==================== piso_shift_out
piso_shift_out, routed clock nets over the placement:
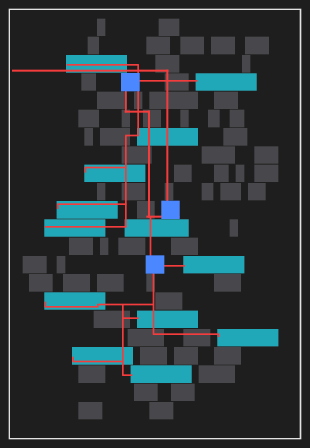

<file path="src/rtl/piso_pkg.sv">
// piso_pkg: state encoding and parity helper for the PISO transmitter
package piso_pkg;
    typedef enum logic [1:0] {IDLE, SHIFT, PARITY} piso_state_t;
    function automatic logic even_parity(input logic [63:0] v);
        return ^v;
    endfunction
endpackage

</file>
<file path="src/rtl/piso_shift_out.sv">
// piso_shift_out: parallel-in/serial-out transmitter with valid/ready load and last flag
// Define PISO_PARITY_EN to append an even-parity bit after each frame (word width n <= 64).
module piso_shift_out
    import piso_pkg::*;
#(
    parameter int n         = 8,
    parameter bit MSB_FIRST = 0
) (
    input  logic         clk,
    input  logic         rst,
    input  logic         en,
    input  logic [n-1:0] d,
    input  logic         load_valid,
    output logic         load_ready,
    output logic         sdo,
    output logic         sdo_n,
    output logic         sdo_valid,
    output logic         last,
    output logic         busy
);
    localparam int CW = $clog2(n);
    piso_state_t state;
    logic [n-1:0] shreg;
    logic [CW-1:0] cnt;
    logic accept;
    logic final_bit;
`ifdef PISO_PARITY_EN
    logic par;
`endif
    assign load_ready = en & (state == IDLE | last);
    assign accept     = load_valid & load_ready;
    assign busy       = state != IDLE;
    assign sdo_n      = ~sdo;
    assign final_bit  = cnt == CW'(n - 1);
    // sdo is registered, so the next bit is taken from the pre-shift register contents
    always_ff @(posedge clk or negedge rst) begin
        if (!rst) begin
            state     <= IDLE;
            shreg     <= '0;
            cnt       <= '0;
            sdo       <= 1'b0;
            sdo_valid <= 1'b0;
            last      <= 1'b0;
`ifdef PISO_PARITY_EN
            par       <= 1'b0;
`endif
        end else if (accept) begin
            state     <= SHIFT;
            shreg     <= d;
            cnt       <= '0;
            sdo       <= MSB_FIRST ? d[n-1] : d[0];
            sdo_valid <= 1'b1;
            last      <= 1'b0;
`ifdef PISO_PARITY_EN
            par       <= even_parity(64'(d));
`endif
        end else if (en && state == SHIFT && !final_bit) begin
            cnt   <= cnt + 1'b1;
            shreg <= MSB_FIRST ? {shreg[n-2:0], 1'b0} : {1'b0, shreg[n-1:1]};
            sdo   <= MSB_FIRST ? shreg[n-2] : shreg[1];
`ifndef PISO_PARITY_EN
            last  <= cnt == CW'(n - 2);
`endif
        end
`ifdef PISO_PARITY_EN
        else if (en && state == SHIFT) begin
            state <= PARITY;
            sdo   <= par;
            last  <= 1'b1;
        end
`endif
        else if (en && state != IDLE) begin
            state     <= IDLE;
            sdo       <= 1'b0;
            sdo_valid <= 1'b0;
            last      <= 1'b0;
        end
    end
endmodule

</file>
<file path="config.mk">
export PLATFORM = sky130hd
export DESIGN_NAME = piso_shift_out
export DESIGN_NICKNAME = d
export VERILOG_FILES = /design/src/rtl/piso_pkg.sv /design/src/rtl/piso_shift_out.sv
export SDC_FILE = /design/constraint.sdc
export NUM_CORES = 1
export LEC_CHECK = 0
export CELL_PAD_IN_SITES_DETAIL_PLACEMENT = 1
export CELL_PAD_IN_SITES_GLOBAL_PLACEMENT = 2
export CORE_ASPECT_RATIO = 1.5
export CORE_UTILIZATION = 27
export CTS_CLUSTER_SIZE = 16
export DETAILED_ROUTE_END_ITERATION = 8
export GPL_TIMING_DRIVEN = 0
export HOLD_SLACK_MARGIN = 0.06
export PLACE_DENSITY = 0.76
export SYNTH_ARGS = -nofsm -noshare
export SYNTH_HDL_FRONTEND = slang
export SYNTH_SLANG_ARGS = --single-unit
</file>
<file path="constraint.sdc">
create_clock -name clk -period 1.9 [get_ports clk]
set_input_delay 0.38 -clock clk [delete_from_list [all_inputs] [get_ports clk]]
set_output_delay 0.38 -clock clk [all_outputs]
set_load 0.005 [all_outputs]
</file>
==================== mem_arbiter
**config.mk**
```make
export PLATFORM = sky130hd
export DESIGN_NAME = mem_arbiter
export DESIGN_NICKNAME = d
export VERILOG_FILES = /design/src/rtl/mem_arbiter.sv
export SDC_FILE = /design/constraint.sdc
export NUM_CORES = 1
export LEC_CHECK = 0
export CORE_AREA = 5 5 302 304
export DETAILED_ROUTE_END_ITERATION = 6
export DIE_AREA = 0 0 307 309
export MAX_ROUTING_LAYER = met4
export PLACE_DENSITY = 0.48
export SYNTH_ARGS = -nofsm -noshare
export SYNTH_HDL_FRONTEND = slang
export SYNTH_SLANG_ARGS = --single-unit
export TNS_END_PERCENT = 50
```
**constraint.sdc**
```tcl
create_clock -name clk -period 3 [get_ports clk]
set_clock_uncertainty 0.05 [all_clocks]
set_input_delay 0.9 -clock clk [delete_from_list [all_inputs] [get_ports clk]]
set_output_delay 0.9 -clock clk [all_outputs]
set_load 0.02 [all_outputs]
```
**src/rtl/mem_arbiter.sv**
```systemverilog
`default_nettype none
// ============================================================================
//  Module      : mem_arbiter
//  Description : Shares the single memory port between the Icache refill path
//                and the Dcache refill / write-back paths. One transaction is
//                latched at a time. The block drives the memory handshake and
//                returns a one-cycle ack, plus line data on reads, to the winner.
//  Revision    : 1.0 - initial release
// ============================================================================
module mem_arbiter #(
    parameter int ADDR_W = 32,
    parameter int LINE_W = 128
) (
    input  logic              clk,
    input  logic              reset,
    // Icache refill
    input  logic              ic_read_req,
    input  logic [ADDR_W-1:0] ic_read_addr,
    output logic              ic_read_ack,
    output logic [LINE_W-1:0] ic_read_data,
    // Dcache refill
    input  logic              dc_read_req,
    input  logic [ADDR_W-1:0] dc_read_addr,
    output logic              dc_read_ack,
    output logic [LINE_W-1:0] dc_read_data,
    // Dcache write-back
    input  logic              dc_write_req,
    input  logic [ADDR_W-1:0] dc_write_addr,
    input  logic [LINE_W-1:0] dc_write_data,
    output logic              dc_write_ack,
    // Memory port
    output logic              mem_enable,
    output logic              mem_rw,
    input  logic              mem_ack,
    output logic [ADDR_W-1:0] mem_addr,
    input  logic [LINE_W-1:0] mem_data_in,
    output logic [LINE_W-1:0] mem_data_out
);

    typedef enum logic [1:0] {
        ST_IDLE = 2'd0,
        ST_BUSY = 2'd1,
        ST_RESP = 2'd2
    } state_t;

    localparam logic [1:0] c_GNT_IC = 2'd0;
    localparam logic [1:0] c_GNT_DR = 2'd1;
    localparam logic [1:0] c_GNT_DW = 2'd2;

    state_t     r_state;
    logic [1:0] r_grant;
    logic       r_last_ic;
    logic       w_pick_ic;

    // Icache wins a read grant when it is alone, or when both read paths are
    // requesting and the previous read grant went to the Dcache.
    assign w_pick_ic = ic_read_req && (!dc_read_req || !r_last_ic);

    // Arbitration FSM; every output is registered here.
    always_ff @(posedge clk) begin
        if (reset) begin
            r_state      <= ST_IDLE;
            r_grant      <= c_GNT_IC;
            r_last_ic    <= 1'b0;
            ic_read_ack  <= 1'b0;
            dc_read_ack  <= 1'b0;
            dc_write_ack <= 1'b0;
            ic_read_data <= '0;
            dc_read_data <= '0;
            mem_enable   <= 1'b0;
            mem_rw       <= 1'b0;
            mem_addr     <= '0;
            mem_data_out <= '0;
        end else begin
            // Acks are single-cycle pulses and are only raised on the
            // BUSY -> RESP transition below.
            ic_read_ack  <= 1'b0;
            dc_read_ack  <= 1'b0;
            dc_write_ack <= 1'b0;

            case (r_state)
                ST_IDLE: begin
                    // A write-back goes first so an eviction always
                    // precedes the refill that caused it.
                    if (dc_write_req) begin
                        r_grant      <= c_GNT_DW;
                        mem_enable   <= 1'b1;
                        mem_rw       <= 1'b1;
                        mem_addr     <= dc_write_addr;
                        mem_data_out <= dc_write_data;
                        r_state      <= ST_BUSY;
                    end else if (w_pick_ic) begin
                        r_grant      <= c_GNT_IC;
                        r_last_ic    <= 1'b1;
                        mem_enable   <= 1'b1;
                        mem_rw       <= 1'b0;
                        mem_addr     <= ic_read_addr;
                        mem_data_out <= '0;
                        r_state      <= ST_BUSY;
                    end else if (dc_read_req) begin
                        r_grant      <= c_GNT_DR;
                        r_last_ic    <= 1'b0;
                        mem_enable   <= 1'b1;
                        mem_rw       <= 1'b0;
                        mem_addr     <= dc_read_addr;
                        mem_data_out <= '0;
                        r_state      <= ST_BUSY;
                    end
                end

                ST_BUSY: begin
                    // Memory outputs are held until memory reports completion.
                    if (mem_ack) begin
                        mem_enable <= 1'b0;
                        r_state    <= ST_RESP;
                        case (r_grant)
                            c_GNT_IC: begin
                                ic_read_ack  <= 1'b1;
                                ic_read_data <= mem_data_in;
                            end
                            c_GNT_DR: begin
                                dc_read_ack  <= 1'b1;
                                dc_read_data <= mem_data_in;
                            end
                            default: begin
                                dc_write_ack <= 1'b1;
                            end
                        endcase
                    end
                end

                ST_RESP: begin
                    // The requester drops its req at the end of this cycle,
                    // so IDLE sees the updated request set.
                    r_state <= ST_IDLE;
                end

                default: begin
                    r_state <= ST_IDLE;
                end
            endcase
        end
    end

endmodule
`default_nettype wire

```
==================== if_stage
===== config.mk =====
export PLATFORM = sky130hd
export DESIGN_NAME = if_stage
export DESIGN_NICKNAME = d
export VERILOG_FILES = /design/src/rtl/if_stage_pkg.sv /design/src/rtl/if_stage_if_id_register.sv /design/src/rtl/if_stage.sv
export SDC_FILE = /design/constraint.sdc
export NUM_CORES = 1
export LEC_CHECK = 0
export CORE_MARGIN = 3
export CORE_UTILIZATION = 52
export CTS_BUF_LIST = sky130_fd_sc_hd__clkbuf_16
export DETAILED_ROUTE_END_ITERATION = 8
export PLACE_DENSITY_LB_ADDON = 0.25
export SYNTH_ARGS = -nofsm -noshare
export SYNTH_HDL_FRONTEND = slang
export SYNTH_SLANG_ARGS = --single-unit

===== constraint.sdc =====
create_clock -name CLK -period 9 [get_ports CLK]
set_clock_uncertainty 0.2 [all_clocks]
set_input_delay 1.8 -clock CLK [delete_from_list [all_inputs] [get_ports CLK]]
set_output_delay 1.8 -clock CLK [all_outputs]
set_load 0.02 [all_outputs]

===== src/rtl/if_stage_pkg.sv =====
// if_stage_pkg: constants and types shared by the fetch stage and decode.
// Holds the reset PC, the bubble word, the fetch FSM encoding, the RV32
// base opcodes and a word-alignment helper.
package if_stage_pkg;

    // PC value taken on reset.
    localparam logic [31:0] RESET_PC  = 32'h0000_0000;

    // Bubble word: ADDI x0, x0, 0.
    localparam logic [31:0] NOP_INSTR = 32'h0000_0013;

    // Width of the IF/ID register: {valid, pc, instr}.
    localparam int IF_ID_W = 65;

    // Fetch FSM encoding.
    typedef enum logic {
        FETCH = 1'b0,
        DRAIN = 1'b1
    } fetch_state_e;

    // RV32 major opcodes, shared with the decode-stage control unit.
    localparam logic [6:0] OPC_LUI      = 7'b0110111;
    localparam logic [6:0] OPC_AUIPC    = 7'b0010111;
    localparam logic [6:0] OPC_JAL      = 7'b1101111;
    localparam logic [6:0] OPC_JALR     = 7'b1100111;
    localparam logic [6:0] OPC_BRANCH   = 7'b1100011;
    localparam logic [6:0] OPC_LOAD     = 7'b0000011;
    localparam logic [6:0] OPC_STORE    = 7'b0100011;
    localparam logic [6:0] OPC_OP_IMM   = 7'b0010011;
    localparam logic [6:0] OPC_OP       = 7'b0110011;
    localparam logic [6:0] OPC_MISC_MEM = 7'b0001111;
    localparam logic [6:0] OPC_SYSTEM   = 7'b1110011;

    // Force an address onto a word boundary (low two bits cleared).
    function automatic logic [31:0] word_align(input logic [31:0] addr);
        return {addr[31:2], 2'b00};
    endfunction

endpackage


===== src/rtl/if_stage_if_id_register.sv =====
// if_id_register: the 65-bit IF/ID pipeline register {valid, pc, instr}.
// flush has priority over hold, hold over load; with none asserted the
// register keeps its value. Asynchronous active-high reset to the bubble
// entry {0, 0, NOP_INSTR}.
module if_id_register
    import if_stage_pkg::*;
(
    input  logic        clk,
    input  logic        rst,
    input  logic        load,
    input  logic        hold,
    input  logic        flush,
    input  logic        d_valid,
    input  logic [31:0] d_pc,
    input  logic [31:0] d_instr,
    output logic        q_valid,
    output logic [31:0] q_pc,
    output logic [31:0] q_instr
);

    localparam logic [IF_ID_W-1:0] BUBBLE = {1'b0, 32'h0000_0000, NOP_INSTR};

    logic [IF_ID_W-1:0] entry_r;
    logic [IF_ID_W-1:0] entry_nxt_s;

    // Select the next register contents: flush, hold, load or keep.
    always_comb begin
        entry_nxt_s = entry_r;
        if (flush) begin
            entry_nxt_s = BUBBLE;
        end else if (hold) begin
            entry_nxt_s = entry_r;
        end else if (load) begin
            entry_nxt_s = {d_valid, d_pc, d_instr};
        end else begin
            entry_nxt_s = entry_r;
        end
    end

    // IF/ID storage with asynchronous reset to the bubble entry.
    always_ff @(posedge clk or posedge rst) begin
        if (rst) begin
            entry_r <= BUBBLE;
        end else begin
            entry_r <= entry_nxt_s;
        end
    end

    assign q_valid = entry_r[64];
    assign q_pc    = entry_r[63:32];
    assign q_instr = entry_r[31:0];

endmodule


===== src/rtl/if_stage.sv =====
// if_stage: instruction-fetch stage of the RV32IM 5-stage pipeline.
// Owns the PC, the pending-redirect register and the FETCH/DRAIN FSM, and
// drives the IF/ID register. DRAIN is entered when a redirect arrives while
// a memory access is still in flight: that access cannot be aborted, so its
// word is discarded and the redirect target is fetched once it completes.
// Optional feature macro: IF_STAGE_PERF_COUNT_EN adds perf_fetched and
// perf_stall_cycles counters.
module if_stage
    import if_stage_pkg::*;
(
    input  logic        CLK,
    input  logic        RESET,
    output logic [31:0] imem_addr,
    output logic        imem_read,
    input  logic [31:0] imem_instr,
    input  logic        imem_busywait,
    input  logic        branch_taken,
    input  logic [31:0] branch_target,
    input  logic        stall,
    output logic [31:0] if_id_instr,
    output logic [31:0] if_id_pc,
    output logic        if_id_valid,
`ifdef IF_STAGE_PERF_COUNT_EN
    output logic        fetch_stall,
    output logic [31:0] perf_fetched,
    output logic [31:0] perf_stall_cycles
`else
    output logic        fetch_stall
`endif
);

    fetch_state_e state_r;
    fetch_state_e state_nxt_s;
    logic [31:0]  pc_r;
    logic [31:0]  pc_nxt_s;
    logic [31:0]  redirect_pc_r;
    logic [31:0]  redirect_pc_nxt_s;
    logic [31:0]  target_s;
    logic         ifid_load_s;
    logic         ifid_hold_s;
    logic         ifid_flush_s;

    assign target_s = word_align(branch_target);

    // Next-state, next-PC and IF/ID control for the fetch FSM.
    always_comb begin
        state_nxt_s       = state_r;
        pc_nxt_s          = pc_r;
        redirect_pc_nxt_s = redirect_pc_r;
        ifid_load_s       = 1'b0;
        ifid_hold_s       = 1'b0;
        ifid_flush_s      = 1'b0;
        case (state_r)
            FETCH: begin
                if (branch_taken && !imem_busywait) begin
                    // Redirect immediately; the word returned now is wrong-path.
                    pc_nxt_s     = target_s;
                    ifid_flush_s = 1'b1;
                end else if (branch_taken) begin
                    // Access still in flight: remember target, drain it first.
                    redirect_pc_nxt_s = target_s;
                    ifid_flush_s      = 1'b1;
                    state_nxt_s       = DRAIN;
                end else if (stall) begin
                    // Hold everything; a word returned now is refetched later.
                    ifid_hold_s = 1'b1;
                end else if (imem_busywait) begin
                    ifid_flush_s = 1'b1;
                end else begin
                    ifid_load_s = 1'b1;
                    pc_nxt_s    = pc_r + 32'd4;
                end
            end
            DRAIN: begin
                ifid_flush_s = 1'b1;
                if (branch_taken) begin
                    redirect_pc_nxt_s = target_s;
                end else begin
                    redirect_pc_nxt_s = redirect_pc_r;
                end
                if (!imem_busywait) begin
                    // A redirect arriving on the completing cycle is the
                    // youngest one, so it takes precedence over the stored one.
                    if (branch_taken) begin
                        pc_nxt_s = target_s;
                    end else begin
                        pc_nxt_s = redirect_pc_r;
                    end
                    state_nxt_s = FETCH;
                end else begin
                    state_nxt_s = DRAIN;
                end
            end
            default: begin
                ifid_flush_s = 1'b1;
                state_nxt_s  = FETCH;
            end
        endcase
    end

    // FSM state, PC and pending-redirect registers.
    always_ff @(posedge CLK or posedge RESET) begin
        if (RESET) begin
            state_r       <= FETCH;
            pc_r          <= RESET_PC;
            redirect_pc_r <= 32'h0000_0000;
        end else begin
            state_r       <= state_nxt_s;
            pc_r          <= pc_nxt_s;
            redirect_pc_r <= redirect_pc_nxt_s;
        end
    end

    if_id_register u_if_id_register (
        .clk     (CLK),
        .rst     (RESET),
        .load    (ifid_load_s),
        .hold    (ifid_hold_s),
        .flush   (ifid_flush_s),
        .d_valid (1'b1),
        .d_pc    (pc_r),
        .d_instr (imem_instr),
        .q_valid (if_id_valid),
        .q_pc    (if_id_pc),
        .q_instr (if_id_instr)
    );

    // The read request follows RESET directly so it drops the moment reset asserts.
    assign imem_read   = ~RESET;
    assign imem_addr   = pc_r;
    assign fetch_stall = (state_r == DRAIN) | imem_busywait;

`ifdef IF_STAGE_PERF_COUNT_EN
    logic [31:0] perf_fetched_r;
    logic [31:0] perf_stall_r;

    // Count valid IF/ID loads and stalled edges, wrapping modulo 2^32.
    always_ff @(posedge CLK or posedge RESET) begin
        if (RESET) begin
            perf_fetched_r <= 32'h0000_0000;
            perf_stall_r   <= 32'h0000_0000;
        end else begin
            if (ifid_load_s) begin
                perf_fetched_r <= perf_fetched_r + 32'd1;
            end
            if (fetch_stall) begin
                perf_stall_r <= perf_stall_r + 32'd1;
            end
        end
    end

    assign perf_fetched      = perf_fetched_r;
    assign perf_stall_cycles = perf_stall_r;
`endif

endmodule


==================== alu_display_driver_flat
$ cat src/rtl/alu_display_if.sv
// Capture bus from the sign-magnitude add/sub unit into the display driver.
// The upstream stage (master) drives a one-cycle load strobe with the result and its flags.
interface alu_display_if;
    logic       load;
    logic [3:0] R;
    logic       ZF;
    logic       SF;
    logic       DZF;

    modport master (output load, R, ZF, SF, DZF);
    modport slave  (input  load, R, ZF, SF, DZF);
endinterface

$ cat src/rtl/alu_display_driver.sv
// Holds the last sign-magnitude result and drives a 4-digit multiplexed common-anode display.
// It shows "Err" on divide-by-zero and exposes the held flags on registered LEDs.
module alu_display_driver #(
    parameter int REFRESH_DIV = 50000
) (
    input  logic              clk,
    input  logic              rst,
    alu_display_if.slave      bus,
    output logic [6:0]        seg,
    output logic [3:0]        an,
    output logic [2:0]        flags,
    output logic              valid
);
    localparam int              CW       = (REFRESH_DIV > 1) ? $clog2(REFRESH_DIV) : 1;
    localparam logic [CW-1:0]   CNT_LAST = CW'(REFRESH_DIV - 1);

    localparam logic [6:0] SEG_DASH  = 7'b0111111;
    localparam logic [6:0] SEG_BLANK = 7'b1111111;
    localparam logic [6:0] SEG_E     = 7'b0000110;
    localparam logic [6:0] SEG_R     = 7'b0101111;

    logic [CW-1:0] cnt;
    logic [1:0]    idx;
    logic [3:0]    r_q;
    logic          zf_q;
    logic          sf_q;
    logic          dzf_q;
    logic [6:0]    seg_next;

    function automatic logic [6:0] digit_code(input logic [2:0] mag);
        case (mag)
            3'd0:    digit_code = 7'b1000000;
            3'd1:    digit_code = 7'b1111001;
            3'd2:    digit_code = 7'b0100100;
            3'd3:    digit_code = 7'b0110000;
            3'd4:    digit_code = 7'b0011001;
            3'd5:    digit_code = 7'b0010010;
            3'd6:    digit_code = 7'b0000010;
            default: digit_code = 7'b1111000;
        endcase
    endfunction

    // NOTE: seg_next gets a default before any branch so no path leaves it unassigned (no latch).
    always_comb begin
        seg_next = SEG_BLANK;
        if (!valid) begin
            seg_next = SEG_DASH;
        end else if (dzf_q) begin
            case (idx)
                2'd2:       seg_next = SEG_E;
                2'd1, 2'd0: seg_next = SEG_R;
                default:    seg_next = SEG_BLANK;
            endcase
        end else begin
            case (idx)
                2'd0:    seg_next = digit_code(r_q[2:0]);
                // Negative zero is shown without a sign.
                2'd1:    seg_next = (r_q[3] && (r_q[2:0] != 3'd0)) ? SEG_DASH : SEG_BLANK;
                default: seg_next = SEG_BLANK;
            endcase
        end
    end

    // NOTE: all state uses non-blocking assignments so every register samples pre-edge values.
    always_ff @(posedge clk) begin
        if (rst) begin
            cnt   <= '0;
            idx   <= 2'd0;
            r_q   <= 4'd0;
            zf_q  <= 1'b0;
            sf_q  <= 1'b0;
            dzf_q <= 1'b0;
            valid <= 1'b0;
            flags <= 3'b000;
            an    <= 4'b1111;
            seg   <= SEG_BLANK;
        end else begin
            if (cnt == CNT_LAST) begin
                cnt <= '0;
                idx <= idx + 2'd1;
            end else begin
                cnt <= cnt + CW'(1);
            end

            if (bus.load) begin
                r_q   <= bus.R;
                zf_q  <= bus.ZF;
                sf_q  <= bus.SF;
                dzf_q <= bus.DZF;
                valid <= 1'b1;
            end

            // Outputs follow idx and the hold registers by one cycle, so an and seg always switch together.
            flags <= {dzf_q, sf_q, zf_q};
            an    <= ~(4'b0001 << idx);
            seg   <= seg_next;
        end
    end
endmodule

$ cat src/flat_wrapper.sv
// flat-port wrapper written by rule: the top's interface ports become plain ports
module alu_display_driver_flat 
#(
    parameter int REFRESH_DIV = 50000
)
  (clk, rst, seg, an, flags, valid, bus_load, bus_R, bus_ZF, bus_SF, bus_DZF);
  alu_display_if bus_i ();
  input  logic clk;
  input  logic rst;
  output logic [6:0] seg;
  output logic [3:0] an;
  output logic [2:0] flags;
  output logic valid;
  input wire logic [$bits(bus_i.load)-1:0] bus_load;
  input wire logic [$bits(bus_i.R)-1:0] bus_R;
  input wire logic [$bits(bus_i.ZF)-1:0] bus_ZF;
  input wire logic [$bits(bus_i.SF)-1:0] bus_SF;
  input wire logic [$bits(bus_i.DZF)-1:0] bus_DZF;
  assign bus_i.load = bus_load;
  assign bus_i.R = bus_R;
  assign bus_i.ZF = bus_ZF;
  assign bus_i.SF = bus_SF;
  assign bus_i.DZF = bus_DZF;
  alu_display_driver #(.REFRESH_DIV(REFRESH_DIV)) u_core (.clk(clk), .rst(rst), .bus(bus_i), .seg(seg), .an(an), .flags(flags), .valid(valid));
endmodule
$ cat config.mk
export PLATFORM = sky130hd
export DESIGN_NAME = alu_display_driver_flat
export DESIGN_NICKNAME = d
export VERILOG_FILES = /design/src/rtl/alu_display_if.sv /design/src/rtl/alu_display_driver.sv /design/src/flat_wrapper.sv
export SDC_FILE = /design/constraint.sdc
export NUM_CORES = 1
export LEC_CHECK = 0
export CORE_MARGIN = 3
export CORE_UTILIZATION = 35
export CTS_BUF_LIST = sky130_fd_sc_hd__clkbuf_2
export CTS_CLUSTER_SIZE = 12
export DETAILED_ROUTE_END_ITERATION = 12
export GPL_ROUTABILITY_DRIVEN = 0
export GPL_TIMING_DRIVEN = 0
export PLACE_DENSITY = 0.64
export SLEW_MARGIN = 40
export SYNTH_ARGS = -nofsm -noshare
export SYNTH_HDL_FRONTEND = slang
export SYNTH_SLANG_ARGS = --single-unit
export TNS_END_PERCENT = 50
$ cat constraint.sdc
create_clock -name clk -period 1.9 [get_ports clk]
set_clock_uncertainty 0.1 [all_clocks]
set_input_delay 0.38 -clock clk [delete_from_list [all_inputs] [get_ports clk]]
set_output_delay 0.38 -clock clk [all_outputs]
set_load 0.01 [all_outputs]
==================== life_engine_serial
===== src/rtl/life_engine_serial.sv =====
`default_nettype none
// +----------------------------------------------------------------------------+
// | Module   : life_engine_serial                                              |
// | Purpose  : Game of Life engine; one cell per clock into a shadow board,    |
// |            atomic commit, frame pacing, step, reload and still-life flag.  |
// | Revision : 1.0                                                             |
// +----------------------------------------------------------------------------+
module life_engine_serial #(
  parameter int W_BITS         = 3,
  parameter int H_BITS         = 3,
  parameter int FRAMES_PER_GEN = 60,
  parameter logic [(1<<(W_BITS+H_BITS))-1:0] SEED = '0
) (
  input  logic              clk,
  input  logic              rst_n,
  input  logic              tick,
  input  logic              run,
  input  logic              step,
  input  logic              load,
  input  logic              wrap,
  input  logic [W_BITS-1:0] rd_x,
  input  logic [H_BITS-1:0] rd_y,
  output logic              rd_cell,
  output logic              busy,
  output logic              gen_done,
  output logic              stable,
  output logic [15:0]       gen_count
);

  localparam int W  = 1 << W_BITS;
  localparam int H  = 1 << H_BITS;
  localparam int IW = W_BITS + H_BITS;
  localparam int N  = 1 << IW;
  localparam int FW = (FRAMES_PER_GEN > 1) ? $clog2(FRAMES_PER_GEN) : 1;

  typedef enum logic [1:0] {
    S_IDLE    = 2'd0,
    S_COMPUTE = 2'd1,
    S_COMMIT  = 2'd2
  } state_t;

  state_t            r_state;
  logic [N-1:0]      r_board;
  logic [N-1:0]      r_nxt;
  logic [IW-1:0]     r_idx;
  logic [FW-1:0]     r_frame_cnt;
  logic              r_pending;
  logic              r_wrap_q;
  logic [15:0]       r_gen_count;
  logic              r_stable;
  logic              r_busy;
  logic              r_gen_done;

  logic [W_BITS-1:0] w_x;
  logic [H_BITS-1:0] w_y;
  logic [3:0]        w_cnt;
  logic              w_new;
  logic              w_ovf;

  // Truncating the coordinates to the board width gives the toroidal index for free.
  function automatic logic f_alive(input logic [N-1:0] b, input int x, input int y,
                                   input logic wr);
    logic          inr;
    logic [IW-1:0] li;
    inr = wr || (x >= 0 && x < W && y >= 0 && y < H);
    li  = {H_BITS'(y), W_BITS'(x)};
    return inr & b[li];
  endfunction

  assign w_x = r_idx[W_BITS-1:0];
  assign w_y = r_idx[IW-1:W_BITS];

  always_comb begin
    w_cnt = '0;
    for (int dy = -1; dy <= 1; dy++) begin
      for (int dx = -1; dx <= 1; dx++) begin
        if (dx != 0 || dy != 0) begin
          w_cnt = w_cnt + 4'(f_alive(r_board, int'(w_x) + dx, int'(w_y) + dy, r_wrap_q));
        end
      end
    end
  end

  assign w_new = (w_cnt == 4'd3) | (r_board[r_idx] & (w_cnt == 4'd2));
  assign w_ovf = run & tick & (r_frame_cnt == FW'(FRAMES_PER_GEN - 1));

  always_ff @(posedge clk) begin
    if (!rst_n) begin
      r_state     <= S_IDLE;
      r_board     <= SEED;
      r_nxt       <= '0;
      r_idx       <= '0;
      r_frame_cnt <= '0;
      r_pending   <= 1'b0;
      r_wrap_q    <= 1'b0;
      r_gen_count <= '0;
      r_stable    <= 1'b0;
      r_busy      <= 1'b0;
      r_gen_done  <= 1'b0;
    end else if (load) begin
      r_state     <= S_IDLE;
      r_board     <= SEED;
      r_frame_cnt <= '0;
      r_pending   <= 1'b0;
      r_gen_count <= '0;
      r_stable    <= 1'b0;
      r_busy      <= 1'b0;
      r_gen_done  <= 1'b0;
    end else begin
      r_gen_done <= 1'b0;
      if (!run) begin
        r_frame_cnt <= '0;
      end else if (tick) begin
        r_frame_cnt <= w_ovf ? '0 : r_frame_cnt + FW'(1);
      end
      if (w_ovf && !r_pending) begin
        r_pending <= 1'b1;
      end

      case (r_state)
        S_IDLE: begin
          if (r_pending || (step && !run)) begin
            r_pending <= 1'b0;
            r_wrap_q  <= wrap;
            r_idx     <= '0;
            r_busy    <= 1'b1;
            r_state   <= S_COMPUTE;
          end
        end
        S_COMPUTE: begin
          r_nxt[r_idx] <= w_new;
          if (r_idx == IW'(N - 1)) begin
            r_state <= S_COMMIT;
          end else begin
            r_idx <= r_idx + IW'(1);
          end
        end
        S_COMMIT: begin
          r_board     <= r_nxt;
          r_stable    <= (r_nxt == r_board);
          r_gen_count <= r_gen_count + 16'd1;
          r_gen_done  <= 1'b1;
          r_busy      <= 1'b0;
          r_state     <= S_IDLE;
        end
        default: begin
          r_busy  <= 1'b0;
          r_state <= S_IDLE;
        end
      endcase
    end
  end

  assign rd_cell   = r_board[{rd_y, rd_x}];
  assign busy      = r_busy;
  assign gen_done  = r_gen_done;
  assign stable    = r_stable;
  assign gen_count = r_gen_count;

endmodule
`default_nettype wire


===== config.mk =====
export PLATFORM = sky130hd
export DESIGN_NAME = life_engine_serial
export DESIGN_NICKNAME = d
export VERILOG_FILES = /design/src/rtl/life_engine_serial.sv
export SDC_FILE = /design/constraint.sdc
export NUM_CORES = 1
export LEC_CHECK = 0
export ABC_AREA = 1
export CORE_ASPECT_RATIO = 0.6
export CORE_UTILIZATION = 55
export DETAILED_ROUTE_END_ITERATION = 12
export PLACE_DENSITY = 0.76
export SYNTH_ARGS = -nofsm -noshare
export SYNTH_HDL_FRONTEND = slang
export SYNTH_SLANG_ARGS = --single-unit

===== constraint.sdc =====
create_clock -name clk -period 6.5 [get_ports clk]
set_input_delay 1.3 -clock clk [delete_from_list [all_inputs] [get_ports clk]]
set_output_delay 1.3 -clock clk [all_outputs]
set_load 0.02 [all_outputs]


==> screenshots <==
Where the registers sit.
shot_01.png
Scale bar: 20 um.
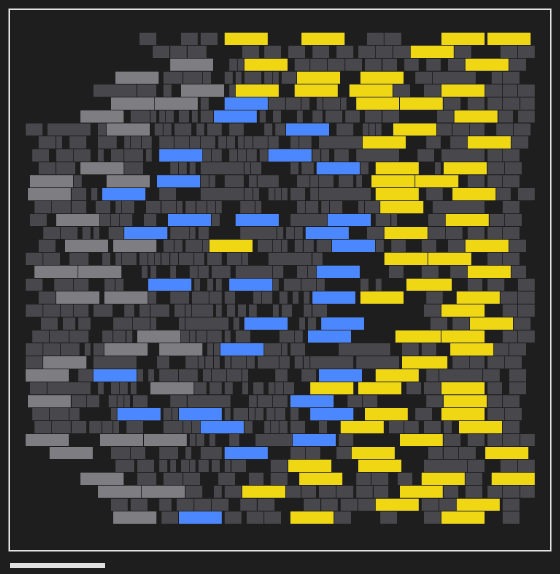
shot_02.png
Scale bar: 10 um.
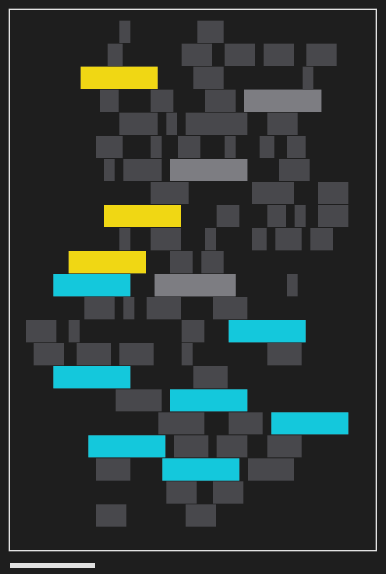
shot_03.png
Scale bar: 50 um.
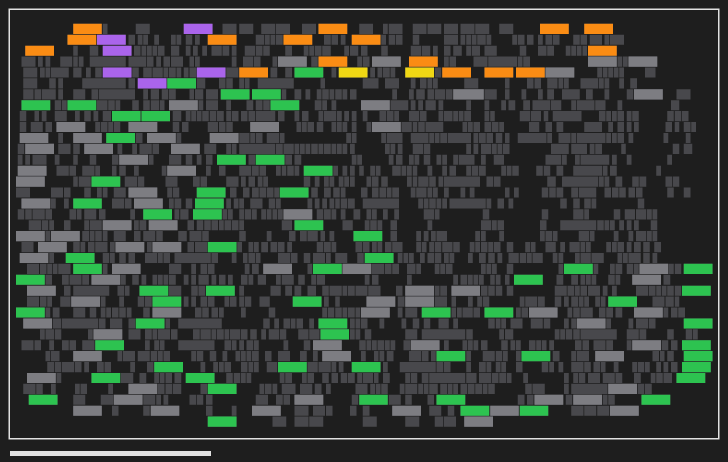
shot_04.png
Scale bar: 100 um.
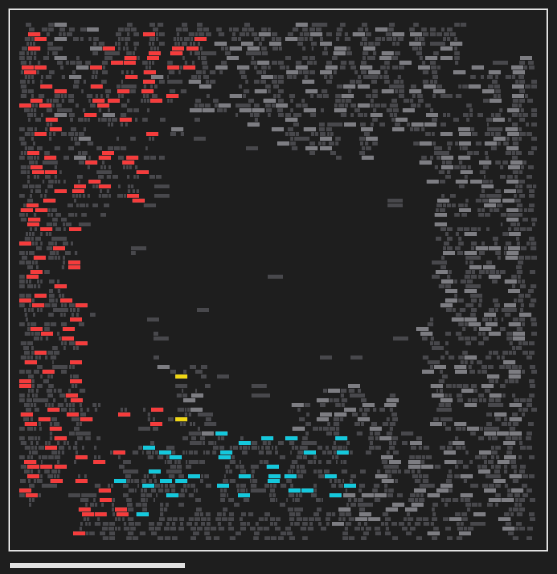
shot_05.png
Scale bar: 20 um.
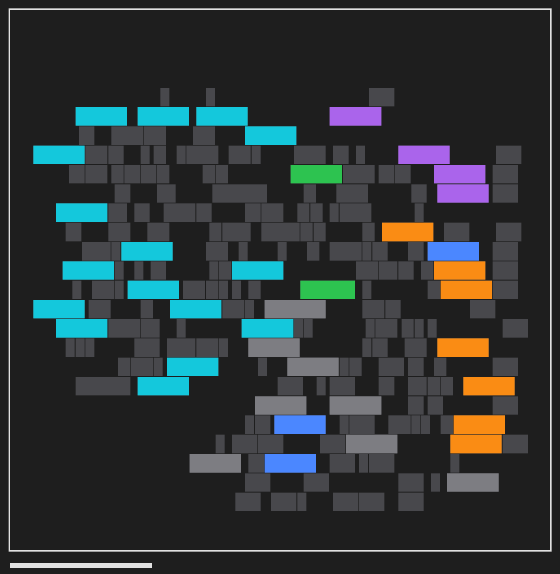
life_engine_serial is shot_03.png.
alu_display_driver_flat is shot_05.png.
mem_arbiter is shot_04.png.
piso_shift_out is shot_02.png.
if_stage is shot_01.png.
Of these, fewest sequential cells: shot_02.png

alu_display_driver_flat, signal metal coverage by tile:
15 x 15 tiles, from dark blue (low) to red (high), scaled to the fullest tile. Values are wire area over tile area, all layers added.
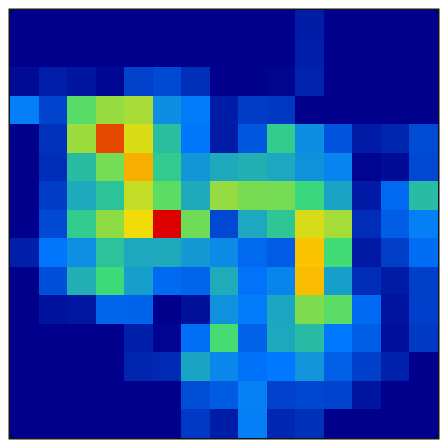
densest ninth of the die: center
tiles over half the peak: 11%
emptiest ninth of the die: lower left
mean over tiles: 0.082

==> run summary, alu_display_driver_flat <==
gate count after technology mapping -> 178
PnR worst setup slack -> 0.0920 ns
R2R Path Start -> u_core.idx[1]
Clock Sinks -> 40
hold_sp -> bus_load
Worst path slowest cell -> clkdlybuf4s50_1
Logic inverters -> 7
CP startpoint -> u_core.valid
routed wl met2 -> 1.41 mm
Min Hold Slack -> 0.334 ns
FILL cells -> 454
cell area power density -> 671 nW/um^2
Syn Area/Cell -> 9.69 um^2
DR top layer -> met4
status -> complete, no violations
H-tree Lvls -> 2
Post-synth mux share -> 0.0406
fp util -> 0.378
Biggest Area Class -> combinational gates
Final nets -> 224
crit path time final -> 1.81 ns
vias in the first global route -> 1168
synth cell count leaders -> dfxtp_1 (40), nor2_1 (26), xnor2_1 (14)
Comb area share -> 0.416
-- alu_display_driver_flat: report_power, final --
part           switching (W)  total, W  internal, W  leakage, nW
clock               0.000292  0.000377    0.0000853       0.0226
sequential         0.0000194  0.000888     0.000869        0.328
combinational      0.0000591  0.000134    0.0000748        0.400
total               0.000370   0.00140      0.00103        0.750
-- alu_display_driver_flat: repair_timing --
action / CTS / global route
gates resized: 0 / 3
setup endpoints to repair: 0 / 2
hold buffers: 0 / 0
buffers inserted: 0 / 0
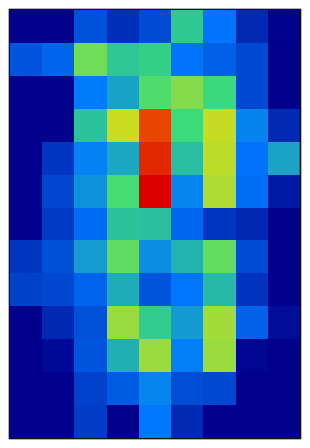
piso_shift_out: signal metal coverage by tile
9 x 13 tiles, from dark blue (low) to red (high), scaled to the fullest tile. Values are wire area over tile area, all layers added.
emptiest ninth of the die: lower left
nearly empty tiles: 26%
mean over tiles: 0.078

piso_shift_out, cell placement:
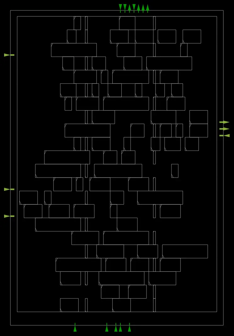
sequential cell area share: 0.348
Post-Route Utilization: 0.387
registers: 13
core region area: 2420 um^2
FILL cells: 271

## Picture notes: 'routed clock nets over the placement' of piso_shift_out
[cyan] flip-flops | count: 13
[red] clock wires | length: 218 um
[blue] clock-net drivers | count: 3
routed clock nets: 4

==> run summary, piso_shift_out <==
num tapcells -> 24
Signal buf overhead -> 0.212
M1 WL -> 568 um
CTS Buf Count -> 3
synth unique cells -> 25
FF-to-FF path depth -> 6
Switching Share -> 0.313
slowest stage delay, CP -> 0.41 ns
fin cells -> 103
worst-path fanout max -> 10
most numerous logic cells after layout -> clkdlybuf4s50_1 (16), dfrtp_1 (12), mux2_2 (8)
VDD IR-drop max -> 0.450 mV
Fin Setup TNS -> 0 ns
critical path depth -> 6
Flop pwr share -> 0.384
r2r setup slk -> 0.08 ns
CP startpoint -> cnt[1]
initial drt markers -> 3
Post-synth mux share -> 0.242
Min Hold Slack -> 0.469 ns
Final nets -> 95
reg2reg end -> shreg[5]
Antenna Violating Nets Remaining -> 0
CP required -> 2.07 ns
simple-gate share of the synthesized area -> 0.0984
chip area -> 2750 um^2
Leakage -> 0.447 nW
global-route wire length before repair -> 2.32 mm
biggest regs -> shreg: 7 flops, cnt: 3 flops
Top cell area share -> 0.474
area occupied by registers -> 327 um^2
area delta synth->final -> 36.4%
status -> complete, no violations
hpwl dp -> 1.03 mm
Yosys chip area -> 687 um^2
1st-pass router iterations -> 2
vias in the first global route -> 518
Non-Filler Cell Area, Final -> 937 um^2
GR peak layer -> met2
Setup crit end kind -> flip-flop
initial antenna violation count -> 0
piso_shift_out: cell usage after synthesis:
cell / count
a21o_1: 1
a21oi_1: 1
a221o_1: 1
a311oi_1: 1
and2_1: 1
and3_1: 1
buf_4: 1
buf_6: 1
clkbuf_1: 1
dfrtp_1: 13
ha_1: 3
inv_1: 4
mux2_1: 1
mux2_2: 8
mux2_4: 3
mux2i_1: 2
nand2_1: 5
nand2b_1: 1
nand3_1: 1
nand3b_2: 1
nor2_1: 2
o21ai_0: 1
o31ai_1: 1
or2_0: 1
xnor2_1: 1
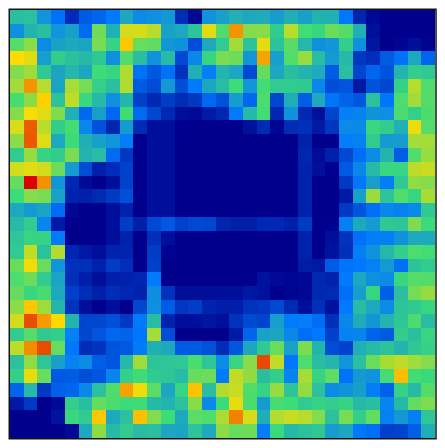
mem_arbiter: signal metal coverage by tile
31 x 31 tiles, from dark blue (low) to red (high), scaled to the fullest tile. Values are wire area over tile area, all layers added.
nearly empty tiles: 17%
densest ninth of the die: upper left
emptiest ninth of the die: center
fullest tile: 0.45

==> run summary, mem_arbiter <==
vias -> 16.3k
wire per inst -> 19.9 um
Worst path slowest cell -> clkdlybuf4s50_1
Synth Seq Share -> 0.483
Biggest Area Class -> flip-flops and latches
FILL cells -> 9095
clock slew at reported path FFs -> 0.05 ns
combinational share of power -> 0.170
CTS Hold Bufs -> 0
Comb area share -> 0.293
vias in the first global route -> 17.2k
met2 Track Usage GR -> 0.255
clock power share -> 0.423
Signal buf overhead -> 0.295
CLK BUF -> 81
met3 WL -> 6.47 mm
ys cells -> 1849
Flop pwr share -> 0.406
status -> complete, no violations
## mem_arbiter: layout by cell type (no fill, tap or decap), drive strengths merged, types with 2 or more instances in the layout
| cell type | instances |
|---|---|
| a21oi | 134 |
| a221oi | 32 |
| and2 | 33 |
| buf | 49 |
| clkbuf | 81 |
| clkdlybuf4s50 | 776 |
| clkinv | 8 |
| dfxtp | 425 |
| diode | 17 |
| inv | 3 |
| mux2i | 256 |
| nand2 | 3 |
| nand2b | 385 |
| nand3 | 128 |
| nor2 | 36 |
| nor2b | 32 |
| nor3 | 4 |
| o21ai | 161 |
| o41ai | 32 |
| or3b | 2 |
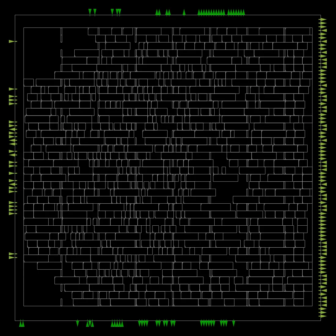
if_stage: cell placement
core region area: 11100 um^2
row count: 38
num tapcells: 140

if_stage, routed clock nets over the placement:
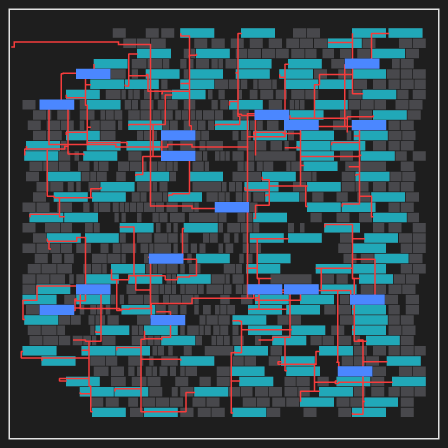
[cyan] flip-flops | count: 130
[red] clock wires | length: 1620 um
[blue] clock-net drivers | count: 17
routed clock nets: 18
flops lie: all over the die

==> run summary, if_stage <==
sequential cell area share -> 0.393
Final nets -> 769
gate count after technology mapping -> 552
CLK BUF -> 17
wire per inst -> 20.4 um
synth cell count leaders -> dfrtp_1 (127), a22o_1 (59), nand2_1 (55)
clock power share -> 0.388
DRC -> 0
1st-pass router iterations -> 5
status -> complete, no violations
vias per cell -> 6.15
max-slew violation count -> 0
Port Buf Inserts -> 165
GRT met3 Usage -> 0.0912
Achievable Freq -> 179 MHz
CTS Hold Bufs -> 0
Top cell area share -> 0.529
Post-synth mux share -> 0.0593
cts repair resizes -> 0
CP required -> 7.00 ns
most numerous logic cells after layout -> clkdlybuf4s50_1 (165), dfrtp_1 (127), a22o_1 (59)
routed wl met2 -> 8.16 mm
TritonCTS clock tree -> done
top power group -> sequential cells
flip-flops with a built-in enable -> 0
hold_sp -> u_if_id_register.entry_r[55]
Final setup viols -> 0
-- if_stage: through the flow --
step                std cells  hold slack, ns  area (um^2)  worst slack (ns)
floorplan                 552           0.250         6010              2.42
global placement          820           0.259         7700              3.39
detailed placement        820           0.271         7700              3.36
CTS                       852           0.288         8290              3.36
global route              852           0.312         8290              3.26
finish                    852           0.284         8290              3.42
-- if_stage: worst max-delay path, stage by stage --
cell and delay (ns):
clkdlybuf4s50_1 0.44, inv_4 0.59, clkdlybuf4s50_1 0.75
life_engine_serial, signal metal coverage by tile:
35 x 21 tiles, from dark blue (low) to red (high), scaled to the fullest tile. Values are wire area over tile area, all layers added.
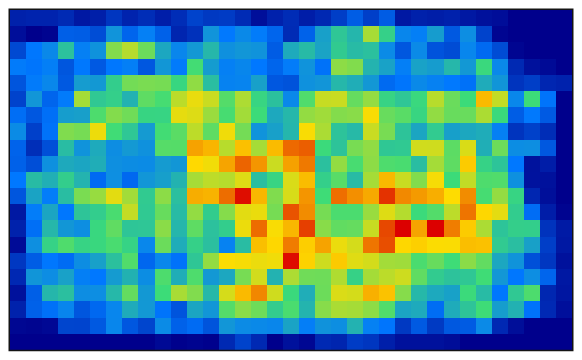
tiles over half the peak: 34%
nearly empty tiles: 7.1%
fullest tile: 0.80
densest ninth of the die: center
mean over tiles: 0.31

==> run summary, life_engine_serial <==
status -> complete, no violations
met1 GRT Util -> 0.576
Dominant combinational family -> simple AND/OR/NAND/NOR gates
vias -> 10.7k
tool warnings -> 31
Data arrival, critical path -> 6.42 ns
met2 Track Usage GR -> 0.476
Top cell area share -> 0.325
Port Buf Inserts -> 32
Cells after DPL -> 1715
gate count after technology mapping -> 1514
pin count of the biggest net entering global routing -> 107
area delta synth->final -> 9.25%
Leakage -> 4.15 nW
Power Clock -> 0.00110 W
Buf/Inv on CP -> 6
slowest stage delay, CP -> 0.60 ns
CP required -> 6.87 ns
layout cell share with drive strength beyond 1 -> 0.0919
[life_engine_serial: flip-flops by register name, indices dropped and copies added (netlist names)]
signal,flops
gen_count,16
gen_done,1
r_state,2
busy,1
r_pending,1
r_nxt,64
r_wrap_q,1
r_idx,6
r_board,64
r_frame_cnt,6
stable,1
[life_engine_serial: metrics by stage]
stage               area [um^2]  setup slack (ns)
floorplan                 10000              1.23
finish                    11000             0.452
CTS                       11000             0.552
detailed placement        10300             0.609
global placement          10300             0.716
global route              11000            0.0577

==================== seq_game_engine
seq_game_engine, cell placement:
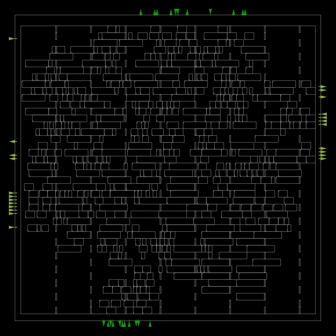

`config.mk`:
```
export PLATFORM = sky130hd
export DESIGN_NAME = seq_game_engine
export DESIGN_NICKNAME = d
export VERILOG_FILES = /design/src/rtl/seq_game_pkg.sv /design/src/rtl/seq_lfsr.sv /design/src/rtl/seq_game_engine.sv
export SDC_FILE = /design/constraint.sdc
export NUM_CORES = 1
export LEC_CHECK = 0
export CORE_MARGIN = 2
export CORE_UTILIZATION = 40
export DETAILED_ROUTE_END_ITERATION = 10
export MAX_ROUTING_LAYER = met4
export SYNTH_ARGS = -nofsm -noshare
export SYNTH_HDL_FRONTEND = slang
export SYNTH_SLANG_ARGS = --single-unit
```
`constraint.sdc`:
```
create_clock -name clock_50 -period 6.76 [get_ports clock_50]
set_input_delay 1.352 -clock clock_50 [delete_from_list [all_inputs] [get_ports clock_50]]
set_output_delay 1.352 -clock clock_50 [all_outputs]
set_load 0.02 [all_outputs]
```
`src/rtl/seq_game_pkg.sv`:
```
// Shared definitions for the sequence-memory game engine.
//   state_t       : game FSM states
//   LFSR_TAPS     : feedback taps of the 8-bit Fibonacci LFSR (bits 7,5,4,3)
//   DEFAULT_SEED  : LFSR value used when the seed is zero (an all-zero LFSR locks up)
//   POINTS_MAX    : score saturation value
//   onehot()      : symbol index -> one-hot key/LED pattern (8 bits, callers truncate)
//   lfsr_next()   : one LFSR advance (shift left, XOR of taps enters at bit 0)
//   seed_fix()    : substitutes DEFAULT_SEED for a zero seed
package seq_game_pkg;

    typedef enum logic [2:0] {
        IDLE      = 3'd0,
        SHOW_ON   = 3'd1,
        SHOW_OFF  = 3'd2,
        WAIT_USER = 3'd3,
        WIN       = 3'd4,
        LOSE      = 3'd5
    } state_t;

    localparam logic [7:0] LFSR_TAPS    = 8'hB8;
    localparam logic [7:0] DEFAULT_SEED = 8'h01;
    localparam logic [7:0] POINTS_MAX   = 8'd255;

    function automatic logic [7:0] onehot(input logic [2:0] idx);
        return 8'h01 << idx;
    endfunction

    function automatic logic [7:0] lfsr_next(input logic [7:0] l);
        return {l[6:0], ^(l & LFSR_TAPS)};
    endfunction

    function automatic logic [7:0] seed_fix(input logic [7:0] s);
        return (s == 8'h00) ? DEFAULT_SEED : s;
    endfunction

endpackage

```
`src/rtl/seq_lfsr.sv`:
```
// 8-bit Fibonacci LFSR used to draw game symbols.
//   clock_50 : clock
//   reset    : asynchronous active-high reset, loads DEFAULT_SEED
//   load     : load seed (zero replaced by DEFAULT_SEED) and advance once,
//              so the register already holds the value that produced symbol 0
//   seed     : seed value
//   step     : advance once (one new symbol drawn)
//   q        : current LFSR value
module seq_lfsr
    import seq_game_pkg::*;
(
    input  logic       clock_50,
    input  logic       reset,
    input  logic       load,
    input  logic [7:0] seed,
    input  logic       step,
    output logic [7:0] q
);

    always_ff @(posedge clock_50 or posedge reset) begin
        if (reset) begin
            q <= DEFAULT_SEED;
        end else if (load) begin
            q <= lfsr_next(seed_fix(seed));
        end else if (step) begin
            q <= lfsr_next(q);
        end
    end

endmodule

```
`src/rtl/seq_game_engine.sv`:
```
// Sequence-memory ("Simon") game engine.
// Shows a growing random sequence on one-hot LEDs, then checks the player's
// key presses against it. Every round won adds (level+1) points.
// Ports:
//   clock_50   : clock
//   reset      : asynchronous active-high reset
//   start      : one-cycle start pulse (ignored while busy)
//   level      : speed level, each phase lasts 2^(3-level) ticks
//   seed       : LFSR seed, selects the sequence
//   max_rounds : rounds needed to win (0 or > MAX_ROUNDS means MAX_ROUNDS)
//   key_pulse  : one-cycle key pulses, one bit per key
//   leds       : one-hot sequence display
//   round      : current round, 1-based
//   points     : saturating score
//   busy       : game in progress
//   win/lose   : held result flags
//   state_dbg  : current FSM state
module seq_game_engine
    import seq_game_pkg::*;
#(
    parameter  int N_KEYS        = 4,
    parameter  int MAX_ROUNDS    = 16,
    parameter  int TICK_DIV      = 50_000_000,
    parameter  int TIMEOUT_TICKS = 5,
    localparam int SW            = $clog2(N_KEYS),
    localparam int RW            = $clog2(MAX_ROUNDS + 1)
) (
    input  logic              clock_50,
    input  logic              reset,
    input  logic              start,
    input  logic [1:0]        level,
    input  logic [7:0]        seed,
    input  logic [RW-1:0]     max_rounds,
    input  logic [N_KEYS-1:0] key_pulse,
    output logic [N_KEYS-1:0] leds,
    output logic [RW-1:0]     round,
    output logic [7:0]        points,
    output logic              busy,
    output logic              win,
    output logic              lose,
    output state_t            state_dbg
);

    localparam int AW   = (MAX_ROUNDS > 1) ? $clog2(MAX_ROUNDS) : 1;
    localparam int PW   = $clog2(TICK_DIV + 1);
    localparam int TMAX = (TIMEOUT_TICKS > 8) ? TIMEOUT_TICKS : 8;
    localparam int TW   = $clog2(TMAX + 1);

    state_t            state_q, state_d;
    logic [PW-1:0]     presc_q;
    logic [TW-1:0]     tcnt_q;
    logic [RW-1:0]     step_q, step_d;
    logic [RW-1:0]     round_q;
    logic [7:0]        points_q;
    logic [7:0]        lfsr_q;
    logic [SW-1:0]     seq_buf [MAX_ROUNDS];

    logic              tick, show_done, timeout_done;
    logic [TW-1:0]     show_len;
    logic [RW-1:0]     max_eff;
    logic [SW-1:0]     gen_sym, exp_sym, show_sym;
    logic [N_KEYS-1:0] exp_keys, leds_d;
    logic [8:0]        points_sum;
    logic              do_start, adv_round, round_done, restart;

    seq_lfsr u_lfsr (
        .clock_50 (clock_50),
        .reset    (reset),
        .load     (do_start),
        .seed     (seed),
        .step     (adv_round),
        .q        (lfsr_q)
    );

    // Next FSM state plus the one-cycle actions that go with each transition.
    always_comb begin
        state_d      = state_q;
        step_d       = step_q;
        do_start     = 1'b0;
        adv_round    = 1'b0;
        round_done   = 1'b0;
        restart      = 1'b0;

        tick         = (presc_q == PW'(TICK_DIV - 1));
        show_len     = TW'(8'd1 << (2'd3 - level));
        show_done    = tick && (tcnt_q == show_len - TW'(1));
        timeout_done = tick && (tcnt_q == TW'(TIMEOUT_TICKS - 1));
        max_eff      = (max_rounds == '0 || max_rounds > RW'(MAX_ROUNDS))
                       ? RW'(MAX_ROUNDS) : max_rounds;
        exp_sym      = seq_buf[step_q[AW-1:0]];
        exp_keys     = N_KEYS'(onehot(3'(exp_sym)));

        case (state_q)
            IDLE, WIN, LOSE: begin
                if (start) begin
                    do_start = 1'b1;
                    step_d   = '0;
                    state_d  = SHOW_ON;
                end
            end
            SHOW_ON: begin
                if (show_done) state_d = SHOW_OFF;
            end
            SHOW_OFF: begin
                if (show_done) begin
                    if (step_q + RW'(1) == round_q) begin
                        step_d  = '0;
                        state_d = WAIT_USER;
                    end else begin
                        step_d  = step_q + RW'(1);
                        state_d = SHOW_ON;
                    end
                end
            end
            WAIT_USER: begin
                // A press wins over a coinciding timeout tick.
                if (key_pulse != '0) begin
                    if ((key_pulse & (key_pulse - N_KEYS'(1))) != '0) begin
                        state_d = LOSE;
                    end else if (key_pulse != exp_keys) begin
                        state_d = LOSE;
                    end else if (step_q + RW'(1) < round_q) begin
                        step_d  = step_q + RW'(1);
                        restart = 1'b1;
                    end else begin
                        round_done = 1'b1;
                        if (round_q == max_eff) begin
                            state_d = WIN;
                        end else begin
                            adv_round = 1'b1;
                            step_d    = '0;
                            state_d   = SHOW_ON;
                        end
                    end
                end else if (timeout_done) begin
                    state_d = LOSE;
                end
            end
            default: state_d = IDLE;
        endcase

        // On start the new symbol 0 is written this edge, so bypass the buffer.
        gen_sym    = SW'(lfsr_next(do_start ? seed_fix(seed) : lfsr_q));
        show_sym   = do_start ? gen_sym : seq_buf[step_d[AW-1:0]];
        leds_d     = (state_d == SHOW_ON) ? N_KEYS'(onehot(3'(show_sym))) : '0;
        points_sum = {1'b0, points_q} + 9'(level) + 9'd1;
    end

    always_ff @(posedge clock_50 or posedge reset) begin
        if (reset) state_q <= IDLE;
        else       state_q <= state_d;
    end

    // Counters, score and registered outputs.
    always_ff @(posedge clock_50 or posedge reset) begin
        if (reset) begin
            presc_q  <= '0;
            tcnt_q   <= '0;
            step_q   <= '0;
            round_q  <= '0;
            points_q <= '0;
            leds     <= '0;
            busy     <= 1'b0;
            win      <= 1'b0;
            lose     <= 1'b0;
        end else begin
            step_q <= step_d;

            // Tick timing restarts on every state change and on each correct
            // mid-round press, which is what restarts the timeout.
            if (state_d != state_q || restart) begin
                presc_q <= '0;
                tcnt_q  <= '0;
            end else if (tick) begin
                presc_q <= '0;
                tcnt_q  <= tcnt_q + TW'(1);
            end else begin
                presc_q <= presc_q + PW'(1);
            end

            if (do_start) begin
                round_q  <= RW'(1);
                points_q <= '0;
            end else begin
                if (adv_round) round_q <= round_q + RW'(1);
                if (round_done) begin
                    points_q <= (points_sum > 9'(POINTS_MAX)) ? POINTS_MAX : points_sum[7:0];
                end
            end

            leds <= leds_d;
            busy <= (state_d == SHOW_ON) || (state_d == SHOW_OFF) || (state_d == WAIT_USER);
            win  <= (state_d == WIN);
            lose <= (state_d == LOSE);
        end
    end

    // Sequence storage, contents only meaningful below the current round.
    always_ff @(posedge clock_50) begin
        if (do_start) begin
            seq_buf[0] <= gen_sym;
        end else if (adv_round) begin
            seq_buf[round_q[AW-1:0]] <= gen_sym;
        end
    end

    assign round     = round_q;
    assign points    = points_q;
    assign state_dbg = state_q;

endmodule

```
==================== ex_muldiv_unit
--- config.mk ---
export PLATFORM = sky130hd
export DESIGN_NAME = ex_muldiv_unit
export DESIGN_NICKNAME = d
export VERILOG_FILES = /design/src/rtl/mips_pkg.sv /design/src/rtl/muldiv_iter_core.sv /design/src/rtl/ex_muldiv_unit.sv
export SDC_FILE = /design/constraint.sdc
export NUM_CORES = 1
export LEC_CHECK = 0
export CORE_MARGIN = 4
export CORE_UTILIZATION = 25
export DETAILED_ROUTE_END_ITERATION = 7
export SYNTH_ARGS = -nofsm -noshare
export SYNTH_HDL_FRONTEND = slang
export SYNTH_SLANG_ARGS = --single-unit
--- constraint.sdc ---
create_clock -name clk -period 6.35 [get_ports clk]
set_clock_uncertainty 0.05 [all_clocks]
set_input_delay 0.635 -clock clk [delete_from_list [all_inputs] [get_ports clk]]
set_output_delay 0.635 -clock clk [all_outputs]
set_load 0.02 [all_outputs]
--- src/rtl/mips_pkg.sv ---
`default_nettype none
// ============================================================================
//  Module      : mips_pkg
//  Description : Shared MIPS encodings for the EX-stage multiply/divide unit.
//                Holds the R-type func codes serviced by the HI/LO unit, the
//                ALU op class that qualifies the func field, and the
//                multiply/divide sequencer state type.
//  Revision    : 1.0 - initial release
// ============================================================================
package mips_pkg;

    // R-type func field codes handled by the HI/LO unit
    localparam logic [5:0] FUNC_MFHI  = 6'h10;
    localparam logic [5:0] FUNC_MTHI  = 6'h11;
    localparam logic [5:0] FUNC_MFLO  = 6'h12;
    localparam logic [5:0] FUNC_MTLO  = 6'h13;
    localparam logic [5:0] FUNC_MULT  = 6'h18;
    localparam logic [5:0] FUNC_MULTU = 6'h19;
    localparam logic [5:0] FUNC_DIV   = 6'h1A;
    localparam logic [5:0] FUNC_DIVU  = 6'h1B;

    // alu_op class for which the func field is meaningful
    localparam logic [1:0] ALUOP_RTYPE = 2'b10;

    // Multiply/divide sequencer states
    typedef enum logic [1:0] {
        IDLE = 2'd0,
        RUN  = 2'd1,
        FIX  = 2'd2
    } md_state_t;

endpackage : mips_pkg
`default_nettype wire

--- src/rtl/muldiv_iter_core.sv ---
`default_nettype none
// ============================================================================
//  Module      : muldiv_iter_core
//  Description : Unsigned radix-2 iterative datapath. One shift-add multiply
//                step or one restoring-divide step per enabled cycle on a
//                2*XLEN accumulator. Sequencing and sign handling live in
//                the parent.
//  Ports       : clk, rst      - clock, async active-high reset
//                load          - capture operands and clear the accumulator
//                step          - perform one iteration
//                div_mode      - sampled on load: 1 = divide, 0 = multiply
//                opa           - multiplicand / dividend magnitude
//                opb           - multiplier / divisor magnitude
//                acc           - mul: {hi, lo} product
//                                div: {remainder, quotient}
//  Revision    : 1.0 - initial release
// ============================================================================
module muldiv_iter_core #(
    parameter int XLEN = 32
) (
    input  logic              clk,
    input  logic              rst,
    input  logic              load,
    input  logic              step,
    input  logic              div_mode,
    input  logic [XLEN-1:0]   opa,
    input  logic [XLEN-1:0]   opb,
    output logic [2*XLEN-1:0] acc
);

    logic [2*XLEN-1:0] r_acc;
    logic [XLEN-1:0]   r_opnd;   // multiplicand (mul) or divisor (div)
    logic              r_div;

    logic [XLEN:0]     w_mul_sum;
    logic [XLEN:0]     w_div_trial;
    logic [2*XLEN-1:0] w_acc_next;

    // Multiply: acc = {partial, multiplier}. Add the multiplicand into the
    // upper half when the current multiplier LSB is set, then shift right
    // bringing the carry in at the top.
    assign w_mul_sum = {1'b0, r_acc[2*XLEN-1:XLEN]}
                     + {1'b0, (r_acc[0] ? r_opnd : {XLEN{1'b0}})};

    // Divide: acc = {remainder, dividend}. Trial-subtract the divisor from
    // the remainder shifted left by one with the next dividend bit; bit XLEN
    // set means the trial went negative, so keep the plain shift.
    assign w_div_trial = r_acc[2*XLEN-1:XLEN-1] - {1'b0, r_opnd};

    always_comb begin
        w_acc_next = r_acc;
        if (r_div) begin
            if (w_div_trial[XLEN]) begin
                w_acc_next = {r_acc[2*XLEN-2:0], 1'b0};
            end else begin
                w_acc_next = {w_div_trial[XLEN-1:0], r_acc[XLEN-2:0], 1'b1};
            end
        end else begin
            w_acc_next = {w_mul_sum, r_acc[XLEN-1:1]};
        end
    end

    always_ff @(posedge clk or posedge rst) begin
        if (rst) begin
            r_acc  <= '0;
            r_opnd <= '0;
            r_div  <= 1'b0;
        end else if (load) begin
            r_div  <= div_mode;
            r_opnd <= div_mode ? opb : opa;
            r_acc  <= {{XLEN{1'b0}}, (div_mode ? opa : opb)};
        end else if (step) begin
            r_acc  <= w_acc_next;
        end
    end

    assign acc = r_acc;

endmodule : muldiv_iter_core
`default_nettype wire

--- src/rtl/ex_muldiv_unit.sv ---
`default_nettype none
// ============================================================================
//  Module      : ex_muldiv_unit
//  Description : EX-stage MIPS multiply/divide unit. Runs MULT/MULTU/DIV/DIVU
//                iteratively into architectural HI/LO, services MTHI/MTLO/
//                MFHI/MFLO and requests a pipeline stall when an md
//                instruction reaches ID/EX while an operation is in flight.
//  Ports       : clk, rst        - clock, async active-high reset
//                valid_idex      - ID/EX holds a real instruction
//                flush_ex        - squash the ID/EX instruction
//                alu_op_idex     - ALU op class
//                func_idex       - R-type func field
//                rs_data_idex    - rs operand
//                rt_data_idex    - rt operand
//                stall_md        - hold PC, IF/ID, ID/EX
//                busy            - operation in flight
//                hilo_sel        - EX result mux selects hilo_rdata
//                hilo_rdata      - HI (MFHI) / LO (MFLO) / 0
//                hi, lo          - architectural HI/LO
//                done            - one-cycle pulse: HI/LO just written
//                div_by_zero     - pulses with done when divisor was 0
//  Revision    : 1.0 - initial release
// ============================================================================
module ex_muldiv_unit
    import mips_pkg::*;
#(
    parameter int XLEN = 32
) (
    input  logic            clk,
    input  logic            rst,
    input  logic            valid_idex,
    input  logic            flush_ex,
    input  logic [1:0]      alu_op_idex,
    input  logic [5:0]      func_idex,
    input  logic [XLEN-1:0] rs_data_idex,
    input  logic [XLEN-1:0] rt_data_idex,
    output logic            stall_md,
    output logic            busy,
    output logic            hilo_sel,
    output logic [XLEN-1:0] hilo_rdata,
    output logic [XLEN-1:0] hi,
    output logic [XLEN-1:0] lo,
    output logic            done,
    output logic            div_by_zero
);

    localparam int CW = $clog2(XLEN);

    md_state_t         r_state;
    md_state_t         w_state_next;
    logic [CW-1:0]     r_cnt;

    // Operation context captured at accept
    logic              r_is_div;
    logic              r_neg_q;      // negate product / quotient
    logic              r_neg_r;      // negate remainder (dividend sign)
    logic              r_div0;
    logic [XLEN-1:0]   r_rs_raw;

    logic              r_done;
    logic              r_div_by_zero;

    // Decode
    logic              w_rtype;
    logic              w_is_muldiv;
    logic              w_is_mthi;
    logic              w_is_mtlo;
    logic              w_is_mfhi;
    logic              w_is_mflo;
    logic              w_md_op;

    // Sequencer controls
    logic              w_accept;
    logic              w_step;
    logic              w_fix;

    // Operand magnitudes
    logic              w_signed;
    logic              w_rs_neg;
    logic              w_rt_neg;
    logic [XLEN-1:0]   w_rs_mag;
    logic [XLEN-1:0]   w_rt_mag;

    // Result path
    logic [2*XLEN-1:0] w_acc;
    logic [2*XLEN-1:0] w_prod_fix;
    logic [XLEN-1:0]   w_quo_fix;
    logic [XLEN-1:0]   w_rem_fix;

    // ------------------------------------------------------------------
    // Decode
    // ------------------------------------------------------------------
    assign w_rtype     = valid_idex & ~flush_ex & (alu_op_idex == ALUOP_RTYPE);
    assign w_is_muldiv = w_rtype & ((func_idex == FUNC_MULT) | (func_idex == FUNC_MULTU) |
                                    (func_idex == FUNC_DIV)  | (func_idex == FUNC_DIVU));
    assign w_is_mthi   = w_rtype & (func_idex == FUNC_MTHI);
    assign w_is_mtlo   = w_rtype & (func_idex == FUNC_MTLO);
    assign w_is_mfhi   = w_rtype & (func_idex == FUNC_MFHI);
    assign w_is_mflo   = w_rtype & (func_idex == FUNC_MFLO);
    assign w_md_op     = w_is_muldiv | w_is_mthi | w_is_mtlo | w_is_mfhi | w_is_mflo;

    assign busy     = (r_state != IDLE);
    assign stall_md = busy & w_md_op;
    assign hilo_sel = (w_is_mfhi | w_is_mflo) & ~busy;

    always_comb begin
        hilo_rdata = '0;
        if (w_is_mfhi) begin
            hilo_rdata = hi;
        end else if (w_is_mflo) begin
            hilo_rdata = lo;
        end
    end

    // ------------------------------------------------------------------
    // Operand magnitudes. func[0] = unsigned variant, func[1] = divide.
    // ------------------------------------------------------------------
    assign w_signed = ~func_idex[0];
    assign w_rs_neg = w_signed & rs_data_idex[XLEN-1];
    assign w_rt_neg = w_signed & rt_data_idex[XLEN-1];
    assign w_rs_mag = w_rs_neg ? -rs_data_idex : rs_data_idex;
    assign w_rt_mag = w_rt_neg ? -rt_data_idex : rt_data_idex;

    // ------------------------------------------------------------------
    // Sequencer
    // ------------------------------------------------------------------
    always_ff @(posedge clk or posedge rst) begin
        if (rst) begin
            r_state <= IDLE;
        end else begin
            r_state <= w_state_next;
        end
    end

    always_comb begin
        w_state_next = r_state;
        w_accept     = 1'b0;
        w_step       = 1'b0;
        w_fix        = 1'b0;
        case (r_state)
            IDLE: begin
                if (w_is_muldiv) begin
                    w_accept     = 1'b1;
                    w_state_next = RUN;
                end
            end
            RUN: begin
                w_step = 1'b1;
                if (r_cnt == CW'(XLEN-1)) begin
                    w_state_next = FIX;
                end
            end
            FIX: begin
                w_fix        = 1'b1;
                w_state_next = IDLE;
            end
            default: begin
                w_state_next = IDLE;
            end
        endcase
    end

    always_ff @(posedge clk or posedge rst) begin
        if (rst) begin
            r_cnt    <= '0;
            r_is_div <= 1'b0;
            r_neg_q  <= 1'b0;
            r_neg_r  <= 1'b0;
            r_div0   <= 1'b0;
            r_rs_raw <= '0;
        end else if (w_accept) begin
            r_cnt    <= '0;
            r_is_div <= func_idex[1];
            r_neg_q  <= w_rs_neg ^ w_rt_neg;
            r_neg_r  <= w_rs_neg;
            r_div0   <= (rt_data_idex == '0);
            r_rs_raw <= rs_data_idex;
        end else if (w_step) begin
            r_cnt    <= r_cnt + CW'(1);
        end
    end

    // ------------------------------------------------------------------
    // Iterative datapath
    // ------------------------------------------------------------------
    muldiv_iter_core #(
        .XLEN     (XLEN)
    ) u_core (
        .clk      (clk),
        .rst      (rst),
        .load     (w_accept),
        .step     (w_step),
        .div_mode (func_idex[1]),
        .opa      (w_rs_mag),
        .opb      (w_rt_mag),
        .acc      (w_acc)
    );

    // Sign correction. The signed-overflow case (most-negative / -1) needs
    // no special handling: the magnitude quotient 2^(XLEN-1) negates to
    // itself and the remainder is zero.
    assign w_prod_fix = r_neg_q ? -w_acc : w_acc;
    assign w_quo_fix  = r_neg_q ? -w_acc[XLEN-1:0]      : w_acc[XLEN-1:0];
    assign w_rem_fix  = r_neg_r ? -w_acc[2*XLEN-1:XLEN] : w_acc[2*XLEN-1:XLEN];

    // ------------------------------------------------------------------
    // HI/LO and completion flags. MTHI/MTLO only write while idle; held
    // under stall otherwise.
    // ------------------------------------------------------------------
    always_ff @(posedge clk or posedge rst) begin
        if (rst) begin
            hi            <= '0;
            lo            <= '0;
            r_done        <= 1'b0;
            r_div_by_zero <= 1'b0;
        end else begin
            r_done        <= w_fix;
            r_div_by_zero <= w_fix & r_is_div & r_div0;
            if (w_fix) begin
                if (r_is_div) begin
                    if (r_div0) begin
                        hi <= r_rs_raw;
                        lo <= '1;
                    end else begin
                        hi <= w_rem_fix;
                        lo <= w_quo_fix;
                    end
                end else begin
                    hi <= w_prod_fix[2*XLEN-1:XLEN];
                    lo <= w_prod_fix[XLEN-1:0];
                end
            end else if (r_state == IDLE) begin
                if (w_is_mthi) begin
                    hi <= rs_data_idex;
                end
                if (w_is_mtlo) begin
                    lo <= rs_data_idex;
                end
            end
        end
    end

    assign done        = r_done;
    assign div_by_zero = r_div_by_zero;

endmodule : ex_muldiv_unit
`default_nettype wire

seq_game_engine, where the registers sit:
Scale bar: 20 um.
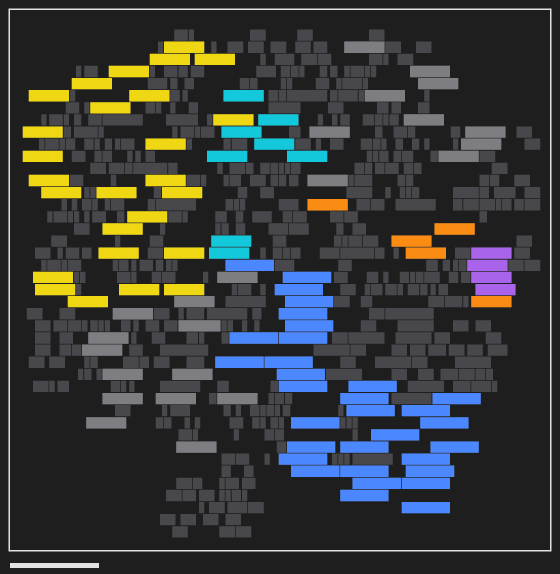
| color | signal | placed flops |
|---|---|---|
| orange | `step_q` | 5 |
| purple | `leds` | 4 |
| yellow | `presc_q` | 26 |
| blue | `seq_buf` | 32 |
| cyan | `points` | 8 |

Notes on 'cell placement' of seq_game_engine above:
registers: 98
row count: 42
Post-Route Utilization: 0.477
fin cells: 739

==> run summary, seq_game_engine <==
status -> complete, no violations
Hold Crit Class -> flip-flop to flip-flop
pin count of the biggest net entering global routing -> 67
Data arrival, critical path -> 5.32 ns
Main synth FF type -> dfrtp_1
RSZ-0062 raised after global routing -> false
R2R Path Start -> step_q[0]
synth cell count leaders -> nor2_1 (73), dfrtp_1 (65), nand2_1 (40)
max-slew violation count -> 0
DR top layer -> met4
core region area -> 13300 um^2
routed wl met2 -> 5.67 mm
FF-to-FF path depth -> 14
top power group -> sequential cells
clock-cell share of area -> 0.0487
met3 WL -> 391 um
synth unique cells -> 70
P_sw -> 0.000517 W
area delta synth->final -> 15.8%
crit path cell chain -> ha_1, nand3_1, xnor2_1, ha_1, and2_0, a221oi_1, o22ai_1, o21a_2, a22oi_4, mux2i_1, mux2i_1, or4_1, and4_4, nor3_2
Slew headroom -> 0.232
layout cell share with drive strength beyond 1 -> 0.0835
TritonCTS clock tree -> done
hold depth -> 1
multi-input gate count -> 380
combinational share of power -> 0.232
Biggest Area Class -> combinational gates
Syn Nets -> 557
initial drt markers -> 234
Root Driver -> clkbuf_16
Flop pwr share -> 0.461
Final nets -> 594
[seq_game_engine: logic make-up after synthesis]
family                     Yosys count  share of synthesized area
adders and majority gates           14                     0.0332
and+or+nand+nor                    222                      0.210
buffers and inverters               43                     0.0366
DFF                                 98                      0.475
xor gates and xnor gates            45                     0.0717
AOI/OAI and AO/OA                   57                     0.0771
muxes                               42                     0.0965
[seq_game_engine: state kept, by name (all words and copies together), names as in the netlist]
register	count
round	5
presc_q	26
leds	4
win	1
tcnt_q	4
lose	1
step_q	5
seq_buf	32
u_lfsr.q	8
busy	1
state_dbg	3
points	8
ex_muldiv_unit, sizing map:
Scale bar: 100 um.
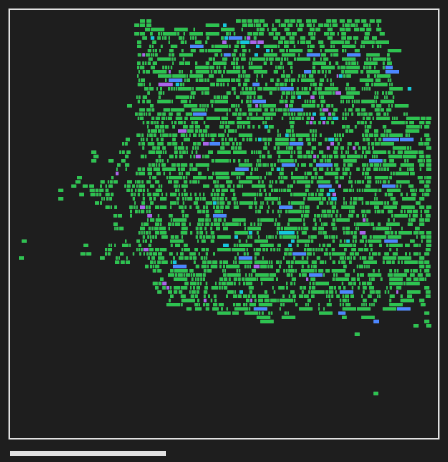
| color | size | cells | share |
|---|---|---|---|
| cyan | x3 and x4 | 32 | 1.4% |
| purple | x2 | 39 | 1.7% |
| blue | x6 and larger | 36 | 1.5% |
| green | x1 and smaller | 2220 | 95% |

ex_muldiv_unit, cell placement:
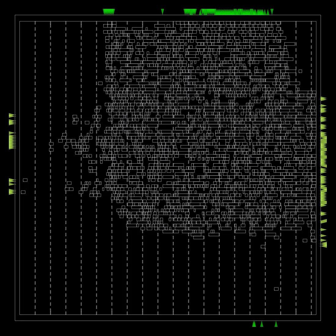
sequential cell area share: 0.244
registers: 205
FILL cells: 7563
core region area: 70400 um^2
Post-Route Utilization: 0.298

==> run summary, ex_muldiv_unit <==
area delta synth->final -> 17.9%
gate count after technology mapping -> 2262
Root Driver -> clkbuf_16
Clock Sinks -> 205
CTS Hold Bufs -> 0
clock-cell share of area -> 0.0409
Synth Seq Share -> 0.288
Comb area share -> 0.555
simple-gate share of the synthesized area -> 0.183
Hold Violations, Final -> 0
seq pwr -> 0.00221 W
Setup crit end kind -> flip-flop
Logic inverters -> 62
chip area -> 75600 um^2
crit path cell chain -> inv_1, nor2_1, ha_1, o211ai_1, o21ai_0, o311a_1, a221oi_1, o21ai_0, a21bo_2, a41oi_1, xor2_1, o221ai_1
Die Y -> 275 um
grt total ovfl -> 0
ys cells -> 2262
R2R Path Start -> u_core.acc[0]
horizontal die size -> 275 um
Final period util -> 0.678
Syn Nets -> 2410
DR top layer -> met5
Final Routed Wirelength -> 65.4 mm
hpwl dp -> 49.0 mm
CP Launch Type -> flip-flop
CP startpoint -> u_core.acc[0]
most numerous logic cells after layout -> nand2_1 (330), o21ai_0 (251), dfrtp_1 (203)
crit path time final -> 4.30 ns
vias -> 17.2k
Internal -> 0.00409 W
num tapcells -> 940
fin cells -> 3271
row count -> 97
Dominant combinational family -> AND-OR/OR-AND gates
area occupied by registers -> 5130 um^2
fp util -> 0.253
synth unique cells -> 77
status -> complete, no violations
RSZ-0062 raised after global routing -> false
ex_muldiv_unit: final timing paths:
kind / to / slack [ns] / cells past startpoint
min in group asynchronous: r_rs_raw[5] / 0.61 / 2
setup reg to reg: u_core.acc[56] / 2.05 / 12
hold reg to reg: r_rs_raw[12] / 0.42 / 2
max in group asynchronous: r_div0 / 4.31 / 3
hold / removal: r_rs_raw[12] / 0.42 / 2
setup / recovery: u_core.acc[56] / 2.05 / 12

## Gallery

Signal metal coverage by tile.
panel A
24 x 24 tiles, from dark blue (low) to red (high), scaled to the fullest tile. Values are wire area over tile area, all layers added.
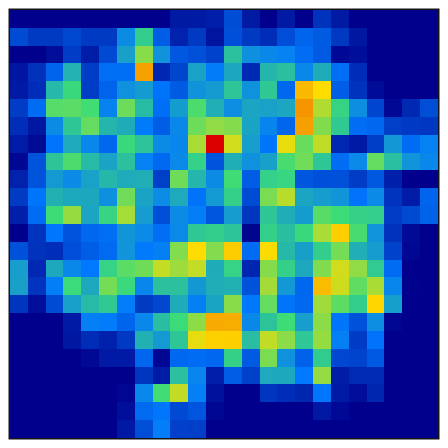
panel B
27 x 27 tiles, from dark blue (low) to red (high), scaled to the fullest tile. Values are wire area over tile area, all layers added.
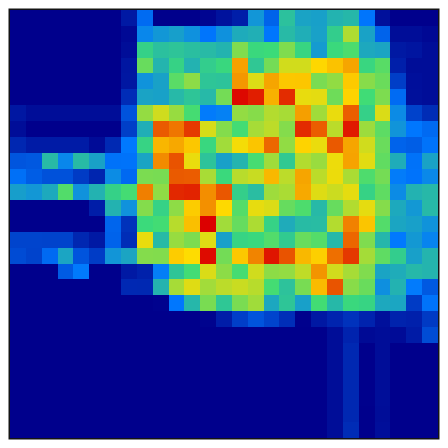
ex_muldiv_unit: panel B
seq_game_engine: panel A


==================== decode_sb
decode_sb, signal metal coverage by tile:
22 x 22 tiles, from dark blue (low) to red (high), scaled to the fullest tile. Values are wire area over tile area, all layers added.
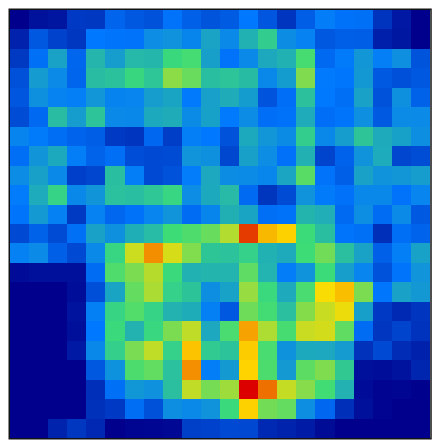

$ cat src/rtl/decode_sb_pkg.sv
// Shared types and constants for the decode stage: opcode map, ALU select codes
// and the instruction field layout.
package decode_sb_pkg;

  localparam int DEF_DATA_WIDTH = 32;
  localparam int DEF_REG_AW     = 5;
  localparam int DEF_IMM_W      = 11;
  localparam int INSTR_W        = 32;

  localparam int FLD_OP_W    = 6;
  localparam int FLD_RS1_LSB = 6;
  localparam int FLD_RS2_LSB = 11;
  localparam int FLD_RD_LSB  = 16;
  localparam int FLD_IMM_LSB = 21;

  typedef enum logic [FLD_OP_W-1:0] {
    OP_NOOP = 6'h00,
    OP_ADD  = 6'h01,
    OP_OR   = 6'h02,
    OP_AND  = 6'h03,
    OP_XOR  = 6'h04,
    OP_MULT = 6'h05,
    OP_ADDI = 6'h06
  } opcode_e;

  typedef enum logic [3:0] {
    ALU_NOP  = 4'b0000,
    ALU_ADD  = 4'b0001,
    ALU_OR   = 4'b0011,
    ALU_AND  = 4'b0100,
    ALU_XOR  = 4'b0101,
    ALU_MULT = 4'b0110,
    ALU_ADDI = 4'b0111
  } alu_sel_e;

  typedef struct packed {
    alu_sel_e alu;
    logic     use_imm;
    logic     writes_rd;
    logic     illegal;
  } dec_ctl_t;

endpackage

$ cat src/rtl/decode_sb_scoreboard.sv
// Register scoreboard: one pending bit per architectural register, set when a writer
// issues and cleared on write-back, with a write-back bypass on the busy queries.
module decode_sb_scoreboard #(
  parameter int REG_AW = 5
) (
  input  logic              i_clk,
  input  logic              i_reset,
  input  logic              i_set_en,
  input  logic [REG_AW-1:0] i_set_addr,
  input  logic              i_clr_en,
  input  logic [REG_AW-1:0] i_clr_addr,
  input  logic [REG_AW-1:0] i_qa_addr,
  input  logic [REG_AW-1:0] i_qb_addr,
  output logic              o_busy_a,
  output logic              o_busy_b
);

  localparam int NREG = 1 << REG_AW;

  logic [NREG-1:0] r_sb;
  logic [NREG-1:0] w_sb_next;
  logic            w_clr_hit_a;
  logic            w_clr_hit_b;

  // Clear first, then set, so a same-cycle set of the same register wins.
  always_comb begin
    // NOTE: copy the current vector before the conditional updates so every bit is assigned on every path; no latch.
    w_sb_next = r_sb;
    if (i_clr_en) w_sb_next[i_clr_addr] = 1'b0;
    if (i_set_en) w_sb_next[i_set_addr] = 1'b1;
    w_sb_next[0] = 1'b0;
  end

  always_ff @(posedge i_clk) begin
    // NOTE: this vector is a handful of flops rather than a RAM, so it is reset like any other state.
    if (i_reset) begin
      // NOTE: sequential state uses non-blocking assignments so every flop samples pre-edge values.
      r_sb <= '0;
    end else begin
      r_sb <= w_sb_next;
    end
  end

  assign w_clr_hit_a = i_clr_en && (i_clr_addr == i_qa_addr);
  assign w_clr_hit_b = i_clr_en && (i_clr_addr == i_qb_addr);

  assign o_busy_a = (i_qa_addr != '0) && r_sb[i_qa_addr] && !w_clr_hit_a;
  assign o_busy_b = (i_qb_addr != '0) && r_sb[i_qb_addr] && !w_clr_hit_b;

endmodule

$ cat src/rtl/decode_sb.sv
// Decode stage: cracks the instruction word, holds RAW hazards against the scoreboard
// and the output register, and presents one decoded instruction to execute.
module decode_sb
  import decode_sb_pkg::*;
#(
  parameter int DATA_WIDTH = DEF_DATA_WIDTH,
  parameter int REG_AW     = DEF_REG_AW,
  parameter int IMM_W      = DEF_IMM_W
) (
  input  logic                  i_clk,
  input  logic                  i_reset,
  input  logic                  i_stall,
  input  logic                  i_flush,
  input  logic                  i_in_valid,
  output logic                  o_in_ready,
  input  logic [DATA_WIDTH-1:0] i_pc_decode,
  input  logic [INSTR_W-1:0]    i_idata,
  output logic                  o_out_valid,
  input  logic                  i_out_ready,
  output logic [DATA_WIDTH-1:0] o_pc_exe,
  output logic [REG_AW-1:0]     o_rega_addr,
  output logic [REG_AW-1:0]     o_regb_addr,
  output logic [REG_AW-1:0]     o_regd_addr,
  output logic [3:0]            o_alu_fns_sel,
  output logic [DATA_WIDTH-1:0] o_imm,
  output logic                  o_use_imm,
  output logic                  o_reg_write,
  output logic                  o_illegal_op,
  input  logic                  i_wb_valid,
  input  logic [REG_AW-1:0]     i_wb_addr
);

  logic [FLD_OP_W-1:0]   w_op;
  logic [REG_AW-1:0]     w_rs1;
  logic [REG_AW-1:0]     w_rs2;
  logic [REG_AW-1:0]     w_rd;
  logic [DATA_WIDTH-1:0] w_imm;
  dec_ctl_t              w_ctl;
  logic                  w_reg_write;

  logic                  w_sb_busy_a;
  logic                  w_sb_busy_b;
  logic                  w_rs1_busy;
  logic                  w_rs2_busy;
  logic                  w_issue;
  logic                  w_accept;

  logic                  r_out_valid;
  logic [DATA_WIDTH-1:0] r_pc_exe;
  logic [REG_AW-1:0]     r_rega;
  logic [REG_AW-1:0]     r_regb;
  logic [REG_AW-1:0]     r_regd;
  logic [3:0]            r_alu;
  logic [DATA_WIDTH-1:0] r_imm;
  logic                  r_use_imm;
  logic                  r_reg_write;
  logic                  r_illegal;

  assign w_op  = i_idata[FLD_OP_W-1:0];
  assign w_rs1 = i_idata[FLD_RS1_LSB +: REG_AW];
  assign w_rs2 = i_idata[FLD_RS2_LSB +: REG_AW];
  assign w_rd  = i_idata[FLD_RD_LSB +: REG_AW];
  assign w_imm = {{(DATA_WIDTH-IMM_W){i_idata[FLD_IMM_LSB+IMM_W-1]}},
                  i_idata[FLD_IMM_LSB +: IMM_W]};

  // Unknown opcodes decode as NOOP and are flagged; they never write rd.
  always_comb begin
    w_ctl = '{alu: ALU_NOP, use_imm: 1'b0, writes_rd: 1'b0, illegal: 1'b0};
    case (w_op)
      OP_NOOP: w_ctl.alu = ALU_NOP;
      OP_ADD:  w_ctl = '{alu: ALU_ADD,  use_imm: 1'b0, writes_rd: 1'b1, illegal: 1'b0};
      OP_OR:   w_ctl = '{alu: ALU_OR,   use_imm: 1'b0, writes_rd: 1'b1, illegal: 1'b0};
      OP_AND:  w_ctl = '{alu: ALU_AND,  use_imm: 1'b0, writes_rd: 1'b1, illegal: 1'b0};
      OP_XOR:  w_ctl = '{alu: ALU_XOR,  use_imm: 1'b0, writes_rd: 1'b1, illegal: 1'b0};
      OP_MULT: w_ctl = '{alu: ALU_MULT, use_imm: 1'b0, writes_rd: 1'b1, illegal: 1'b0};
      OP_ADDI: w_ctl = '{alu: ALU_ADDI, use_imm: 1'b1, writes_rd: 1'b1, illegal: 1'b0};
      default: w_ctl.illegal = 1'b1;
    endcase
  end

  assign w_reg_write = w_ctl.writes_rd && (w_rd != '0);

  decode_sb_scoreboard #(
    .REG_AW (REG_AW)
  ) u_sb (
    .i_clk      (i_clk),
    .i_reset    (i_reset),
    .i_set_en   (w_issue && r_reg_write),
    .i_set_addr (r_regd),
    .i_clr_en   (i_wb_valid),
    .i_clr_addr (i_wb_addr),
    .i_qa_addr  (w_rs1),
    .i_qb_addr  (w_rs2),
    .o_busy_a   (w_sb_busy_a),
    .o_busy_b   (w_sb_busy_b)
  );

  // The writer still sitting in the output register has no scoreboard bit yet.
  assign w_rs1_busy = w_sb_busy_a ||
                      (r_out_valid && r_reg_write && (r_regd == w_rs1) && (w_rs1 != '0));
  assign w_rs2_busy = !w_ctl.use_imm &&
                      (w_sb_busy_b ||
                       (r_out_valid && r_reg_write && (r_regd == w_rs2) && (w_rs2 != '0)));

  assign w_issue    = r_out_valid && i_out_ready && !i_stall && !i_flush;
  assign o_in_ready = !i_stall && !i_flush && !w_rs1_busy && !w_rs2_busy &&
                      (!r_out_valid || i_out_ready);
  assign w_accept   = i_in_valid && o_in_ready;

  always_ff @(posedge i_clk) begin
    if (i_reset) begin
      r_out_valid <= 1'b0;
      r_pc_exe    <= '0;
      r_rega      <= '0;
      r_regb      <= '0;
      r_regd      <= '0;
      r_alu       <= '0;
      r_imm       <= '0;
      r_use_imm   <= 1'b0;
      r_reg_write <= 1'b0;
      r_illegal   <= 1'b0;
    end else if (i_flush) begin
      r_out_valid <= 1'b0;
    end else if (!i_stall) begin
      if (w_accept) begin
        r_out_valid <= 1'b1;
        r_pc_exe    <= i_pc_decode;
        r_rega      <= w_rs1;
        r_regb      <= w_rs2;
        r_regd      <= w_rd;
        r_alu       <= w_ctl.alu;
        r_imm       <= w_imm;
        r_use_imm   <= w_ctl.use_imm;
        r_reg_write <= w_reg_write;
        r_illegal   <= w_ctl.illegal;
      end else if (i_out_ready) begin
        r_out_valid <= 1'b0;
      end
    end
  end

  assign o_out_valid   = r_out_valid;
  assign o_pc_exe      = r_pc_exe;
  assign o_rega_addr   = r_rega;
  assign o_regb_addr   = r_regb;
  assign o_regd_addr   = r_regd;
  assign o_alu_fns_sel = r_alu;
  assign o_imm         = r_imm;
  assign o_use_imm     = r_use_imm;
  assign o_reg_write   = r_reg_write;
  assign o_illegal_op  = r_illegal;

endmodule
$ cat config.mk
export PLATFORM = sky130hd
export DESIGN_NAME = decode_sb
export DESIGN_NICKNAME = d
export VERILOG_FILES = /design/src/rtl/decode_sb_pkg.sv /design/src/rtl/decode_sb_scoreboard.sv /design/src/rtl/decode_sb.sv
export SDC_FILE = /design/constraint.sdc
export NUM_CORES = 1
export LEC_CHECK = 0
export ABC_AREA = 1
export CAP_MARGIN = 20
export CORE_AREA = 2 2 108 110
export CTS_CLUSTER_DIAMETER = 150
export CTS_CLUSTER_SIZE = 28
export DETAILED_ROUTE_END_ITERATION = 16
export DIE_AREA = 0 0 110 112
export PLACE_DENSITY = 0.86
export SYNTH_ARGS = -nofsm -noshare
export SYNTH_HDL_FRONTEND = slang
export SYNTH_SLANG_ARGS = --single-unit
$ cat constraint.sdc
create_clock -name i_clk -period 5.3 [get_ports i_clk]
set_input_delay 1.06 -clock i_clk [delete_from_list [all_inputs] [get_ports i_clk]]
set_output_delay 1.06 -clock i_clk [all_outputs]
set_load 0.02 [all_outputs]
==================== ledpanel_scan
**config.mk**
```make
export PLATFORM = sky130hd
export DESIGN_NAME = ledpanel_scan
export DESIGN_NICKNAME = d
export VERILOG_FILES = /design/src/rtl/ledpanel_scan_pkg.sv /design/src/rtl/ledpanel_gamma.sv /design/src/rtl/ledpanel_scan.sv
export SDC_FILE = /design/constraint.sdc
export NUM_CORES = 1
export LEC_CHECK = 0
export ABC_AREA = 0
export CAP_MARGIN = 20
export CORE_AREA = 2 2 69 71
export DETAILED_ROUTE_END_ITERATION = 6
export DIE_AREA = 0 0 71 73
export PLACE_DENSITY = 0.75
export SKIP_LAST_GASP = 1
export SLEW_MARGIN = 20
export SYNTH_ARGS = -nofsm -noshare
export SYNTH_HDL_FRONTEND = slang
export SYNTH_HIERARCHICAL = 1
export SYNTH_SLANG_ARGS = --single-unit
```
**constraint.sdc**
```tcl
create_clock -name clk -period 2.7 [get_ports clk]
set_input_delay 0.405 -clock clk [delete_from_list [all_inputs] [get_ports clk]]
set_output_delay 0.405 -clock clk [all_outputs]
set_load 0.05 [all_outputs]
```
**src/rtl/ledpanel_scan_pkg.sv**
```systemverilog
// Shared types and constants for the LED panel scan controller.
// Also holds the gamma curve used by ledpanel_gamma (LEDPANEL_GAMMA_EN builds).
package ledpanel_scan_pkg;

    typedef enum logic [1:0] {
        SHIFT = 2'd0,
        WAIT  = 2'd1,
        BLANK = 2'd2,
        LATCH = 2'd3
    } state_t;

    localparam int SHIFT_LEN = 130;
    localparam int NUM_COLS  = 64;
    localparam int NUM_ROWS  = 8;

    // Square-law curve, rounded up so 0 maps to 0 and 255 maps to 255.
    function automatic logic [7:0] gamma_value(input logic [7:0] x);
        logic [15:0] sq;
        sq = 16'(x) * 16'(x) + 16'd255;
        return sq[15:8];
    endfunction

endpackage

```
**src/rtl/ledpanel_gamma.sv**
```systemverilog
// Combinational 8-to-8 gamma table, instantiated by ledpanel_scan only when
// LEDPANEL_GAMMA_EN is defined.
module ledpanel_gamma
    import ledpanel_scan_pkg::*;
(
    input  logic [7:0] value,
    output logic [7:0] corrected
);

    logic [7:0] lut [256];

    for (genvar gi = 0; gi < 256; gi++) begin : g_lut
        assign lut[gi] = gamma_value(8'(gi));
    end

    assign corrected = lut[value];

endmodule

```
**src/rtl/ledpanel_scan.sv**
```systemverilog
// HUB-style LED panel scanner with binary-coded modulation over PLANES bit planes.
// Define LEDPANEL_GAMMA_EN to route pixel data through ledpanel_gamma first.
module ledpanel_scan
    import ledpanel_scan_pkg::*;
#(
    parameter int PLANES = 8,
    parameter int BASE   = 16
) (
    input  logic       clk,
    input  logic       reset,
    output logic [2:0] row,
    output logic [5:0] col,
    input  logic [7:0] red,
    input  logic [7:0] green,
    input  logic [7:0] blue,
    output logic       panel_clk,
    output logic       panel_r,
    output logic       panel_g,
    output logic       panel_b,
    output logic       panel_lat,
    output logic       panel_oe_n,
    output logic [2:0] panel_a,
    output logic       frame_start
);

    localparam int ON_MAX  = BASE << (PLANES - 1);
    localparam int ON_W    = $clog2(ON_MAX + 1);
    localparam int PLANE_W = (PLANES > 1) ? $clog2(PLANES) : 1;

    localparam logic [7:0]         SHIFT_LAST  = 8'(SHIFT_LEN - 1);
    localparam logic [7:0]         CAPTURE_END = 8'(2 * NUM_COLS);
    localparam logic [7:0]         COL_HOLD    = 8'(2 * NUM_COLS - 1);
    localparam logic [2:0]         ROW_LAST    = 3'(NUM_ROWS - 1);
    localparam logic [PLANE_W-1:0] PLANE_LAST  = PLANE_W'(PLANES - 1);
    localparam logic [ON_W-1:0]    ON_BASE     = ON_W'(BASE);

    state_t             state_reg, state_next;
    logic [7:0]         shift_cnt_reg, shift_cnt_next;
    logic [ON_W-1:0]    on_cnt_reg, on_cnt_next;
    logic [2:0]         row_reg, row_next;
    logic [PLANE_W-1:0] plane_reg, plane_next;
    logic [PLANE_W-1:0] shift_plane;
    logic [2:0]         rgb_reg, rgb_next;
    logic               pclk_reg, pclk_next;
    logic               shift_done;
    logic               on_last;
    logic [7:0]         red_g, green_g, blue_g;

`ifdef LEDPANEL_GAMMA_EN
    ledpanel_gamma u_gamma_r (.value(red),   .corrected(red_g));
    ledpanel_gamma u_gamma_g (.value(green), .corrected(green_g));
    ledpanel_gamma u_gamma_b (.value(blue),  .corrected(blue_g));
`else
    assign red_g   = red;
    assign green_g = green;
    assign blue_g  = blue;
`endif

    always_ff @(posedge clk or posedge reset) begin
        if (reset) begin
            state_reg     <= SHIFT;
            shift_cnt_reg <= '0;
            on_cnt_reg    <= '0;
            row_reg       <= ROW_LAST;
            plane_reg     <= PLANE_LAST;
            rgb_reg       <= '0;
            pclk_reg      <= 1'b0;
        end else begin
            state_reg     <= state_next;
            shift_cnt_reg <= shift_cnt_next;
            on_cnt_reg    <= on_cnt_next;
            row_reg       <= row_next;
            plane_reg     <= plane_next;
            rgb_reg       <= rgb_next;
            pclk_reg      <= pclk_next;
        end
    end

    always_comb begin
        state_next     = state_reg;
        row_next       = row_reg;
        plane_next     = plane_reg;
        rgb_next       = rgb_reg;
        on_cnt_next    = on_cnt_reg;
        shift_cnt_next = '0;

        // While row 7 is on display, the next row shifted in is row 0 of the next plane.
        shift_plane = plane_reg;
        if (row_reg == ROW_LAST)
            shift_plane = (plane_reg == PLANE_LAST) ? '0 : plane_reg + PLANE_W'(1);

        shift_done = (state_reg == SHIFT) && (shift_cnt_reg == SHIFT_LAST);
        // Counter reaches zero at the coming edge (or is already there).
        on_last    = (on_cnt_reg <= ON_W'(1));

        if (state_reg == SHIFT)
            shift_cnt_next = shift_cnt_reg + 8'd1;

        if (state_reg == LATCH)
            on_cnt_next = ON_BASE << plane_reg;
        else if (on_cnt_reg != '0)
            on_cnt_next = on_cnt_reg - ON_W'(1);

        case (state_reg)
            SHIFT: if (shift_done) state_next = on_last ? BLANK : WAIT;
            WAIT:  if (on_last) state_next = BLANK;
            BLANK: begin
                state_next = LATCH;
                row_next   = row_reg + 3'd1;
                plane_next = shift_plane;
            end
            LATCH:   state_next = SHIFT;
            default: state_next = SHIFT;
        endcase

        // Pixel for col c arrives on odd counts 2c+1; shift clock pulses on the
        // following odd count so data is always stable while panel_clk is high.
        if (state_reg == SHIFT && shift_cnt_reg[0] && shift_cnt_reg < CAPTURE_END)
            rgb_next = {red_g[shift_plane], green_g[shift_plane], blue_g[shift_plane]};

        pclk_next = (state_reg == SHIFT) && !shift_cnt_reg[0]
                    && (shift_cnt_reg >= 8'd2) && (shift_cnt_reg <= CAPTURE_END);
    end

    assign col         = (shift_cnt_reg >= COL_HOLD) ? 6'(NUM_COLS - 1) : shift_cnt_reg[6:1];
    assign row         = row_reg;
    assign panel_a     = row_reg;
    assign panel_clk   = pclk_reg;
    assign panel_r     = rgb_reg[2];
    assign panel_g     = rgb_reg[1];
    assign panel_b     = rgb_reg[0];
    assign panel_lat   = (state_reg == LATCH);
    assign panel_oe_n  = !(((state_reg == SHIFT) || (state_reg == WAIT)) && (on_cnt_reg != '0));
    assign frame_start = (state_reg == LATCH) && (row_reg == 3'd0) && (plane_reg == '0);

endmodule

```
ledpanel_scan, sizing map:
Scale bar: 20 um.
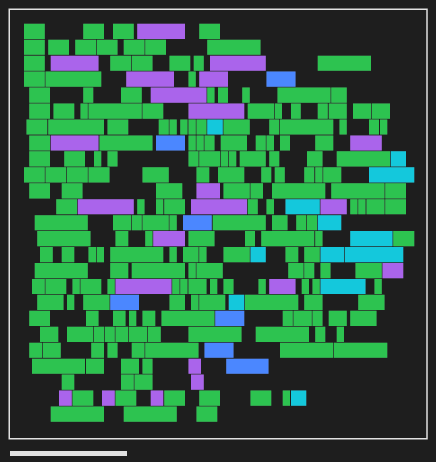
| color | size | cells | share |
|---|---|---|---|
| green | x1 and smaller | 212 | 84% |
| blue | x6 and larger | 7 | 2.8% |
| cyan | x3 and x4 | 12 | 4.7% |
| purple | x2 | 22 | 8.7% |

==> run summary, ledpanel_scan <==
status -> complete, no violations
Main synth FF type -> dfrtp_1
multi-input gate count -> 153
CTS max path bufs -> 2
Top cell area share -> 0.301
M1 WL -> 1.88 mm
area delta synth->final -> 27.2%
Slew headroom -> 0.616
grt total ovfl -> 0
Yosys chip area -> 2160 um^2
fp util -> 0.477
pre-CTS WS -> 0.346 ns
io pins -> 45
synth unique cells -> 47
Largest register FFs -> 12
Worst-Margin Slew -> 0.572 ns
num tapcells -> 54
RSZ-0062 raised after global routing -> false
vias per cell -> 5.30
area occupied by registers -> 808 um^2
H-tree Lvls -> 2
tool warnings -> 38
post-CTS setup repair buffer count -> 0
warning count from the yosys run -> 6
FILL cells -> 377
worst-path fanout max -> 6
crit path time final -> 2.54 ns
Achievable Freq -> 394 MHz
Setup crit end kind -> primary output
DRC -> 0
skew final -> 0.00693 ns
Min Hold Slack -> 0.506 ns
core region area -> 4540 um^2
Hold Violations, Final -> 0
Comb area share -> 0.459
synth cell count leaders -> dfrtp_1 (26), ha_1 (19), nor2_1 (18)
Total Power -> 0.000931 W
async set or reset register ratio after synthesis -> 1.00
Data arrival, critical path -> 2.13 ns
-- ledpanel_scan: worst max-delay path, stage by stage (launching register included) --
cell and delay, ns:
dfrtp_1 0.43, ha_1 0.25, and3_1 0.18, a211o_1 0.29, clkdlybuf4s50_1 0.70
-- ledpanel_scan: power by group --
part | leakage (nW) | internal [W] | switching, W
combinational | 0.801 | 0.0000445 | 0.0000249
clock | 0.0455 | 0.000208 | 0.000170
sequential | 0.399 | 0.000482 | 0.00000142
total | 1.25 | 0.000734 | 0.000196
decode_sb, sizing map:
Scale bar: 20 um.
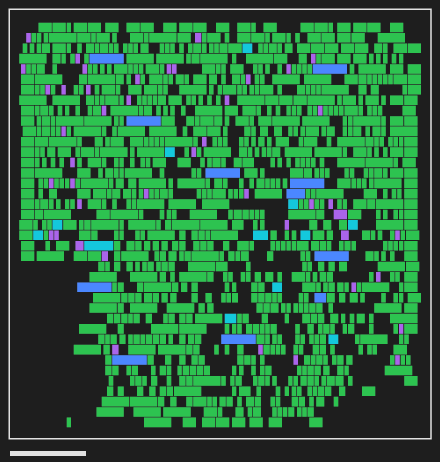
| color | size | cells | share |
|---|---|---|---|
| purple | x2 | 44 | 4.1% |
| green | x1 and smaller | 1005 | 94% |
| cyan | x3 and x4 | 12 | 1.1% |
| blue | x6 and larger | 11 | 1.0% |

Notes on 'signal metal coverage by tile' of decode_sb above:
fullest tile: 0.84
densest ninth of the die: bottom center
nearly empty tiles: 9.1%
tiles over half the peak: 14%
emptiest ninth of the die: lower left
mean over tiles: 0.25

==> run summary, decode_sb <==
Non-CTS buffers -> 171
Non-Filler Cell Area, Final -> 7510 um^2
CP required -> 4.24 ns
Placer Congestion -> 0.932
FF+latch count, synth -> 96
CTS Buf Count -> 9
Signal buf overhead -> 0.224
Fin Setup TNS -> 0 ns
max-slew violation count -> 0
most numerous logic cell after layout -> nand2_1
met3 WL -> 1.97 mm
DR top layer -> met5
CTS max path bufs -> 2
r2r setup slk -> 2.80 ns
GR peak layer -> met2
hold depth -> 4
hpwl dp -> 12.6 mm
Final setup viols -> 0
cell area power density -> 228 nW/um^2
M1 WL -> 7.38 mm
Syn Std Cell Area -> 5830 um^2
post-CTS setup repair buffer count -> 0
Antenna Violating Nets Remaining -> 0
num tapcells -> 143
Cell area leaders -> dfxtp_1 (33%), nand2_1 (16%), inv_1 (11%)
slowest stage delay, CP -> 0.73 ns
clock slew at reported path FFs -> 0.06 ns
most numerous logic cells after layout -> nand2_1 (240), inv_1 (169), clkdlybuf4s50_1 (161)
TritonCTS clock tree -> done
status -> complete, no violations
VDD IR-drop max -> 0.181 mV
global-route wire length before repair -> 27.9 mm
row count -> 39
H-tree Lvls -> 3
Min Hold Slack -> 0.509 ns
==> decode_sb: where the power goes <==
group | internal, W | switching, W | total [W] | leakage, nW
registers | 0.000739 | 0.0000140 | 0.000753 | 0.776
logic | 0.000140 | 0.000199 | 0.000339 | 2.43
clock network | 0.000333 | 0.000291 | 0.000623 | 0.137
total | 0.00121 | 0.000504 | 0.00172 | 3.34
==> decode_sb: metrics by stage <==
step	std cells	util	setup WS (ns)
floorplan	963	-	1.74
global placement	1199	0.647	0.682
detailed placement	1199	0.647	0.713
CTS	1215	0.672	0.695
global route	1215	0.672	0.560
finish	1215	0.672	0.657

==================== md_issue_ctrl
md_issue_ctrl, routed clock nets over the placement:
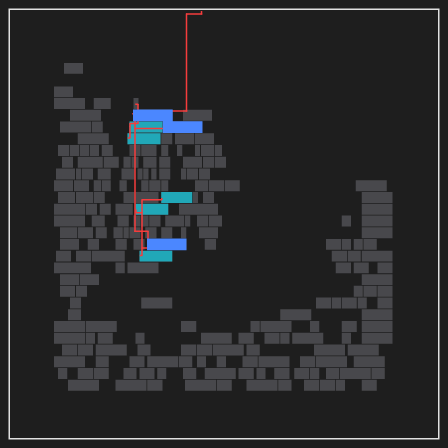

## src/rtl/md_issue_ctrl.sv

```systemverilog
// md_issue_ctrl: EX-stage issue front end for the HI/LO multiply/divide unit.
// Turns decoded EX instructions into one-cycle one-hot op pulses for
// mult_div. It also tracks the single outstanding HI/LO write, stalls
// dependent MFHI/MFLO or MD ops, and returns HI/LO read data to EX.
//
// Optional build macro: MD_MT_FWD_EN. When defined, an MTHI/MTLO value is held
// in a shadow register. A matching MFHI/MFLO in the MT wait window is then
// served from the shadow register instead of stalling.
//
// Handshake: ex_valid/ex_allowout form a valid/ready pair. An MD op transfers
// to mult_div only in a cycle with ex_valid, ex_allowout, no flush and an idle
// unit. That transfer is marked by the md_op pulse. ex_md_stall tells EX to hold
// its instruction. EX must keep ex_valid and the decode stable while stalled.
module md_issue_ctrl #(
   parameter int DW        = 32,
   parameter int MUL_LAT   = 2,
   parameter int MT_LAT    = 1,
   parameter int DIV_GUARD = 2
) (
   input  logic          clk,
   input  logic          rst_n,
   input  logic          ex_valid,
   input  logic [2:0]    ex_md_type,
   input  logic          ex_mfhi,
   input  logic          ex_mflo,
   input  logic [DW-1:0] ex_src0,
   input  logic [DW-1:0] ex_src1,
   input  logic          ex_allowout,
   input  logic          flush,
   input  logic          md_accessible,
   input  logic [DW-1:0] md_res,
   output logic [5:0]    md_op,
   output logic [DW-1:0] md_in0,
   output logic [DW-1:0] md_in1,
   output logic          md_read_request,
   output logic          ex_md_stall,
   output logic [DW-1:0] ex_md_rdata,
   output logic          md_busy
);

   // Decoded EX op types; 0 and 7 mean "no MD op".
   localparam logic [2:0] TY_MULT  = 3'd1;
   localparam logic [2:0] TY_MULTU = 3'd2;
   localparam logic [2:0] TY_DIV   = 3'd3;
   localparam logic [2:0] TY_DIVU  = 3'd4;
   localparam logic [2:0] TY_MTHI  = 3'd5;
   localparam logic [2:0] TY_MTLO  = 3'd6;

   // Wait-counter load values; the counter is 3 bits and never wraps.
   localparam logic [2:0] MUL_LAT_C   = 3'(MUL_LAT);
   localparam logic [2:0] MT_LAT_C    = 3'(MT_LAT);
   localparam logic [2:0] DIV_GUARD_C = 3'(DIV_GUARD);

   typedef enum logic [1:0] {
      ST_IDLE     = 2'd0,
      ST_MUL_WAIT = 2'd1,
      ST_MT_WAIT  = 2'd2,
      ST_DIV_WAIT = 2'd3
   } state_t;

   state_t        state_q;
   state_t        state_d;
   logic [2:0]    cnt_q;
   logic [2:0]    cnt_d;

   logic          is_mul;
   logic          is_div;
   logic          is_mt;
   logic          op_valid;
   logic [5:0]    op_onehot;
   logic          in_idle;
   logic          issue;
   logic          mf_req;
   logic          fwd_hit;
   logic [DW-1:0] fwd_data;

   // Decode the EX op type into an op class and its one-hot pulse pattern.
   always_comb begin
      is_mul    = 1'b0;
      is_div    = 1'b0;
      is_mt     = 1'b0;
      op_onehot = 6'b000000;
      case (ex_md_type)
         TY_MULT:  begin is_mul = 1'b1; op_onehot = 6'b000001; end
         TY_MULTU: begin is_mul = 1'b1; op_onehot = 6'b000010; end
         TY_DIV:   begin is_div = 1'b1; op_onehot = 6'b000100; end
         TY_DIVU:  begin is_div = 1'b1; op_onehot = 6'b001000; end
         TY_MTHI:  begin is_mt  = 1'b1; op_onehot = 6'b010000; end
         TY_MTLO:  begin is_mt  = 1'b1; op_onehot = 6'b100000; end
         default:  begin op_onehot = 6'b000000; end
      endcase
      op_valid = is_mul | is_div | is_mt;
   end

   assign in_idle = (state_q == ST_IDLE);
   assign mf_req  = ex_mfhi | ex_mflo;

   // Only one HI/LO write may be outstanding, so issue requires an idle unit.
   // A flush in the same cycle wins over the issue.
   assign issue = ex_valid & op_valid & in_idle & ex_allowout & ~flush;

   // State register with synchronous active-low reset.
   always_ff @(posedge clk) begin
      if (!rst_n) begin
         state_q <= ST_IDLE;
         cnt_q   <= 3'd0;
      end else begin
         state_q <= state_d;
         cnt_q   <= cnt_d;
      end
   end

   // Next-state logic. The mult and MT waits are fixed length. The divide
   // waits out a guard interval before md_accessible is trusted, then waits
   // for that flag.
   always_comb begin
      state_d = state_q;
      cnt_d   = cnt_q;
      case (state_q)
         ST_IDLE: begin
            if (issue) begin
               if (is_mul) begin
                  state_d = ST_MUL_WAIT;
                  cnt_d   = MUL_LAT_C;
               end else if (is_mt) begin
                  state_d = ST_MT_WAIT;
                  cnt_d   = MT_LAT_C;
               end else begin
                  state_d = ST_DIV_WAIT;
                  cnt_d   = DIV_GUARD_C;
               end
            end
         end
         ST_MUL_WAIT, ST_MT_WAIT: begin
            // A count of 0 is unreachable here. Treating it like 1 guarantees
            // the counter can never wrap.
            if (cnt_q <= 3'd1) begin
               state_d = ST_IDLE;
               cnt_d   = 3'd0;
            end else begin
               cnt_d = cnt_q - 3'd1;
            end
         end
         ST_DIV_WAIT: begin
            if (cnt_q != 3'd0) begin
               cnt_d = cnt_q - 3'd1;
            end else if (md_accessible) begin
               state_d = ST_IDLE;
            end
         end
         default: begin
            state_d = ST_IDLE;
            cnt_d   = 3'd0;
         end
      endcase
      // mult_div drops the pending write itself, so a flush only has to
      // release the scoreboard.
      if (flush) begin
         state_d = ST_IDLE;
         cnt_d   = 3'd0;
      end
   end

`ifdef MD_MT_FWD_EN
   logic [DW-1:0] shadow_q;
   logic [1:0]    tag_q;   // [1] HI, [0] LO

   // Capture the MTHI/MTLO operand and which register it targets.
   always_ff @(posedge clk) begin
      if (!rst_n || flush) begin
         shadow_q <= '0;
         tag_q    <= 2'b00;
      end else if (issue) begin
         tag_q <= {ex_md_type == TY_MTHI, ex_md_type == TY_MTLO};
         if (is_mt) begin
            shadow_q <= md_in0;
         end
      end
   end

   // An MFHI/MFLO hits when it reads the register being written. If both
   // read bits are set, HI is the selected register.
   assign fwd_hit  = (state_q == ST_MT_WAIT) &
                     (ex_mfhi ? tag_q[1] : (ex_mflo & tag_q[0]));
   assign fwd_data = shadow_q;
`else
   assign fwd_hit  = 1'b0;
   assign fwd_data = '0;
`endif

   // Outputs toward mult_div.
   assign md_op           = issue ? op_onehot : 6'b000000;
   assign md_in0          = ex_src0;
   assign md_in1          = ex_src1;
   assign md_read_request = ex_mfhi;

   // Outputs toward EX.
   assign md_busy     = ~in_idle;
   assign ex_md_stall = ex_valid & ~flush & ~in_idle & (mf_req | op_valid) & ~fwd_hit;
   assign ex_md_rdata = in_idle ? md_res : (fwd_hit ? fwd_data : '0);

   // At most one op pulse per cycle, and no pulse unless the unit was idle.
   assert property (@(posedge clk) disable iff (!rst_n) $onehot0(md_op));
   assert property (@(posedge clk) disable iff (!rst_n) (md_op != 6'b0) |-> in_idle);

endmodule

```

## config.mk

```make
export PLATFORM = sky130hd
export DESIGN_NAME = md_issue_ctrl
export DESIGN_NICKNAME = d
export VERILOG_FILES = /design/src/rtl/md_issue_ctrl.sv
export SDC_FILE = /design/constraint.sdc
export NUM_CORES = 1
export LEC_CHECK = 0
export CAP_MARGIN = 20
export CORE_MARGIN = 10
export CORE_UTILIZATION = 20
export CTS_BUF_LIST = sky130_fd_sc_hd__clkbuf_16
export CTS_CLUSTER_DIAMETER = 200
export DETAILED_ROUTE_END_ITERATION = 7
export PLACE_DENSITY = 0.85
export SKIP_CTS_REPAIR_TIMING = 1
export SLEW_MARGIN = 20
export SYNTH_ARGS = -nofsm -noshare
export SYNTH_HDL_FRONTEND = slang
export SYNTH_SLANG_ARGS = --single-unit
```

## constraint.sdc

```tcl
create_clock -name clk -period 1.5 [get_ports clk]
set_input_delay 0.225 -clock clk [delete_from_list [all_inputs] [get_ports clk]]
set_output_delay 0.225 -clock clk [all_outputs]
set_load 0.05 [all_outputs]
```

==================== path_tracer
File: src/rtl/path_tracer.sv
// rtl/path_tracer.sv - walks Dijkstra predecessor links from destination back to source
// and streams each node, destination first, reporting path length or an error pulse.
module path_tracer #(
  parameter int unsigned MAX_NODES   = 16,
  parameter int unsigned INDEX_WIDTH = 4,
  parameter logic [INDEX_WIDTH-1:0] UNVISITED = {INDEX_WIDTH{1'b1}}
) (
  input  logic                             clk_i,
  input  logic                             rst_ni,
  input  logic                             start_i,
  input  logic [INDEX_WIDTH-1:0]           number_of_nodes_i,
  input  logic [INDEX_WIDTH-1:0]           source_i,
  input  logic [INDEX_WIDTH-1:0]           destination_i,
  input  logic [INDEX_WIDTH*MAX_NODES-1:0] prev_vector_flattened_i,
  output logic                             busy_o,
  output logic                             path_valid_o,
  input  logic                             path_ready_i,
  output logic [INDEX_WIDTH-1:0]           path_node_o,
  output logic                             path_last_o,
  output logic [INDEX_WIDTH-1:0]           path_length_o,
  output logic                             done_o,
  output logic                             error_o
);

  typedef enum logic [2:0] {
    IDLE  = 3'd0,
    CHECK = 3'd1,
    EMIT  = 3'd2,
    DONE  = 3'd3,
    ERROR = 3'd4
  } state_t;

  state_t                 state_q;
  logic [INDEX_WIDTH-1:0] current_q;
  logic [INDEX_WIDTH-1:0] src_q;
  logic [INDEX_WIDTH-1:0] n_q;
  logic [INDEX_WIDTH:0]   hop_q;
  logic [INDEX_WIDTH-1:0] length_q;
  logic                   busy_q;
  logic                   valid_q;
  logic [INDEX_WIDTH-1:0] node_q;
  logic                   last_q;
  logic                   done_q;
  logic                   error_q;
  logic [INDEX_WIDTH-1:0] prev_cur;
  logic                   check_fail;

  // Mux-style lookup so an index beyond MAX_NODES simply reads zero instead of going out of range.
  always_comb begin
    prev_cur = '0;
    for (int j = 0; j < MAX_NODES; j++) begin
      if (current_q == INDEX_WIDTH'(j)) begin
        prev_cur = prev_vector_flattened_i[j*INDEX_WIDTH +: INDEX_WIDTH];
      end
    end
  end

  assign check_fail = (n_q == '0) || (current_q >= n_q) ||
                      (hop_q == {1'b0, n_q}) ||
                      ((current_q != src_q) && (prev_cur == UNVISITED));

  always_ff @(posedge clk_i or negedge rst_ni) begin
    if (!rst_ni) begin
      state_q   <= IDLE;
      current_q <= '0;
      src_q     <= '0;
      n_q       <= '0;
      hop_q     <= '0;
      length_q  <= '0;
      busy_q    <= 1'b0;
      valid_q   <= 1'b0;
      node_q    <= '0;
      last_q    <= 1'b0;
      done_q    <= 1'b0;
      error_q   <= 1'b0;
    end else begin
      done_q  <= 1'b0;
      error_q <= 1'b0;
      case (state_q)
        IDLE: begin
          if (start_i) begin
            src_q     <= source_i;
            current_q <= destination_i;
            n_q       <= number_of_nodes_i;
            hop_q     <= '0;
            length_q  <= '0;
            busy_q    <= 1'b1;
            state_q   <= CHECK;
          end
        end
        CHECK: begin
          if (check_fail) begin
            error_q <= 1'b1;
            state_q <= ERROR;
          end else begin
            valid_q <= 1'b1;
            node_q  <= current_q;
            last_q  <= (current_q == src_q);
            state_q <= EMIT;
          end
        end
        EMIT: begin
          if (path_ready_i) begin
            hop_q    <= hop_q + (INDEX_WIDTH+1)'(1);
            length_q <= length_q + INDEX_WIDTH'(1);
            valid_q  <= 1'b0;
            last_q   <= 1'b0;
            if (last_q) begin
              done_q  <= 1'b1;
              state_q <= DONE;
            end else begin
              current_q <= prev_cur;
              state_q   <= CHECK;
            end
          end
        end
        DONE, ERROR: begin
          busy_q  <= 1'b0;
          state_q <= IDLE;
        end
        default: begin
          busy_q  <= 1'b0;
          valid_q <= 1'b0;
          last_q  <= 1'b0;
          state_q <= IDLE;
        end
      endcase
    end
  end

  assign busy_o        = busy_q;
  assign path_valid_o  = valid_q;
  assign path_node_o   = node_q;
  assign path_last_o   = last_q;
  assign path_length_o = length_q;
  assign done_o        = done_q;
  assign error_o       = error_q;

endmodule

File: config.mk
export PLATFORM = sky130hd
export DESIGN_NAME = path_tracer
export DESIGN_NICKNAME = d
export VERILOG_FILES = /design/src/rtl/path_tracer.sv
export SDC_FILE = /design/constraint.sdc
export NUM_CORES = 1
export LEC_CHECK = 0
export ABC_AREA = 0
export CORE_MARGIN = 2
export CORE_UTILIZATION = 40
export CTS_CLUSTER_DIAMETER = 40
export DETAILED_ROUTE_END_ITERATION = 16
export PLACE_DENSITY_LB_ADDON = 0.25
export SETUP_SLACK_MARGIN = 0.02
export SYNTH_ARGS = -nofsm -noshare
export SYNTH_HDL_FRONTEND = slang
export SYNTH_SLANG_ARGS = --single-unit
File: constraint.sdc
create_clock -name clk_i -period 2.4 [get_ports clk_i]
set_clock_uncertainty 0.2 [all_clocks]
set_input_delay 0.48 -clock clk_i [delete_from_list [all_inputs] [get_ports clk_i]]
set_output_delay 0.48 -clock clk_i [all_outputs]
set_load 0.005 [all_outputs]
path_tracer, cell placement:
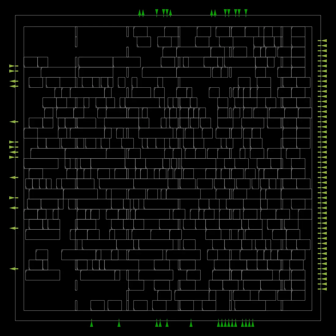
fin cells: 458
FILL cells: 486

==> run summary, path_tracer <==
Signal buf overhead -> 0.324
combinational gate power -> 0.00277 W
Setup crit end kind -> flip-flop
layout cell share with drive strength beyond 1 -> 0.185
Cell area leaders -> dfrtp_1 (34%), a21oi_1 (5.8%), mux2_2 (4.2%)
1st-pass router iterations -> 5
seq pwr -> 0.000968 W
Syn Area/Cell -> 9.24 um^2
met3 WL -> 575 um
CTS Hold Bufs -> 0
Final nets -> 468
clock-cell share of area -> 0.0306
vias -> 2493
CTS max path bufs -> 2
status -> complete, no violations
Placer Congestion -> 0.906
area of placed instances -> 3580 um^2
Clock Sinks -> 33
Final Routed Wirelength -> 7.29 mm
gate count after technology mapping -> 263
[path_tracer: through the flow]
stage,worst slack [ns],std cells,power (W),setup TNS [ns]
after floorplan,0.0284,263,0.00258,0
after global placement,-0.360,447,0.00346,-3.19
after detailed placement,-0.415,447,0.00351,-3.66
after CTS,0.0358,455,0.00413,0
after global routing,0.00482,458,0.00461,0
final,0.0795,458,0.00428,0
[path_tracer: critical path: stages (launching register included)]
cell,delay (ns)
dfrtp_1,0.36
buf_6,0.13
mux4_2,0.48
mux2_4,0.29
a22oi_2,0.19
o31ai_2,0.10
and4_4,0.22
o221a_4,0.24
md_issue_ctrl, signal metal coverage by tile:
20 x 20 tiles, from dark blue (low) to red (high), scaled to the fullest tile. Values are wire area over tile area, all layers added.
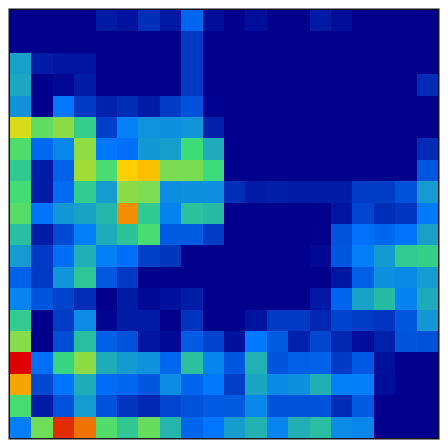
mean over tiles: 0.081
nearly empty tiles: 38%
emptiest ninth of the die: upper right
tiles over half the peak: 7.0%

About 'routed clock nets over the placement' of md_issue_ctrl:
[cyan] flip-flops | count: 5
[red] clock wires | length: 129 um
[blue] clock-net drivers | count: 3
routed clock nets: 4

==> run summary, md_issue_ctrl <==
pre-CTS WS -> -0.437 ns
Setup CP Type -> flip-flop to primary output
Antenna Violating Nets Remaining -> 0
Power Clock -> 0.000436 W
sequential cell area share -> 0.0424
1st-pass router iterations -> 4
vias -> 1210
Root Driver -> clkbuf_16
Worst path slowest cell -> dfxtp_2
hold depth -> 5
Final setup viols -> 42
GRT Resource Usage Total -> 0.0835
Top cell area share -> 0.389
cell area power density -> 646 nW/um^2
Setup crit end kind -> primary output
XOR/XNOR Area Share -> 0.00698
CTS max path bufs -> 2
clock-cell share of area -> 0.0318
Comb area share -> 0.309
Min Hold Slack -> 0.444 ns
failing checks -> setup timing
DRC -> 0
area occupied by registers -> 105 um^2
multi-input gate count -> 92
Synth Seq Share -> 0.0798
VDD IR-drop max -> 0.478 mV
horizontal die size -> 99.2 um
combinational share of power -> 0.638
CP delay by family, top -> simple AND/OR/NAND/NOR gates
Yosys chip area -> 1250 um^2
FILL cells -> 567
async set or reset register ratio after synthesis -> 0
status -> finished with violations
PnR worst setup slack -> -0.0895 ns
warning count from the yosys run -> 0
==> md_issue_ctrl: worst max path at each step <==
stage	end	slack, ns	cells past startpoint
floorplan	md_op[4]	-0.1	4
global placement	ex_md_stall	-0.38	6
detailed placement	ex_md_stall	-0.44	6
CTS	ex_md_stall	-0.43	6
global route	md_op[3]	-0.15	5
finish	md_op[4]	-0.09	5
==> md_issue_ctrl: per-layer routing <==
layer	part of all wire	vias up	global-route usage
li1	-	574	-
met1	0.34	538	0.0774
met2	0.50	71	0.146
met3	0.12	27	0.0388
met4	0.044	0	0.0529
met5	0	-	0


==> screenshots <==
Signal metal coverage by tile.
Plate I
16 x 16 tiles, from dark blue (low) to red (high), scaled to the fullest tile. Values are wire area over tile area, all layers added.
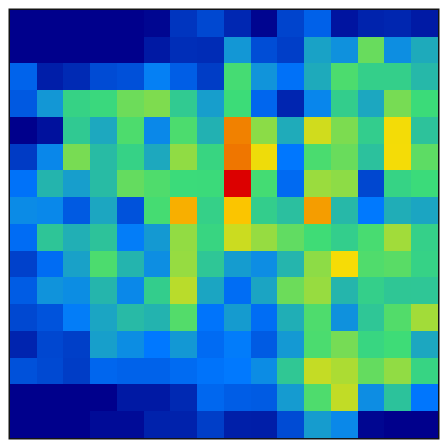
Plate II
14 x 15 tiles, from dark blue (low) to red (high), scaled to the fullest tile. Values are wire area over tile area, all layers added.
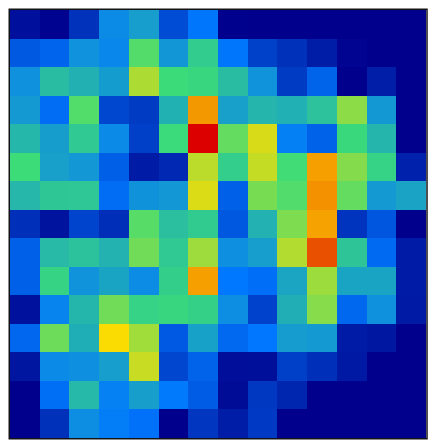
Plate III
23 x 23 tiles, from dark blue (low) to red (high), scaled to the fullest tile. Values are wire area over tile area, all layers added.
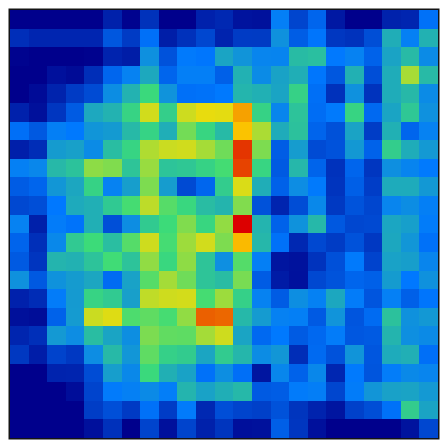
| picture | from |
|---|---|
| Plate III | if_stage |
| Plate II | ledpanel_scan |
| Plate I | path_tracer |


==> layout pictures side by side <==
Routed clock nets over the placement.
(a)
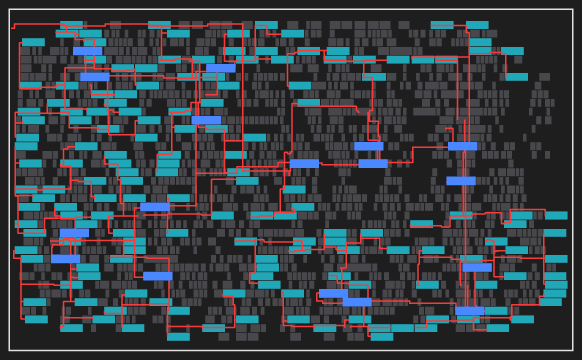
(b)
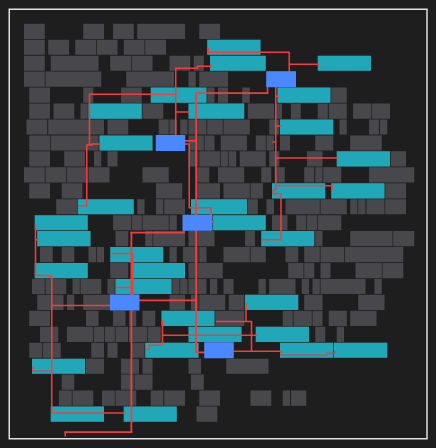
(c)
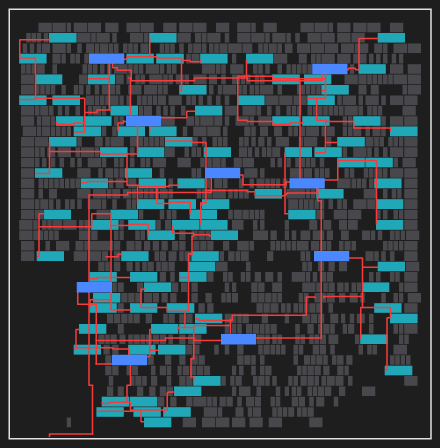
(d)
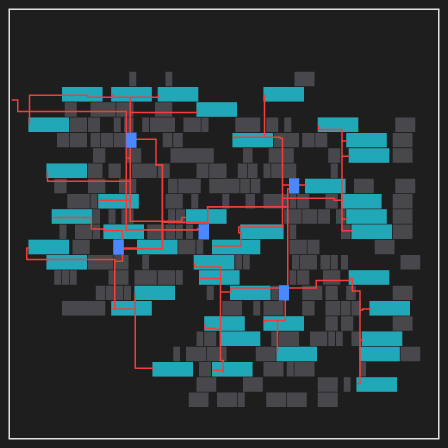
(e)
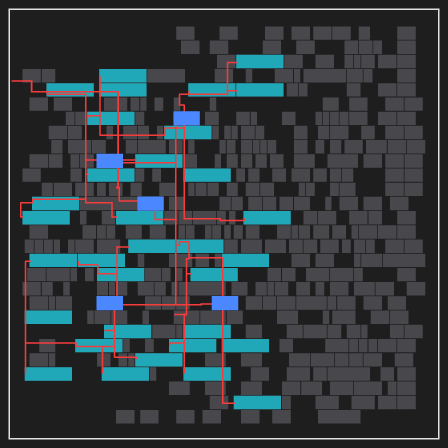
(f)
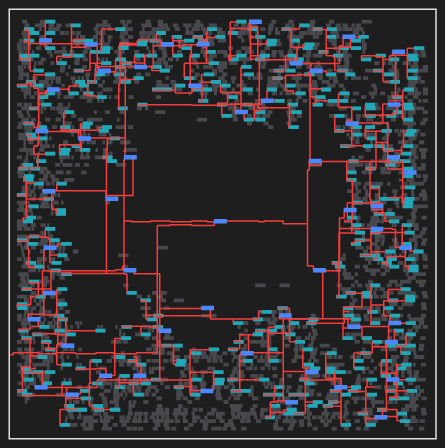
Of these, most sequential cells: (f)
path_tracer -> (e)
life_engine_serial -> (a)
alu_display_driver_flat -> (d)
mem_arbiter -> (f)
ledpanel_scan -> (b)
decode_sb -> (c)

No activity file was given, so power comes from the tool's default toggle rates.
